######## block 1 ########
**Block 1: met1 routing**

Drawn at 1.5 px/µm. Supply wires on this layer in grey.
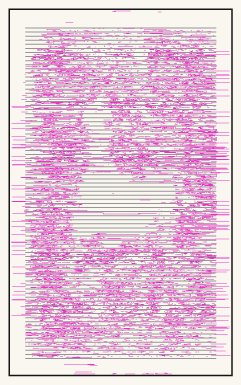

File: src/rtl/z_sq_csa_pkg.sv
// Shared sizing helpers for the square-root carry-select adder.
// Stage j is j+2 bits wide, so K stages cover (K+1)(K+2)/2-1 bits.
package z_sq_csa_pkg;

  localparam int K_DEFAULT = 15;

  function automatic int n_of(input int k);
    return (k + 1) * (k + 2) / 2 - 1;
  endfunction

  function automatic int stage_width(input int j);
    return j + 2;
  endfunction

  // Closed form of sum_{i<j}(i+2).
  function automatic int stage_offset(input int j);
    return j * (j + 3) / 2;
  endfunction

endpackage

File: src/rtl/z_csa_block.sv
// One carry-select stage: both carry-in outcomes are precomputed,
// and the incoming carry only drives the final select mux.
module z_csa_block #(
  parameter int W = 2
) (
  input  logic [W-1:0] a,
  input  logic [W-1:0] b,
  input  logic         c_sel,
  output logic [W-1:0] sum,
  output logic         co
);

  logic [W:0] r0;
  logic [W:0] r1;

  assign r0 = {1'b0, a} + {1'b0, b};
  assign r1 = {1'b0, a} + {1'b0, b} + {{W{1'b0}}, 1'b1};

  assign sum = c_sel ? r1[W-1:0] : r0[W-1:0];
  assign co  = c_sel ? r1[W]     : r0[W];

endmodule

File: src/rtl/z_sq_csa.sv
// Registered square-root carry-select adder: {c_out, sum} = a + b + c_in.
// Define Z_SQ_CSA_INPUT_REG_EN to register the operands too (latency 2).
module z_sq_csa
  import z_sq_csa_pkg::*;
#(
  parameter  int K = K_DEFAULT,
  localparam int N = n_of(K)
) (
  input  logic         clk,
  input  logic         rst_n,
  input  logic         in_valid,
  input  logic [N-1:0] a,
  input  logic [N-1:0] b,
  input  logic         c_in,
  output logic         out_valid,
  output logic [N-1:0] sum,
  output logic         c_out
);

  logic [N-1:0] a_q;
  logic [N-1:0] b_q;
  logic         c_q;
  logic         v_q;

`ifdef Z_SQ_CSA_INPUT_REG_EN
  always_ff @(posedge clk) begin
    if (!rst_n) begin
      a_q <= '0;
      b_q <= '0;
      c_q <= 1'b0;
      v_q <= 1'b0;
    end else begin
      a_q <= a;
      b_q <= b;
      c_q <= c_in;
      v_q <= in_valid;
    end
  end
`else
  assign a_q = a;
  assign b_q = b;
  assign c_q = c_in;
  assign v_q = in_valid;
`endif

  logic [N-1:0] sum_comb;
  logic         c_out_comb;

  // Per-stage carry nets keep the chain free of intra-vector loops.
  for (genvar j = 0; j < K; j++) begin : g_stage
    localparam int W = stage_width(j);
    localparam int O = stage_offset(j);
    logic ci;
    logic co;

    if (j == 0) begin : g_c0
      assign ci = c_q;
    end else begin : g_cn
      assign ci = g_stage[j-1].co;
    end

    z_csa_block #(.W(W)) u_blk (
      .a     (a_q[O +: W]),
      .b     (b_q[O +: W]),
      .c_sel (ci),
      .sum   (sum_comb[O +: W]),
      .co    (co)
    );
  end

  assign c_out_comb = g_stage[K-1].co;

  always_ff @(posedge clk) begin
    if (!rst_n) begin
      sum       <= '0;
      c_out     <= 1'b0;
      out_valid <= 1'b0;
    end else begin
      sum       <= sum_comb;
      c_out     <= c_out_comb;
      out_valid <= v_q;
    end
  end

endmodule

File: config.mk
export PLATFORM = sky130hd
export DESIGN_NAME = z_sq_csa
export DESIGN_NICKNAME = d
export VERILOG_FILES = /design/src/rtl/z_sq_csa_pkg.sv /design/src/rtl/z_csa_block.sv /design/src/rtl/z_sq_csa.sv
export SDC_FILE = /design/constraint.sdc
export NUM_CORES = 1
export LEC_CHECK = 0
export ABC_AREA = 1
export ABC_CLOCK_PERIOD_IN_PS = 41100
export CAP_MARGIN = 20
export CORE_ASPECT_RATIO = 1.75
export CORE_MARGIN = 10
export CORE_UTILIZATION = 56
export CTS_BUF_LIST = sky130_fd_sc_hd__clkbuf_4
export DETAILED_ROUTE_END_ITERATION = 8
export PLACE_DENSITY = 0.95
export SYNTH_ARGS = -nofsm -noshare
export SYNTH_HDL_FRONTEND = slang
export SYNTH_HIERARCHICAL = 1
export SYNTH_SLANG_ARGS = --single-unit
File: constraint.sdc
create_clock -name clk -period 41.1 [get_ports clk]
set_input_delay 8.22 -clock clk [delete_from_list [all_inputs] [get_ports clk]]
set_output_delay 8.22 -clock clk [all_outputs]
set_load 0.02 [all_outputs]
######## block 2 ########
===== config.mk =====
export PLATFORM = sky130hd
export DESIGN_NAME = lsu_sequencer
export DESIGN_NICKNAME = d
export VERILOG_FILES = /design/src/rtl/lsu_sequencer.sv
export SDC_FILE = /design/constraint.sdc
export NUM_CORES = 1
export LEC_CHECK = 0
export CORE_UTILIZATION = 25
export CTS_BUF_LIST = sky130_fd_sc_hd__clkbuf_8
export DETAILED_ROUTE_END_ITERATION = 16
export PLACE_DENSITY = 0.51
export SKIP_LAST_GASP = 1
export SLEW_MARGIN = 20
export SYNTH_ARGS = -nofsm -noshare
export SYNTH_HDL_FRONTEND = slang
export SYNTH_SLANG_ARGS = --single-unit

===== constraint.sdc =====
create_clock -name clk -period 2.3 [get_ports clk]
set_input_delay 0.69 -clock clk [delete_from_list [all_inputs] [get_ports clk]]
set_output_delay 0.69 -clock clk [all_outputs]
set_load 0.005 [all_outputs]

===== src/rtl/lsu_sequencer.sv =====
// Load/store sequencer between the core's execute stage and a data RAM.
// Issues one aligned bus access per op, stalls the core until it finishes.
module lsu_sequencer #(
    parameter int unsigned TIMEOUT_CYCLES = 255
) (
    input  logic        clk,
    input  logic        rst,
    input  logic        req_valid,
    input  logic [1:0]  write_ram_flag,
    input  logic [2:0]  read_ram_flag,
    input  logic [31:0] addr,
    input  logic [31:0] wdata,
    output logic        stall,
    output logic        done,
    output logic [31:0] rdata,
    output logic        misaligned,
    output logic        bus_err,
    output logic        mem_req,
    output logic        mem_we,
    output logic [31:0] mem_addr,
    output logic [3:0]  mem_wstrb,
    output logic [31:0] mem_wdata,
    input  logic        mem_ready,
    input  logic [31:0] mem_rdata
);

    localparam int CW = (TIMEOUT_CYCLES > 1) ? $clog2(TIMEOUT_CYCLES) : 1;
    localparam logic [CW-1:0] CNT_LAST = CW'(TIMEOUT_CYCLES - 1);

    typedef enum logic [1:0] {
        S_IDLE,
        S_REQ,
        S_DONE
    } state_t;

    state_t        state_q;
    logic [CW-1:0] cnt_q;
    logic [2:0]    ld_type_q;
    logic [1:0]    off_q;
    logic          done_q;
    logic          mis_q;
    logic          berr_q;
    logic [31:0]   rdata_q;
    logic          mem_req_q;
    logic          mem_we_q;
    logic [31:0]   mem_addr_q;
    logic [3:0]    mem_wstrb_q;
    logic [31:0]   mem_wdata_q;

    logic        is_st;
    logic        rd_legal;
    logic        op_present;
    logic        mis_c;
    logic [3:0]  wstrb_c;
    logic [31:0] wdata_c;
    logic [7:0]  byte_c;
    logic [15:0] half_c;
    logic [31:0] ld_data_c;

    // Decode the incoming op: legality, alignment, lanes and store data.
    always_comb begin
        is_st    = |write_ram_flag;
        rd_legal = 1'b0;
        mis_c    = 1'b0;
        wstrb_c  = 4'b0000;
        wdata_c  = 32'h0;
        case (read_ram_flag)
            3'b001, 3'b010, 3'b011,
            3'b110, 3'b111: rd_legal = 1'b1;
            default:        rd_legal = 1'b0;
        endcase
        if (is_st) begin
            case (write_ram_flag)
                2'b01: begin
                    mis_c   = |addr[1:0];
                    wstrb_c = 4'b1111;
                    wdata_c = wdata;
                end
                2'b10: begin
                    mis_c   = addr[0];
                    wstrb_c = addr[1] ? 4'b1100 : 4'b0011;
                    wdata_c = {2{wdata[15:0]}};
                end
                default: begin
                    mis_c   = 1'b0;
                    wstrb_c = 4'b0001 << addr[1:0];
                    wdata_c = {4{wdata[7:0]}};
                end
            endcase
        end else begin
            case (read_ram_flag)
                3'b001:         mis_c = |addr[1:0];
                3'b010, 3'b110: mis_c = addr[0];
                default:        mis_c = 1'b0;
            endcase
        end
        op_present = req_valid && (is_st || rd_legal);
    end

    // Pick the addressed lane out of the returned word and extend it.
    always_comb begin
        byte_c = 8'h0;
        unique case (off_q)
            2'd0: byte_c = mem_rdata[7:0];
            2'd1: byte_c = mem_rdata[15:8];
            2'd2: byte_c = mem_rdata[23:16];
            2'd3: byte_c = mem_rdata[31:24];
        endcase
        half_c = off_q[1] ? mem_rdata[31:16] : mem_rdata[15:0];
        case (ld_type_q)
            3'b001:  ld_data_c = mem_rdata;
            3'b010:  ld_data_c = {16'h0, half_c};
            3'b011:  ld_data_c = {24'h0, byte_c};
            3'b110:  ld_data_c = {{16{half_c[15]}}, half_c};
            3'b111:  ld_data_c = {{24{byte_c[7]}}, byte_c};
            default: ld_data_c = 32'h0;
        endcase
    end

    // Sequencer FSM with registered bus and completion outputs.
    always_ff @(posedge clk) begin
        if (rst) begin
            state_q     <= S_IDLE;
            cnt_q       <= '0;
            ld_type_q   <= 3'b000;
            off_q       <= 2'b00;
            done_q      <= 1'b0;
            mis_q       <= 1'b0;
            berr_q      <= 1'b0;
            rdata_q     <= 32'h0;
            mem_req_q   <= 1'b0;
            mem_we_q    <= 1'b0;
            mem_addr_q  <= 32'h0;
            mem_wstrb_q <= 4'b0000;
            mem_wdata_q <= 32'h0;
        end else begin
            unique case (state_q)
                S_IDLE: begin
                    if (op_present) begin
                        if (mis_c) begin
                            state_q <= S_DONE;
                            done_q  <= 1'b1;
                            mis_q   <= 1'b1;
                            rdata_q <= 32'h0;
                        end else begin
                            state_q     <= S_REQ;
                            cnt_q       <= '0;
                            mem_req_q   <= 1'b1;
                            mem_we_q    <= is_st;
                            mem_addr_q  <= {addr[31:2], 2'b00};
                            mem_wstrb_q <= is_st ? wstrb_c : 4'b0000;
                            mem_wdata_q <= wdata_c;
                            ld_type_q   <= is_st ? 3'b000 : read_ram_flag;
                            off_q       <= addr[1:0];
                        end
                    end
                end
                S_REQ: begin
                    if (mem_ready) begin
                        state_q   <= S_DONE;
                        mem_req_q <= 1'b0;
                        done_q    <= 1'b1;
                        rdata_q   <= ld_data_c;
                    end else if (cnt_q == CNT_LAST) begin
                        state_q   <= S_DONE;
                        mem_req_q <= 1'b0;
                        done_q    <= 1'b1;
                        berr_q    <= 1'b1;
                        rdata_q   <= 32'h0;
                    end else begin
                        cnt_q <= cnt_q + 1'b1;
                    end
                end
                S_DONE: begin
                    state_q <= S_IDLE;
                    done_q  <= 1'b0;
                    mis_q   <= 1'b0;
                    berr_q  <= 1'b0;
                end
                default: state_q <= S_IDLE;
            endcase
        end
    end

    assign stall = !rst &&
                   ((state_q == S_IDLE && op_present) || state_q == S_REQ);

    assign done       = done_q;
    assign rdata      = rdata_q;
    assign misaligned = mis_q;
    assign bus_err    = berr_q;
    assign mem_req    = mem_req_q;
    assign mem_we     = mem_we_q;
    assign mem_addr   = mem_addr_q;
    assign mem_wstrb  = mem_wstrb_q;
    assign mem_wdata  = mem_wdata_q;

endmodule

######## block 3 ########
`src/rtl/spi_crypto_frame_ctrl_if.sv`:
```
// Bundle of the serial frame pins and the crypto-core handoff signals of spi_crypto_frame_ctrl.
// The master side is the SPI host plus the attached core; the slave side is the controller.
interface spi_crypto_frame_ctrl_if #(
    parameter int nk = 8,
    parameter int nb = 4
);
    logic              cs;
    logic              mosi;
    logic              miso;
    logic              core_mode;
    logic [32*nk-1:0]  core_key;
    logic [32*nb-1:0]  core_msg;
    logic [32*nb-1:0]  core_out;
    logic              data_done;
    logic              busy;
    logic              key_valid;
    logic              err;

    modport slave (
        input  cs, mosi, core_out,
        output miso, core_mode, core_key, core_msg, data_done, busy, key_valid, err
    );

    modport master (
        output cs, mosi, core_out,
        input  miso, core_mode, core_key, core_msg, data_done, busy, key_valid, err
    );
endinterface

```
`src/rtl/spi_crypto_frame_ctrl.sv`:
```
// Serial frame controller: takes header, optional key and a block over a clk-synchronous
// SPI-like link, hands them to a crypto core, then shifts the core result back out on miso.
//
// state | meaning
// IDLE  | waiting for cs low; the first low edge carries header bit 7 (mode)
// HDR   | receiving header bits 6..0 (bit 6 = key_load)
// KEY   | shifting 32*nk key bits into staging
// MSG   | shifting 32*nb block bits
// WAIT  | counting core_lat cycles for the core
// OUT   | result on miso, MSB first
// DRAIN | frame finished or rejected; miso held low until cs rises
module spi_crypto_frame_ctrl #(
    parameter int nk       = 8,
    parameter int nb       = 4,
    parameter int core_lat = 0
) (
    input  logic                    clk,
    input  logic                    rst,
    spi_crypto_frame_ctrl_if.slave  bus
);
    localparam int kw   = 32 * nk;
    localparam int mw   = 32 * nb;
    localparam int cmax = (kw > mw) ? kw : mw;
    localparam int cw   = $clog2(cmax + 1);

    localparam logic [cw-1:0] one_c    = cw'(1);
    localparam logic [cw-1:0] hdr_ld   = cw'(7);
    localparam logic [cw-1:0] key_ld   = cw'(kw);
    localparam logic [cw-1:0] msg_ld   = cw'(mw);
    localparam logic [cw-1:0] lat_ld   = cw'(core_lat);

    typedef enum logic [2:0] {IDLE, HDR, KEY, MSG, WAIT, OUT, DRAIN} state_t;

    state_t          state, state_nxt;
    logic [cw-1:0]   cnt;
    logic            hdr_mode;
    logic            hdr_load;
    logic [kw-2:0]   key_sr;
    logic [mw-2:0]   msg_sr;
    logic [mw-1:0]   out_sr;
    logic [kw-1:0]   core_key_q;
    logic [mw-1:0]   core_msg_q;
    logic            core_mode_q;
    logic            key_valid_q;
    logic            data_done_q;
    logic            err_q;
    logic            last_bit;
    logic            wait_done;
    logic [cw-1:0]   cnt_dec;

    assign last_bit  = (cnt == one_c);
    assign wait_done = (cnt == '0);
    // Saturating decrement: the counter never wraps below zero.
    assign cnt_dec   = wait_done ? '0 : cnt - one_c;

    always_ff @(posedge clk or posedge rst) begin
        if (rst) state <= IDLE;
        else     state <= state_nxt;
    end

    always_comb begin
        state_nxt = state;
        if (bus.cs) begin
            state_nxt = IDLE;
        end else begin
            case (state)
                IDLE:  state_nxt = HDR;
                HDR:   if (last_bit) begin
                           if (hdr_load)         state_nxt = KEY;
                           else if (key_valid_q) state_nxt = MSG;
                           else                  state_nxt = DRAIN;
                       end
                KEY:   if (last_bit)  state_nxt = MSG;
                MSG:   if (last_bit)  state_nxt = WAIT;
                WAIT:  if (wait_done) state_nxt = OUT;
                OUT:   if (last_bit)  state_nxt = DRAIN;
                DRAIN: state_nxt = DRAIN;
                default: state_nxt = IDLE;
            endcase
        end
    end

    always_ff @(posedge clk or posedge rst) begin
        if (rst) begin
            cnt         <= '0;
            hdr_mode    <= 1'b0;
            hdr_load    <= 1'b0;
            key_sr      <= '0;
            msg_sr      <= '0;
            out_sr      <= '0;
            core_key_q  <= '0;
            core_msg_q  <= '0;
            core_mode_q <= 1'b0;
            key_valid_q <= 1'b0;
            data_done_q <= 1'b0;
            err_q       <= 1'b0;
        end else begin
            data_done_q <= 1'b0;
            err_q       <= 1'b0;
            if (bus.cs) begin
                cnt <= '0;
            end else begin
                case (state)
                    IDLE: begin
                        hdr_mode <= bus.mosi;
                        cnt      <= hdr_ld;
                    end
                    HDR: begin
                        if (cnt == hdr_ld) hdr_load <= bus.mosi;
                        if (last_bit) begin
                            if (hdr_load) begin
                                cnt <= key_ld;
                            end else if (key_valid_q) begin
                                cnt <= msg_ld;
                            end else begin
                                err_q <= 1'b1;
                                cnt   <= '0;
                            end
                        end else begin
                            cnt <= cnt_dec;
                        end
                    end
                    KEY: begin
                        key_sr <= {key_sr[kw-3:0], bus.mosi};
                        // The key is only committed on the final bit so an aborted load leaves the old key intact.
                        if (last_bit) begin
                            core_key_q  <= {key_sr, bus.mosi};
                            key_valid_q <= 1'b1;
                            cnt         <= msg_ld;
                        end else begin
                            cnt <= cnt_dec;
                        end
                    end
                    MSG: begin
                        msg_sr <= {msg_sr[mw-3:0], bus.mosi};
                        if (last_bit) begin
                            core_msg_q  <= {msg_sr, bus.mosi};
                            core_mode_q <= hdr_mode;
                            cnt         <= lat_ld;
                        end else begin
                            cnt <= cnt_dec;
                        end
                    end
                    WAIT: begin
                        if (wait_done) begin
                            out_sr      <= bus.core_out;
                            data_done_q <= 1'b1;
                            cnt         <= msg_ld;
                        end else begin
                            cnt <= cnt_dec;
                        end
                    end
                    OUT: begin
                        if (last_bit) begin
                            cnt <= '0;
                        end else begin
                            out_sr <= {out_sr[mw-2:0], 1'b0};
                            cnt    <= cnt_dec;
                        end
                    end
                    default: cnt <= cnt;
                endcase
            end
        end
    end

    assign bus.miso      = (state == OUT) ? out_sr[mw-1] : 1'b0;
    assign bus.busy      = (state != IDLE);
    assign bus.core_key  = core_key_q;
    assign bus.core_msg  = core_msg_q;
    assign bus.core_mode = core_mode_q;
    assign bus.key_valid = key_valid_q;
    assign bus.data_done = data_done_q;
    assign bus.err       = err_q;
endmodule

```
`src/flat_wrapper.sv`:
```
// flat-port wrapper written by rule: the top's interface ports become plain ports
module spi_crypto_frame_ctrl_flat 
#(
    parameter int nk       = 8,
    parameter int nb       = 4,
    parameter int core_lat = 0
)
  (clk, rst, bus_cs, bus_mosi, bus_core_out, bus_miso, bus_core_mode, bus_core_key, bus_core_msg, bus_data_done, bus_busy, bus_key_valid, bus_err);
  spi_crypto_frame_ctrl_if #(.nk(nk), .nb(nb)) bus_i ();
  input  logic clk;
  input  logic rst;
  input wire logic [$bits(bus_i.cs)-1:0] bus_cs;
  input wire logic [$bits(bus_i.mosi)-1:0] bus_mosi;
  input wire logic [$bits(bus_i.core_out)-1:0] bus_core_out;
  output wire logic [$bits(bus_i.miso)-1:0] bus_miso;
  output wire logic [$bits(bus_i.core_mode)-1:0] bus_core_mode;
  output wire logic [$bits(bus_i.core_key)-1:0] bus_core_key;
  output wire logic [$bits(bus_i.core_msg)-1:0] bus_core_msg;
  output wire logic [$bits(bus_i.data_done)-1:0] bus_data_done;
  output wire logic [$bits(bus_i.busy)-1:0] bus_busy;
  output wire logic [$bits(bus_i.key_valid)-1:0] bus_key_valid;
  output wire logic [$bits(bus_i.err)-1:0] bus_err;
  assign bus_i.cs = bus_cs;
  assign bus_i.mosi = bus_mosi;
  assign bus_i.core_out = bus_core_out;
  assign bus_miso = bus_i.miso;
  assign bus_core_mode = bus_i.core_mode;
  assign bus_core_key = bus_i.core_key;
  assign bus_core_msg = bus_i.core_msg;
  assign bus_data_done = bus_i.data_done;
  assign bus_busy = bus_i.busy;
  assign bus_key_valid = bus_i.key_valid;
  assign bus_err = bus_i.err;
  spi_crypto_frame_ctrl #(.nk(nk), .nb(nb), .core_lat(core_lat)) u_core (.clk(clk), .rst(rst), .bus(bus_i));
endmodule
```
`config.mk`:
```
export PLATFORM = sky130hd
export DESIGN_NAME = spi_crypto_frame_ctrl_flat
export DESIGN_NICKNAME = d
export VERILOG_FILES = /design/src/rtl/spi_crypto_frame_ctrl_if.sv /design/src/rtl/spi_crypto_frame_ctrl.sv /design/src/flat_wrapper.sv
export SDC_FILE = /design/constraint.sdc
export NUM_CORES = 2
export LEC_CHECK = 0
export CAP_MARGIN = 20
export CELL_PAD_IN_SITES_DETAIL_PLACEMENT = 0
export CELL_PAD_IN_SITES_GLOBAL_PLACEMENT = 1
export CORE_MARGIN = 3
export CORE_UTILIZATION = 40
export DETAILED_ROUTE_END_ITERATION = 10
export PLACE_DENSITY = 0.75
export SYNTH_ARGS = -nofsm -noshare
export SYNTH_HDL_FRONTEND = slang
export SYNTH_SLANG_ARGS = --single-unit
export TNS_END_PERCENT = 20
```
`constraint.sdc`:
```
create_clock -name clk -period 86.2 [get_ports clk]
set_clock_uncertainty 0.2 [all_clocks]
set_input_delay 8.62 -clock clk [delete_from_list [all_inputs] [get_ports clk]]
set_output_delay 8.62 -clock clk [all_outputs]
set_load 0.01 [all_outputs]
```
**Block 2: met1 routing**

Drawn at 2 px/µm. Supply wires on this layer in grey.
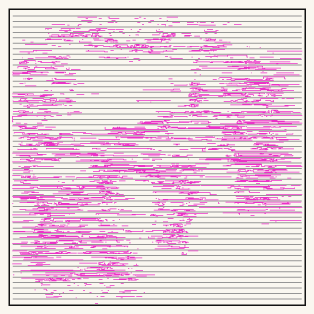
main direction: horizontal
share of all routed wire: 44%
drt total wl: 18400 µm
Via Count: 5454
met1 Use GR: 0.221

==> results.json, block 2 <==
{
  "gp_congestion": 0.825,
  "fp-utilization": 0.258,
  "synth_seq_share": 0.448,
  "total_power_w": 0.00537,
  "status": "completed",
  "wl_per_cell_um": 16.3,
  "fin_nets": 956,
  "cpLargestDelayFamily": "buffers and inverters",
  "power_leader": "sequential cells",
  "ys_ff": 118,
  "max_slew_margin": 0.578,
  "viasPerCell": 4.84,
  "die_area_um2": 21700,
  "busiest_layer": "met2",
  "synthCells": 604
}
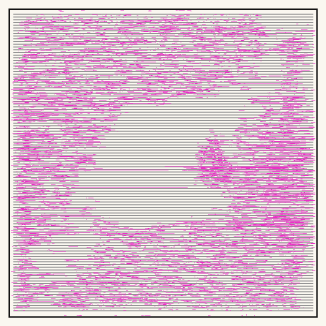
**Above:** block 3 (met1 routing).
Drawn at 1 px/µm. Supply wires on this layer in grey.
main direction: horizontal
longest straight run: 113 µm
Via Count: 19.4k
met1 Use GR: 0.197

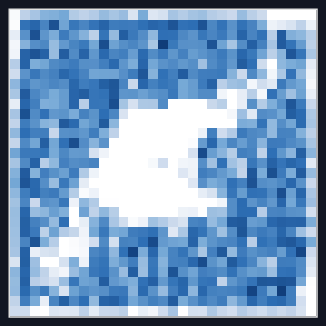
**Above:** block 3 (local utilization).
Drawn at 1 px/µm. 31 x 31 tiles, from white (low) to dark blue (high), 0 to 100% covered.
emptiest ninth of the die: centre
nearly empty tiles: 13%
mean over tiles: 47%
tiles over 75% full: 13%
core area: 88900 µm²
FP Core Util: 0.406
Final Util: 0.510

==> results.json, block 3 <==
{
  "switching_power_w": 0.000248,
  "ir_worst_vdd_uv": 17.3,
  "largest_cell_class": "sequential cells",
  "startpoint": "bus_cs",
  "reg2reg_depth": 9,
  "fin_setup_tns_ns": 0,
  "top_area_frac": 0.633,
  "worstSetupStartpointType": "input port",
  "endpoint": "u_core.bus.core_msg[105]$_DFFE_PP0P_",
  "wl_per_cell_um": 19.3,
  "yosysUniqueCellTypes": 48,
  "hold_buffers": 0,
  "cpPeakStageDelay_ns": 0.93,
  "p_comb_frac": 0.111,
  "ys_cells": 2175,
  "status": "completed",
  "seqPwrFrac": 0.478,
  "power_leader": "sequential cells",
  "met2_usage": 0.272
}
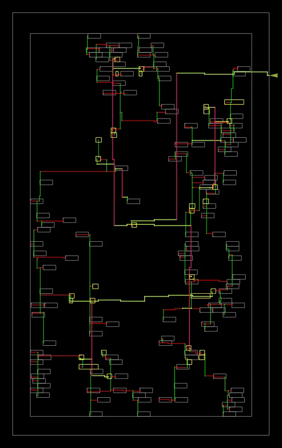
**Above:** block 1 (clock nets).
clock group power: 0.000101 W
registers: 137
Num CTS Buffers: 17
Num Clock Sinks: 137
# clk buffers: 18

## Picture notes: 'met1 routing' of block 1
wire length on this layer: 18300 µm
main direction: horizontal
met1 Use GR: 0.270
drt total wl: 53800 µm
Via Count: 18.2k

==> results.json, block 1 <==
{
  "status": "completed",
  "grt_pass1_wl_um": 86900,
  "min_period_ns": 21.65,
  "fin_util": 0.736,
  "largest_cell_class": "combinational gates",
  "critPathBufInv": 3,
  "placed_cell_area_um2": 20300,
  "startpoint": "a[0]",
  "die_area_um2": 35900,
  "coreArea_um2": 28100,
  "top_layer": "met5",
  "io_pins": 411,
  "h-tree-depth": 4,
  "yosysChipArea_um2": 15900,
  "avgSynthCellArea_um2": 6.09,
  "cts_buffer_depth": 2,
  "hold_violations": 0,
  "antenna_found_initial": 4,
  "synth_seq_share": 0.172,
  "async_flop_share": 0,
  "fill_cells": 2166,
  "worst_pin_slew_ns": 0.834,
  "comb_area_frac": 0.529,
  "viasPerCell": 5.33,
  "edf_count": 0,
  "ctsRootBufferMaster": "clkbuf_4",
  "yosysWarnings": 6,
  "swShare": 0.443,
  "num-nonclk-buffers": 411,
  "drtAntennaViolNets": 0,
  "yosysUniqueCellTypes": 47,
  "cts_resized": 0
}

## Gallery

Clock distribution.
shot_01.png
Drawn at 2 px/µm.
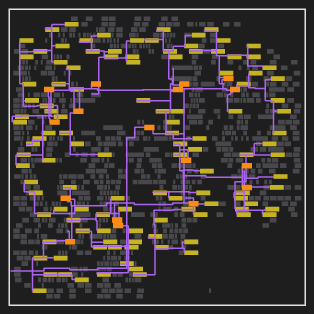
shot_02.png
Drawn at 2 px/µm.
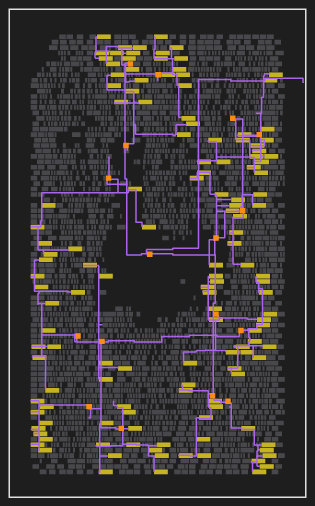
shot_03.png
Drawn at 1 px/µm.
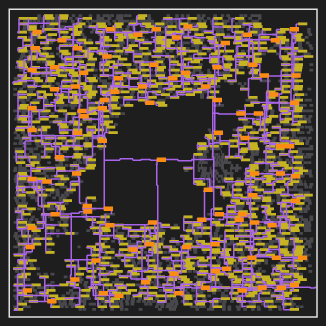
block 1: shot_02.png
block 3: shot_03.png
block 2: shot_01.png
- most sequential cells: shot_03.png
- smallest die: shot_01.png

Key to shot_01.png:
[yellow] flip-flops | count: 118
[orange] cells driving clock nets | count: 17
[purple] clock wires | length: 1790 µm
routed clock nets: 18
flops lie: spread over the die


######## block 4 ########
**Block 4: local utilization**

Drawn at 4 px/µm. 10 x 8 tiles, from white (low) to dark blue (high), 0 to 100% covered.
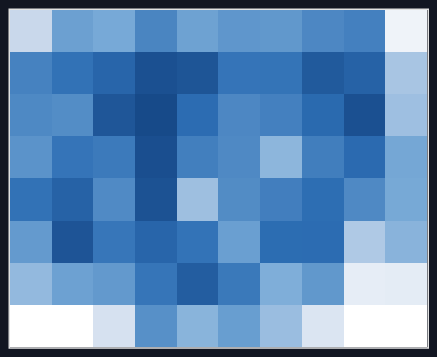

<file path="src/rtl/keypad_time_entry.sv">
// Keypad scanner and MM:SS time entry.
// Drives one keypad column low at a time, samples the synchronised rows at
// the end of each column window, debounces whole-scan results and turns
// accepted keys into a right-aligned 4-digit BCD entry. Enter (D) validates
// the seconds tens digit and presents the time to the timer FSM.
module keypad_time_entry #(
  parameter int SCAN_DIV       = 100000,
  parameter int DEBOUNCE_SCANS = 4
) (
  input  logic        clk,
  input  logic        reset,
  input  logic [3:0]  row_n,
  output logic [3:0]  col_n,
  output logic        key_pulse,
  output logic [3:0]  key_code,
  output logic [15:0] entry_bcd,
  output logic [2:0]  digit_count,
  output logic        time_valid,
  output logic [15:0] time_bcd,
  output logic        entry_err
);

  localparam int DIV_W = (SCAN_DIV > 1) ? $clog2(SCAN_DIV) : 1;
  localparam int CNT_W = $clog2(DEBOUNCE_SCANS + 1) + 1;

  typedef enum logic [1:0] {IDLE, DEBOUNCE, HELD, RELEASE} state_t;

  // Fixed keypad legend: row r, column c -> key code.
  function automatic logic [3:0] key_map(input logic [1:0] r, input logic [1:0] c);
    logic [3:0] code;
    case ({r, c})
      4'h0: code = 4'h1;  4'h1: code = 4'h2;  4'h2: code = 4'h3;  4'h3: code = 4'hA;
      4'h4: code = 4'h4;  4'h5: code = 4'h5;  4'h6: code = 4'h6;  4'h7: code = 4'hB;
      4'h8: code = 4'h7;  4'h9: code = 4'h8;  4'hA: code = 4'h9;  4'hB: code = 4'hC;
      4'hC: code = 4'hE;  4'hD: code = 4'h0;  4'hE: code = 4'hF;  default: code = 4'hD;
    endcase
    return code;
  endfunction

  logic [3:0]       row_meta_reg, row_sync_reg;
  logic [DIV_W-1:0] div_reg;
  logic [1:0]       col_idx_reg;
  logic [3:0]       col_n_reg;
  logic [1:0]       hits_reg;      // keys seen so far this scan, saturating at 2 (multi)
  logic [3:0]       code_acc_reg;
  state_t           state_reg, state_next;
  logic [CNT_W-1:0] cnt_reg, cnt_next, cnt_inc;
  logic [3:0]       cand_reg, cand_next;
  logic             key_pulse_reg;
  logic [3:0]       key_code_reg, key_code_next;
  logic [15:0]      entry_reg, entry_next, time_reg, time_next;
  logic [2:0]       count_reg, count_next;
  logic             time_valid_reg, time_valid_next, entry_err_reg, entry_err_next;

  logic [3:0]  row_code [4];
  logic        sample_tick, scan_done, scan_single, accept;
  logic [1:0]  col_hits, total_hits;
  logic [2:0]  hit_sum;
  logic [3:0]  col_code, scan_code, accept_code;

  // Code each row would produce in the column currently driven.
  genvar gi;
  generate
    for (gi = 0; gi < 4; gi++) begin : g_row_code
      assign row_code[gi] = key_map(2'(gi), col_idx_reg);
    end
  endgenerate

  assign sample_tick = (div_reg == DIV_W'(SCAN_DIV - 1));
  assign scan_done   = sample_tick && (col_idx_reg == 2'd3);
  assign cnt_inc     = cnt_reg + CNT_W'(1);

  // Count pressed rows in this column and merge with the scan-so-far result.
  always_comb begin
    col_hits = 2'd0;
    col_code = 4'h0;
    for (int r = 0; r < 4; r++) begin
      if (!row_sync_reg[r]) begin
        col_hits = (col_hits == 2'd2) ? 2'd2 : col_hits + 2'd1;
        col_code = row_code[r];
      end
    end
    hit_sum     = {1'b0, hits_reg} + {1'b0, col_hits};
    total_hits  = (hit_sum >= 3'd2) ? 2'd2 : hit_sum[1:0];
    scan_code   = (hits_reg == 2'd1) ? code_acc_reg : col_code;
    scan_single = (total_hits == 2'd1);
  end

  // Synchroniser, column scanner and per-scan accumulator.
  always_ff @(posedge clk) begin
    if (reset) begin
      row_meta_reg <= 4'hF;
      row_sync_reg <= 4'hF;
      div_reg      <= '0;
      col_idx_reg  <= 2'd0;
      col_n_reg    <= 4'b1110;
      hits_reg     <= 2'd0;
      code_acc_reg <= 4'h0;
    end else begin
      row_meta_reg <= row_n;
      row_sync_reg <= row_meta_reg;
      if (sample_tick) begin
        div_reg     <= '0;
        col_idx_reg <= col_idx_reg + 2'd1;
        col_n_reg   <= ~(4'b0001 << (col_idx_reg + 2'd1));
        if (scan_done) begin
          hits_reg     <= 2'd0;
          code_acc_reg <= 4'h0;
        end else begin
          hits_reg     <= total_hits;
          code_acc_reg <= scan_code;
        end
      end else begin
        div_reg <= div_reg + DIV_W'(1);
      end
    end
  end

  // Debounce FSM next state, evaluated once per completed scan; MULTI counts as NONE.
  always_comb begin
    state_next  = state_reg;
    cnt_next    = cnt_reg;
    cand_next   = cand_reg;
    accept      = 1'b0;
    accept_code = cand_reg;
    if (scan_done) begin
      case (state_reg)
        IDLE: if (scan_single) begin
          cand_next   = scan_code;
          cnt_next    = CNT_W'(1);
          accept_code = scan_code;
          if (DEBOUNCE_SCANS <= 1) begin
            accept     = 1'b1;
            state_next = HELD;
          end else begin
            state_next = DEBOUNCE;
          end
        end
        DEBOUNCE: begin
          if (!scan_single) begin
            state_next = IDLE;
            cnt_next   = '0;
          end else if (scan_code == cand_reg) begin
            if (cnt_inc >= CNT_W'(DEBOUNCE_SCANS)) begin
              accept     = 1'b1;
              state_next = HELD;
              cnt_next   = '0;
            end else begin
              cnt_next = cnt_inc;
            end
          end else begin
            cand_next = scan_code;
            cnt_next  = CNT_W'(1);
          end
        end
        HELD: if (!scan_single) begin
          cnt_next   = CNT_W'(1);
          state_next = (DEBOUNCE_SCANS <= 1) ? IDLE : RELEASE;
        end
        default: begin
          if (scan_single) begin
            state_next = HELD;
            cnt_next   = '0;
          end else if (cnt_inc >= CNT_W'(DEBOUNCE_SCANS)) begin
            state_next = IDLE;
            cnt_next   = '0;
          end else begin
            cnt_next = cnt_inc;
          end
        end
      endcase
    end
  end

  // Entry editing and Enter validation for an accepted key.
  always_comb begin
    entry_next      = entry_reg;
    count_next      = count_reg;
    time_next       = time_reg;
    time_valid_next = 1'b0;
    entry_err_next  = 1'b0;
    key_code_next   = key_code_reg;
    if (accept) begin
      key_code_next = accept_code;
      case (accept_code)
        4'hA: begin
          entry_next = 16'h0000;
          count_next = 3'd0;
        end
        4'hB: begin
          entry_next = entry_reg >> 4;
          count_next = (count_reg == 3'd0) ? 3'd0 : count_reg - 3'd1;
        end
        4'hD: begin
          if ((count_reg != 3'd0) && (entry_reg[7:4] <= 4'd5)) begin
            time_next       = entry_reg;
            time_valid_next = 1'b1;
            entry_next      = 16'h0000;
            count_next      = 3'd0;
          end else begin
            entry_err_next = 1'b1;
          end
        end
        default: if ((accept_code <= 4'd9) && (count_reg < 3'd4)) begin
          entry_next = {entry_reg[11:0], accept_code};
          count_next = count_reg + 3'd1;
        end
      endcase
    end
  end

  // FSM and entry state registers.
  always_ff @(posedge clk) begin
    if (reset) begin
      state_reg      <= IDLE;
      cnt_reg        <= '0;
      cand_reg       <= 4'h0;
      key_pulse_reg  <= 1'b0;
      key_code_reg   <= 4'h0;
      entry_reg      <= 16'h0000;
      count_reg      <= 3'd0;
      time_reg       <= 16'h0000;
      time_valid_reg <= 1'b0;
      entry_err_reg  <= 1'b0;
    end else begin
      state_reg      <= state_next;
      cnt_reg        <= cnt_next;
      cand_reg       <= cand_next;
      key_pulse_reg  <= accept;
      key_code_reg   <= key_code_next;
      entry_reg      <= entry_next;
      count_reg      <= count_next;
      time_reg       <= time_next;
      time_valid_reg <= time_valid_next;
      entry_err_reg  <= entry_err_next;
    end
  end

  assign col_n       = col_n_reg;
  assign key_pulse   = key_pulse_reg;
  assign key_code    = key_code_reg;
  assign entry_bcd   = entry_reg;
  assign digit_count = count_reg;
  assign time_valid  = time_valid_reg;
  assign time_bcd    = time_reg;
  assign entry_err   = entry_err_reg;

endmodule

</file>
<file path="config.mk">
export PLATFORM = sky130hd
export DESIGN_NAME = keypad_time_entry
export DESIGN_NICKNAME = d
export VERILOG_FILES = /design/src/rtl/keypad_time_entry.sv
export SDC_FILE = /design/constraint.sdc
export NUM_CORES = 1
export LEC_CHECK = 0
export ABC_AREA = 0
export CAP_MARGIN = 10
export CORE_ASPECT_RATIO = 0.8
export CORE_MARGIN = 2
export CORE_UTILIZATION = 56
export DETAILED_ROUTE_END_ITERATION = 10
export PLACE_DENSITY = 0.81
export SKIP_LAST_GASP = 1
export SYNTH_ARGS = -nofsm -noshare
export SYNTH_HDL_FRONTEND = slang
export SYNTH_SLANG_ARGS = --single-unit
</file>
<file path="constraint.sdc">
create_clock -name clk -period 4.93 [get_ports clk]
set_input_delay 0.493 -clock clk [delete_from_list [all_inputs] [get_ports clk]]
set_output_delay 0.493 -clock clk [all_outputs]
set_load 0.02 [all_outputs]
</file>
######## block 5 ########
==> config.mk <==
export PLATFORM = sky130hd
export DESIGN_NAME = weighted_round_robin_arbiter
export DESIGN_NICKNAME = d
export VERILOG_FILES = /design/src/rtl/weighted_round_robin_arbiter.sv
export SDC_FILE = /design/constraint.sdc
export NUM_CORES = 1
export LEC_CHECK = 0
export CAP_MARGIN = 40
export CORE_MARGIN = 2
export CORE_UTILIZATION = 45
export CTS_CLUSTER_SIZE = 16
export DETAILED_ROUTE_END_ITERATION = 10
export PLACE_DENSITY = 0.75
export SETUP_SLACK_MARGIN = 0.05
export SLEW_MARGIN = 20
export SYNTH_ARGS = -nofsm -noshare
export SYNTH_HDL_FRONTEND = slang
export SYNTH_SLANG_ARGS = --single-unit
==> constraint.sdc <==
create_clock -name clk -period 3.47 [get_ports clk]
set_clock_uncertainty 0.05 [all_clocks]
set_input_delay 0.347 -clock clk [delete_from_list [all_inputs] [get_ports clk]]
set_output_delay 0.347 -clock clk [all_outputs]
set_load 0.01 [all_outputs]
==> src/rtl/weighted_round_robin_arbiter.sv <==
// Weighted round-robin arbiter: each requester may keep the grant for up to its
// weight in consecutive cycles, then the grant rotates circularly to the next requester.
module weighted_round_robin_arbiter #(
   parameter int unsigned                    REQ_NUM  = 8,
   parameter int unsigned                    WEIGHT_W = 4,
   parameter logic [REQ_NUM*WEIGHT_W-1:0]    WEIGHTS  = 32'h87654321
) (
   input  logic               clk,
   input  logic               rst,
   input  logic [REQ_NUM-1:0] reqs,
   output logic [REQ_NUM-1:0] grants
);

   localparam int unsigned        PTR_W   = (REQ_NUM > 1) ? $clog2(REQ_NUM) : 1;
   localparam int unsigned        CNT_W   = WEIGHT_W + 1;
   localparam logic [PTR_W-1:0]   PTR_RST = PTR_W'(REQ_NUM - 1);

   logic [REQ_NUM-1:0]  r_grants;
   logic [PTR_W-1:0]    r_ptr;
   logic [CNT_W-1:0]    r_cnt;

   logic [REQ_NUM-1:0]  w_grants_nxt;
   logic [PTR_W-1:0]    w_ptr_nxt;
   logic [CNT_W-1:0]    w_cnt_nxt;
   logic [WEIGHT_W-1:0] w_wt_raw;
   logic [CNT_W-1:0]    w_quota;
   logic [PTR_W-1:0]    w_idx;
   logic                w_found;
   logic                w_hold;

   // Quota of the current holder; a zero weight still allows one cycle.
   always_comb begin
      w_wt_raw = WEIGHT_W'(WEIGHTS >> (32'(r_ptr) * WEIGHT_W));
      w_quota  = (w_wt_raw == '0) ? CNT_W'(1) : CNT_W'(w_wt_raw);
   end

   // Next-state: hold while quota remains, else search from ptr+1 ending at ptr itself.
   always_comb begin
      w_grants_nxt = '0;
      w_ptr_nxt    = r_ptr;
      w_cnt_nxt    = '0;
      w_idx        = '0;
      w_found      = 1'b0;
      w_hold       = (r_grants != '0) && reqs[r_ptr] && (r_cnt < w_quota);

      if (w_hold) begin
         w_grants_nxt = REQ_NUM'(1) << r_ptr;
         w_cnt_nxt    = r_cnt + CNT_W'(1);
      end else if (reqs != '0) begin
         for (int unsigned off = 1; off <= REQ_NUM; off++) begin
            w_idx = PTR_W'((32'(r_ptr) + off) % REQ_NUM);
            if (!w_found && reqs[w_idx]) begin
               w_found   = 1'b1;
               w_ptr_nxt = w_idx;
            end
         end
         w_grants_nxt = REQ_NUM'(1) << w_ptr_nxt;
         w_cnt_nxt    = CNT_W'(1);
      end
   end

   always_ff @(posedge clk) begin
      if (rst) begin
         r_grants <= '0;
         r_ptr    <= PTR_RST;
         r_cnt    <= '0;
      end else begin
         r_grants <= w_grants_nxt;
         r_ptr    <= w_ptr_nxt;
         r_cnt    <= w_cnt_nxt;
      end
   end

   assign grants = r_grants;

endmodule

######## block 6 ########
File: config.mk
export PLATFORM = sky130hd
export DESIGN_NAME = muldiv_sequencer
export DESIGN_NICKNAME = d
export VERILOG_FILES = /design/src/rtl/muldiv_pkg.sv /design/src/rtl/muldiv_sequencer.sv
export SDC_FILE = /design/constraint.sdc
export NUM_CORES = 1
export LEC_CHECK = 0
export CAP_MARGIN = 10
export CORE_AREA = 2 2 110 155
export CTS_CLUSTER_DIAMETER = 50
export DETAILED_ROUTE_END_ITERATION = 8
export DIE_AREA = 0 0 112 157
export PLACE_DENSITY = 0.84
export SLEW_MARGIN = 20
export SYNTH_ARGS = -nofsm -noshare
export SYNTH_HDL_FRONTEND = slang
export SYNTH_SLANG_ARGS = --single-unit
File: constraint.sdc
create_clock -name clk -period 3 [get_ports clk]
set_input_delay 0.6 -clock clk [delete_from_list [all_inputs] [get_ports clk]]
set_output_delay 0.6 -clock clk [all_outputs]
set_load 0.05 [all_outputs]
File: src/rtl/muldiv_pkg.sv
// Shared definitions for the multi-cycle multiply/divide sequencer:
// ALU operation codes, FSM state encoding and operation select.
package muldiv_pkg;

  localparam int WIDTH = 32;
  localparam int CNT_W = 6;

  localparam logic [2:0] ALU_AND = 3'b000;
  localparam logic [2:0] ALU_OR  = 3'b001;
  localparam logic [2:0] ALU_ADD = 3'b010;
  localparam logic [2:0] ALU_SUB = 3'b110;
  localparam logic [2:0] ALU_SLT = 3'b111;

  typedef enum logic [1:0] {
    IDLE = 2'd0,
    RUN  = 2'd1,
    DONE = 2'd2
  } state_e;

  typedef enum logic {
    MD_MUL = 1'b0,
    MD_DIV = 1'b1
  } md_op_e;

endpackage

File: src/rtl/muldiv_sequencer.sv
// Unsigned WIDTHxWIDTH multiply (shift-add) / divide (restoring) into HI/LO,
// one step per cycle through the borrowed shared ALU.
//
// state | meaning
// IDLE  | waiting for start; hi/lo/div_zero hold the last result
// RUN   | one multiply or divide step per cycle, ALU owned
// DONE  | one-cycle done pulse, result valid
module muldiv_sequencer
  import muldiv_pkg::*;
#(
  parameter int WIDTH = 32,
  parameter int CNT_W = 6
) (
  input  logic             clk,
  input  logic             rst_n,
  input  logic             start,
  input  logic             op,
  input  logic [WIDTH-1:0] opa,
  input  logic [WIDTH-1:0] opb,
  output logic             busy,
  output logic             done,
  output logic             div_zero,
  output logic [WIDTH-1:0] hi,
  output logic [WIDTH-1:0] lo,
  output logic             alu_own,
  output logic [WIDTH-1:0] alu_a,
  output logic [WIDTH-1:0] alu_b,
  output logic [2:0]       alu_op,
  input  logic [WIDTH-1:0] alu_result,
  input  logic             alu_c_out
);

  state_e             state_q, state_d;
  md_op_e             op_q, op_d;
  logic [CNT_W-1:0]   cnt_q, cnt_d;
  logic [WIDTH-1:0]   hi_q, hi_d;
  logic [WIDTH-1:0]   lo_q, lo_d;
  logic [WIDTH-1:0]   opnd_q, opnd_d;
  logic               dz_q, dz_d;
  logic [WIDTH-1:0]   rem_shift;

  // Multiplicand (mul) or divisor (div) share one operand register.
  assign rem_shift = {hi_q[WIDTH-2:0], lo_q[WIDTH-1]};

  always_ff @(posedge clk or negedge rst_n) begin
    if (!rst_n) begin
      state_q <= IDLE;
      op_q    <= MD_MUL;
      cnt_q   <= '0;
      hi_q    <= '0;
      lo_q    <= '0;
      opnd_q  <= '0;
      dz_q    <= 1'b0;
    end else begin
      state_q <= state_d;
      op_q    <= op_d;
      cnt_q   <= cnt_d;
      hi_q    <= hi_d;
      lo_q    <= lo_d;
      opnd_q  <= opnd_d;
      dz_q    <= dz_d;
    end
  end

  always_comb begin
    state_d = state_q;
    op_d    = op_q;
    cnt_d   = cnt_q;
    hi_d    = hi_q;
    lo_d    = lo_q;
    opnd_d  = opnd_q;
    dz_d    = dz_q;
    alu_own = 1'b0;
    alu_a   = '0;
    alu_b   = '0;
    alu_op  = ALU_ADD;

    case (state_q)
      IDLE: begin
        if (start) begin
          op_d  = md_op_e'(op);
          dz_d  = 1'b0;
          cnt_d = '0;
          if (md_op_e'(op) == MD_MUL) begin
            opnd_d  = opa;
            hi_d    = '0;
            lo_d    = opb;
            state_d = RUN;
          end else if (opb != '0) begin
            opnd_d  = opb;
            hi_d    = '0;
            lo_d    = opa;
            state_d = RUN;
          end else begin
            opnd_d  = opb;
            hi_d    = opa;
            lo_d    = '1;
            dz_d    = 1'b1;
            state_d = DONE;
          end
        end
      end

      RUN: begin
        alu_own = 1'b1;
        cnt_d   = cnt_q + CNT_W'(1);
        if (op_q == MD_MUL) begin
          alu_a  = hi_q;
          alu_b  = opnd_q;
          alu_op = ALU_ADD;
          if (lo_q[0]) begin
            hi_d = {alu_c_out, alu_result[WIDTH-1:1]};
            lo_d = {alu_result[0], lo_q[WIDTH-1:1]};
          end else begin
            hi_d = {1'b0, hi_q[WIDTH-1:1]};
            lo_d = {hi_q[0], lo_q[WIDTH-1:1]};
          end
        end else begin
          alu_a  = rem_shift;
          alu_b  = opnd_q;
          alu_op = ALU_SUB;
          // A set hi MSB means the shifted remainder exceeds WIDTH bits, so it always covers the divisor.
          if (hi_q[WIDTH-1] || alu_c_out) begin
            hi_d = alu_result;
            lo_d = {lo_q[WIDTH-2:0], 1'b1};
          end else begin
            hi_d = rem_shift;
            lo_d = {lo_q[WIDTH-2:0], 1'b0};
          end
        end
        if (cnt_q == CNT_W'(WIDTH - 1)) begin
          state_d = DONE;
        end
      end

      DONE: begin
        state_d = IDLE;
      end

      default: begin
        state_d = IDLE;
      end
    endcase
  end

  assign busy     = (state_q != IDLE);
  assign done     = (state_q == DONE);
  assign div_zero = dz_q;
  assign hi       = hi_q;
  assign lo       = lo_q;

endmodule

######## block 7 ########
File: src/rtl/alu_result_collector.sv
// Collects results from four ALU sub-units into an in-order queue for a single consumer.
// Output fields are registered and forced to zero whenever the queue is empty.
module alu_result_collector #(
  parameter int ARITH_WIDTH = 32,
  parameter int LOGIC_WIDTH = 16,
  parameter int CMP_WIDTH   = 16,
  parameter int SHIFT_WIDTH = 16,
  parameter int DEPTH       = 4
) (
  input  logic                         CLK,
  input  logic                         RST,
  input  logic [ARITH_WIDTH-1:0]       Arith_OUT,
  input  logic                         Carry_OUT,
  input  logic [LOGIC_WIDTH-1:0]       Logic_OUT,
  input  logic [CMP_WIDTH-1:0]         CMP_OUT,
  input  logic [SHIFT_WIDTH-1:0]       Shift_OUT,
  input  logic                         Arith_Flag,
  input  logic                         Logic_Flag,
  input  logic                         CMP_Flag,
  input  logic                         Shift_Flag,
  input  logic                         CLR,
  input  logic                         RES_READY,
  output logic                         RES_VALID,
  output logic [ARITH_WIDTH-1:0]       RES_DATA,
  output logic [1:0]                   RES_TAG,
  output logic                         RES_CARRY,
  output logic [$clog2(DEPTH):0]       RES_COUNT,
  output logic                         OVERFLOW,
  output logic                         MULTI_ERR
);

  localparam int PW = $clog2(DEPTH);
  localparam int CW = PW + 1;
  localparam logic [CW-1:0] FULL_COUNT = CW'(DEPTH);

  logic [ARITH_WIDTH-1:0] mem_data_r  [DEPTH];
  logic [1:0]             mem_tag_r   [DEPTH];
  logic                   mem_carry_r [DEPTH];

  logic [PW-1:0]          wr_ptr_r;
  logic [PW-1:0]          rd_ptr_r;
  logic [PW-1:0]          nxt_rd_ptr_s;
  logic [CW-1:0]          count_r;
  logic [CW-1:0]          nxt_count_s;

  logic [2:0]             flag_cnt_s;
  logic                   single_s;
  logic                   multi_s;
  logic                   full_s;
  logic                   pop_s;
  logic                   push_s;
  logic                   drop_s;

  logic [ARITH_WIDTH-1:0] push_data_s;
  logic [1:0]             push_tag_s;
  logic                   push_carry_s;
  logic [ARITH_WIDTH-1:0] head_data_s;
  logic [1:0]             head_tag_s;
  logic                   head_carry_s;

  logic                   res_valid_r;
  logic [ARITH_WIDTH-1:0] res_data_r;
  logic [1:0]             res_tag_r;
  logic                   res_carry_r;
  logic                   overflow_r;
  logic                   multi_err_r;

  assign RES_VALID = res_valid_r;
  assign RES_DATA  = res_data_r;
  assign RES_TAG   = res_tag_r;
  assign RES_CARRY = res_carry_r;
  assign RES_COUNT = count_r;
  assign OVERFLOW  = overflow_r;
  assign MULTI_ERR = multi_err_r;

  // Select the captured word for the single active unit.
  always_comb begin
    flag_cnt_s   = 3'(Arith_Flag) + 3'(Logic_Flag) + 3'(CMP_Flag) + 3'(Shift_Flag);
    single_s     = (flag_cnt_s == 3'd1);
    multi_s      = (flag_cnt_s >= 3'd2);
    push_data_s  = {ARITH_WIDTH{1'b0}};
    push_tag_s   = 2'b00;
    push_carry_s = 1'b0;
    case ({Arith_Flag, Logic_Flag, CMP_Flag, Shift_Flag})
      4'b1000: begin
        push_data_s  = Arith_OUT;
        push_tag_s   = 2'b00;
        push_carry_s = Carry_OUT;
      end
      4'b0100: begin
        push_data_s = ARITH_WIDTH'(Logic_OUT);
        push_tag_s  = 2'b01;
      end
      4'b0010: begin
        push_data_s = ARITH_WIDTH'(CMP_OUT);
        push_tag_s  = 2'b10;
      end
      4'b0001: begin
        push_data_s = ARITH_WIDTH'(Shift_OUT);
        push_tag_s  = 2'b11;
      end
      default: begin
        push_data_s  = {ARITH_WIDTH{1'b0}};
        push_tag_s   = 2'b00;
        push_carry_s = 1'b0;
      end
    endcase
  end

  // Queue control and look-ahead of the next head so the outputs can be registered.
  always_comb begin
    full_s       = (count_r == FULL_COUNT);
    pop_s        = res_valid_r & RES_READY;
    push_s       = single_s & (~full_s | pop_s);
    drop_s       = single_s & full_s & ~pop_s;
    nxt_rd_ptr_s = rd_ptr_r;
    if (pop_s) begin
      nxt_rd_ptr_s = rd_ptr_r + 1'b1;
    end else begin
      nxt_rd_ptr_s = rd_ptr_r;
    end
    case ({push_s, pop_s})
      2'b10:   nxt_count_s = count_r + 1'b1;
      2'b01:   nxt_count_s = count_r - 1'b1;
      default: nxt_count_s = count_r;
    endcase
    // A push landing on the next head slot must bypass the storage array.
    if (push_s && (wr_ptr_r == nxt_rd_ptr_s)) begin
      head_data_s  = push_data_s;
      head_tag_s   = push_tag_s;
      head_carry_s = push_carry_s;
    end else begin
      head_data_s  = mem_data_r[nxt_rd_ptr_s];
      head_tag_s   = mem_tag_r[nxt_rd_ptr_s];
      head_carry_s = mem_carry_r[nxt_rd_ptr_s];
    end
  end

  // Queue storage, pointers, sticky errors and registered head outputs.
  always_ff @(posedge CLK or posedge RST) begin
    if (RST) begin
      for (int i = 0; i < DEPTH; i++) begin
        mem_data_r[i]  <= {ARITH_WIDTH{1'b0}};
        mem_tag_r[i]   <= 2'b00;
        mem_carry_r[i] <= 1'b0;
      end
      wr_ptr_r    <= {PW{1'b0}};
      rd_ptr_r    <= {PW{1'b0}};
      count_r     <= {CW{1'b0}};
      overflow_r  <= 1'b0;
      multi_err_r <= 1'b0;
      res_valid_r <= 1'b0;
      res_data_r  <= {ARITH_WIDTH{1'b0}};
      res_tag_r   <= 2'b00;
      res_carry_r <= 1'b0;
    end else if (CLR) begin
      wr_ptr_r    <= {PW{1'b0}};
      rd_ptr_r    <= {PW{1'b0}};
      count_r     <= {CW{1'b0}};
      overflow_r  <= 1'b0;
      multi_err_r <= 1'b0;
      res_valid_r <= 1'b0;
      res_data_r  <= {ARITH_WIDTH{1'b0}};
      res_tag_r   <= 2'b00;
      res_carry_r <= 1'b0;
    end else begin
      if (push_s) begin
        mem_data_r[wr_ptr_r]  <= push_data_s;
        mem_tag_r[wr_ptr_r]   <= push_tag_s;
        mem_carry_r[wr_ptr_r] <= push_carry_s;
        wr_ptr_r              <= wr_ptr_r + 1'b1;
      end else begin
        wr_ptr_r <= wr_ptr_r;
      end
      rd_ptr_r    <= nxt_rd_ptr_s;
      count_r     <= nxt_count_s;
      overflow_r  <= overflow_r | drop_s;
      multi_err_r <= multi_err_r | multi_s;
      if (nxt_count_s != {CW{1'b0}}) begin
        res_valid_r <= 1'b1;
        res_data_r  <= head_data_s;
        res_tag_r   <= head_tag_s;
        res_carry_r <= head_carry_s;
      end else begin
        res_valid_r <= 1'b0;
        res_data_r  <= {ARITH_WIDTH{1'b0}};
        res_tag_r   <= 2'b00;
        res_carry_r <= 1'b0;
      end
    end
  end

endmodule

File: config.mk
export PLATFORM = sky130hd
export DESIGN_NAME = alu_result_collector
export DESIGN_NICKNAME = d
export VERILOG_FILES = /design/src/rtl/alu_result_collector.sv
export SDC_FILE = /design/constraint.sdc
export NUM_CORES = 1
export LEC_CHECK = 0
export ABC_AREA = 1
export CORE_MARGIN = 4
export CORE_UTILIZATION = 30
export DETAILED_ROUTE_END_ITERATION = 8
export HOLD_SLACK_MARGIN = 0.1
export SLEW_MARGIN = 20
export SYNTH_ARGS = -nofsm -noshare
export SYNTH_HDL_FRONTEND = slang
export SYNTH_SLANG_ARGS = --single-unit
File: constraint.sdc
create_clock -name CLK -period 5.4 [get_ports CLK]
set_clock_uncertainty 0.1 [all_clocks]
set_input_delay 0.54 -clock CLK [delete_from_list [all_inputs] [get_ports CLK]]
set_output_delay 0.54 -clock CLK [all_outputs]
set_load 0.01 [all_outputs]
**Block 6: local utilization**

Drawn at 2 px/µm. 11 x 16 tiles, from white (low) to dark blue (high), 0 to 100% covered.
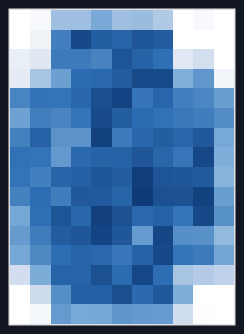
fullest tile: 96%
mean over tiles: 61%
nearly empty tiles: 8.0%
Final Util: 0.684
FP Core Util: 0.494

==> results.json, block 6 <==
{
  "numPortBuffers": 233,
  "async_flop_share": 1.00,
  "nMultiInputCombCells": 670,
  "drtAntennaViolNets": 0,
  "finalClockPeriodUsage": 0.913,
  "hpwl_um": 20100,
  "grt_pass1_vias": 7782,
  "max_slew_margin": 0.480,
  "drc": 0,
  "fin_skew_ns": 0.00809,
  "ctsRootBufferMaster": "clkbuf_16",
  "total_power_w": 0.0149,
  "p_comb_frac": 0.700,
  "power.share.clock": 0.092,
  "yosysWarnings": 0,
  "top_cells_by_count": "106 x dfrtp_1, 101 x mux2i_1, 88 x nand2_1",
  "die_y_um": 157,
  "antenna_cells": 0,
  "met3_usage": 0.0454,
  "powerDensity_nw_per_um2": 1360,
  "seq_area_um2": 2660,
  "pre_cts_ws_ns": 0.218,
  "finalWorstSetupSlack_ns": 0.260,
  "seq-cell-share": 0.242,
  "die_area_um2": 17600,
  "postCtsSetupBuffers": 0,
  "status": "completed",
  "grt-ovfl-total": 0,
  "crit_cells": 3,
  "aoi_share": 0.299,
  "min-delay-path-class": "in2async",
  "switching_power_w": 0.00791,
  "power_leader": "combinational logic",
  "final.clkbuf_count": 10,
  "swShare": 0.530,
  "drive_gt1_frac": 0.183,
  "yosysChipArea_um2": 7960,
  "gp_congestion": 0.906,
  "rows": 55,
  "antenna_found_initial": 0,
  "cts_tree": "yes",
  "grt_max_degree": 62,
  "lay_top_count": "clkdlybuf4s50_1",
  "drtIter0Drc": 732,
  "grt_use_met1": 0.399,
  "wl_met3_um": 2090,
  "dp_cells": 1270,
  "fin_setup_tns_ns": 0,
  "comb_area_frac": 0.431,
  "syn-num-nets": 1005,
  "worst_setup_path_end_kind": "primary output",
  "syn_to_final_growth_pct": 38.4,
  "ir_worst_vdd_uv": 871,
  "reg2reg_depth": 5,
  "clock_sinks": 106,
  "rrSetupSlack_ns": 0.90,
  "fin_nets": 1184,
  "crit_fanout": 17,
  "power.internal_w": 0.00702,
  "cpPeakStageDelay_ns": 0.72,
  "edf_count": 0,
  "r2r-end": "lo[22]$_DFFE_PN0P_",
  "wirelength_um": 27800,
  "num_vias": 8159,
  "fa_ha_area_frac": 0.00157
}
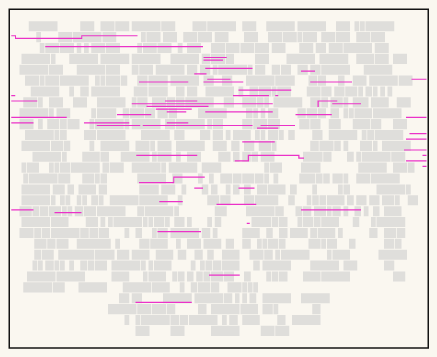
**Above:** block 4 (M3 wires).
Drawn at 4 px/µm. Cells faint in the background.
nets with wire on the layer: 48
main direction: horizontal
share of all routed wire: 5.1%
longest straight run: 39.1 µm
drt total wl: 10600 µm
GR Util met3: 0.0458
Via Count: 3856

Notes on 'local utilization' of block 4 above:
tiles over 75% full: 25%
mean over tiles: 58%
emptiest ninth of the die: south-east
nearly empty tiles: 5.0%
fullest tile: 90%
Final Util: 0.668
FP Core Util: 0.573
core area: 7870 µm²

==> results.json, block 4 <==
{
  "status": "completed",
  "fill_cells": 671,
  "num-nonclk-buffers": 59,
  "seq_cells": 89,
  "cpLargestDelayFamily": "simple AND/OR/NAND/NOR gates",
  "critPathArrivalTime_ns": 4.78,
  "io_pins": 52,
  "avgSynthCellArea_um2": 8.88,
  "yosysWarnings": 0,
  "clk_pin_slew_worst_paths_ns": 0.09,
  "synth-simple-area-share": 0.226,
  "gp_congestion": 0.886,
  "top_cells_by_count": "89 x dfxtp_1, 65 x nor2_1, 43 x nand2_1",
  "final_cells": 664,
  "placed_cell_area_um2": 5060,
  "comb_area_um2": 2510,
  "drive_gt1_frac": 0.0899,
  "slew_violations": 0,
  "warning_count": 40,
  "syn_to_final_growth_pct": 16.5,
  "pre_cts_ws_ns": 0.457,
  "crit_cells": 17,
  "hold_buffers": 0,
  "largest_area_cell": "dfxtp_1",
  "p_leak_nw": 2.00,
  "synth_seq_share": 0.395,
  "startpoint": "row_sync_reg[1]$_SDFF_PP1_",
  "synthMuxAreaShare": 0.0713,
  "power_leader": "sequential cells",
  "yosysChipArea_um2": 4510,
  "seqPwrFrac": 0.569,
  "path_class": "reg2reg",
  "worstSetupStartpointType": "register",
  "ys_ff": 89,
  "wl_per_cell_um": 15.9,
  "grt_max_degree": 64,
  "insertion_delay_ns": 0.36,
  "critPathBufInv": 2
}
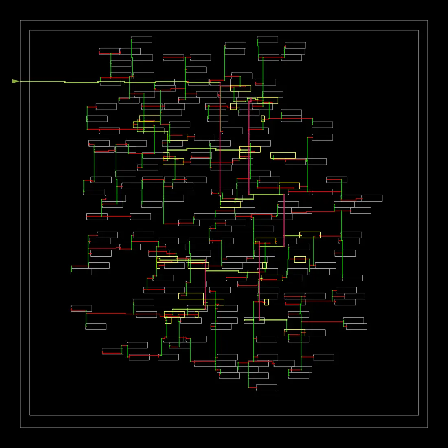
**Above:** block 7 (clock nets).
clock group power: 0.00120 W
Num Clock Sinks: 185
Num CTS Buffers: 17

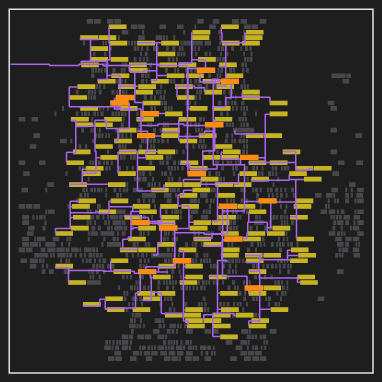
**Above:** block 7 (clock distribution).
Drawn at 2 px/µm.
[yellow] flip-flops | count: 185
[purple] clock wires | length: 2310 µm
[orange] cells driving clock nets | count: 17
routed clock nets: 18
Latency at later pin: 0.43 ns
Clk pwr share: 0.278

==> results.json, block 7 <==
{
  "hold_ws_ns": 0.383,
  "yosysWarnings": 0,
  "top_cells_by_count": "451 x nand2_1, 185 x dfrtp_1, 134 x o21ai_0",
  "top_area_frac": 0.515,
  "fin_nets": 1341,
  "drive_gt1_frac": 0.0520,
  "yosysChipArea_um2": 8990,
  "reg2reg_depth": 11,
  "postCtsSetupBuffers": 0,
  "fin_util": 0.375,
  "buf_share": 0.130,
  "seq_area_um2": 4630,
  "swShare": 0.349,
  "largest_cell_class": "sequential cells",
  "comb_area_frac": 0.339,
  "min-delay-path-class": "reg2reg",
  "top_logic_kind": "simple AND/OR/NAND/NOR gates",
  "drc": 0,
  "hold_buffers": 0,
  "comb_area_um2": 3770,
  "seqPwrFrac": 0.393,
  "wl_met3_um": 1140,
  "worstSetupStartpointType": "input port",
  "synth-simple-area-share": 0.307,
  "cpLargestDelayFamily": "adder cells",
  "finalClockPeriodUsage": 0.705,
  "critPathBufInv": 7,
  "endpoint": "RES_CARRY$_DFF_PP0_",
  "status": "completed",
  "numPortBuffers": 129,
  "async_flop_share": 1.00,
  "cpPeakStageDelay_ns": 0.49,
  "ys_sh_xor": 0,
  "grt_max_degree": 186,
  "fp-utilization": 0.303,
  "die_area_um2": 32800,
  "num_tap_cells": 390,
  "clock_cell_area_share": 0.0495,
  "top_cells_by_area": "dfrtp_1 51%, nand2_1 19%, o21ai_0 7.5%"
}
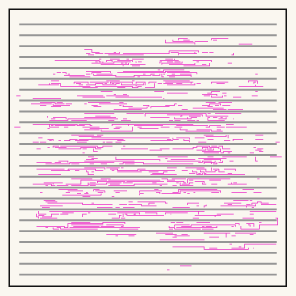
**Above:** block 5 (met1 routing).
Drawn at 4 px/µm. Supply wires on this layer in grey.
wire length on this layer: 1920 µm
main direction: horizontal
share of all routed wire: 42%
met1 Use GR: 0.264
drt total wl: 4600 µm
Via Count: 1672

==> results.json, block 5 <==
{
  "status": "completed",
  "synthCells": 193,
  "grt_usage": 0.211,
  "syn_to_final_growth_pct": 15.8,
  "warning_count": 31,
  "synthMuxAreaShare": 0.295,
  "swShare": 0.495,
  "p_comb_frac": 0.831,
  "top_area_frac": 0.178,
  "reg2reg_depth": 10,
  "rrSetupSlack_ns": 0.27,
  "clk_pin_slew_worst_paths_ns": 0.06,
  "clock_cell_area_share": 0.0251,
  "min_from": "r_cnt[4]$_SDFF_PP0_",
  "max_cap_viol_count": 0,
  "seq-cell-share": 0.146,
  "synth-simple-area-share": 0.167,
  "worstPathCellList": "inv_2 -> ha_1 -> ha_2 -> mux2_1 -> mux4_2 -> nor2_2 -> o21a_4 -> nand2_4 -> o32ai_2 -> o211ai_1",
  "slew_violations": 0,
  "h-tree-depth": 1,
  "endpoint": "r_ptr[2]$_SDFFE_PP1P_",
  "ctsRootBufferMaster": "clkbuf_8"
}


==> layout pictures side by side <==
Local utilization.
(a)
Drawn at 2 px/µm. 15 x 15 tiles, from white (low) to dark blue (high), 0 to 100% covered.
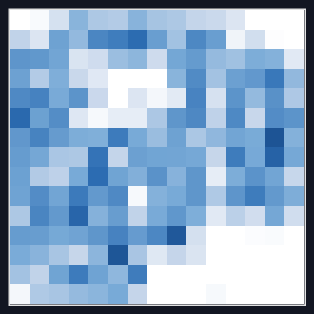
(b)
Drawn at 2 px/µm. 18 x 18 tiles, from white (low) to dark blue (high), 0 to 100% covered.
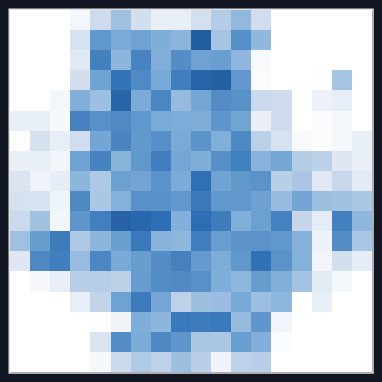
(c)
Drawn at 2 px/µm. 15 x 24 tiles, from white (low) to dark blue (high), 0 to 100% covered.
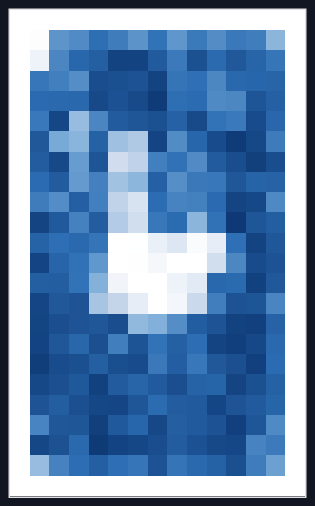
(d)
Drawn at 6 px/µm. 7 x 7 tiles, from white (low) to dark blue (high), 0 to 100% covered.
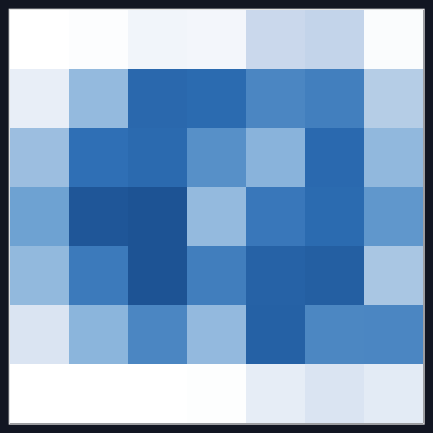
| from | picture |
|---|---|
| block 7 | (b) |
| block 5 | (d) |
| block 1 | (c) |
| block 2 | (a) |
The one with the highest utilization is (c).


## Gallery

M3 wires.
panel A
Drawn at 1.5 px/µm. Cells faint in the background.
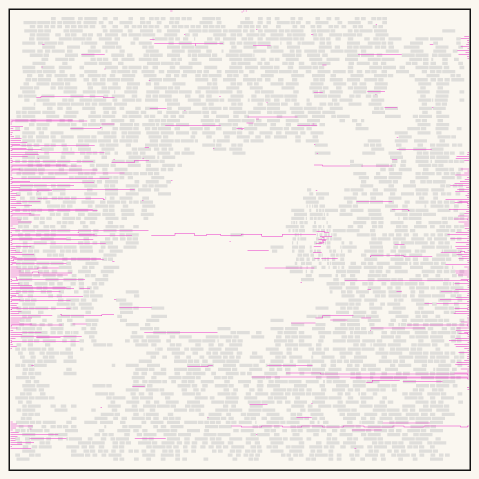
panel B
Drawn at 2 px/µm. Cells faint in the background.
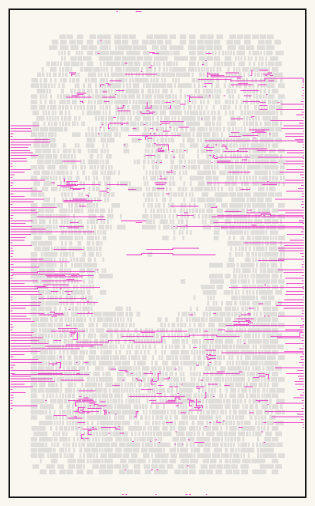
panel C
Drawn at 6 px/µm. Cells faint in the background.
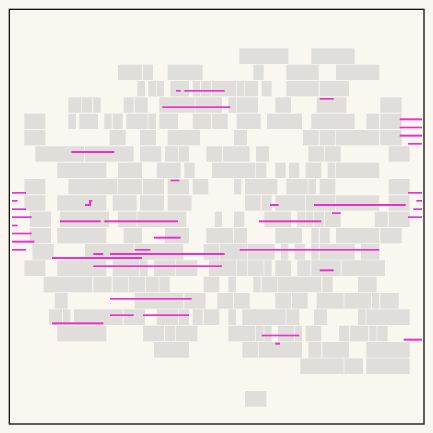
panel D
Drawn at 2 px/µm. Cells faint in the background.
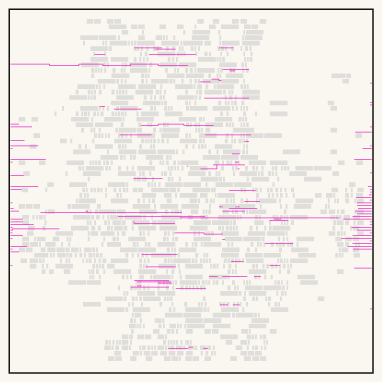
panel E
Drawn at 3 px/µm. Cells faint in the background.
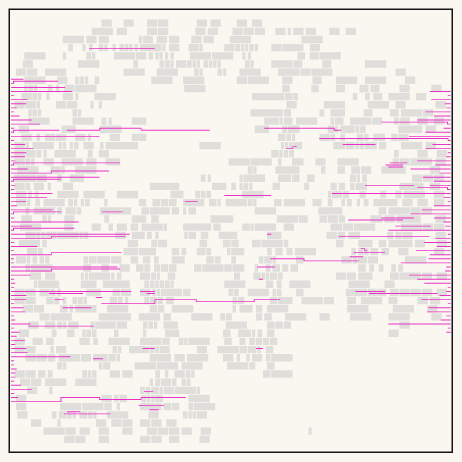
panel F
Drawn at 3 px/µm. Cells faint in the background.
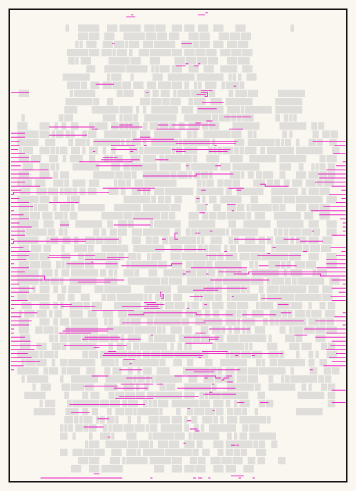
Panel F is block 6.
Panel E is block 2.
Panel D is block 7.
Panel C is block 5.
Panel A is block 3.
Panel B is block 1.

Power figures rest on the tool's default switching activity, not on a simulated workload.
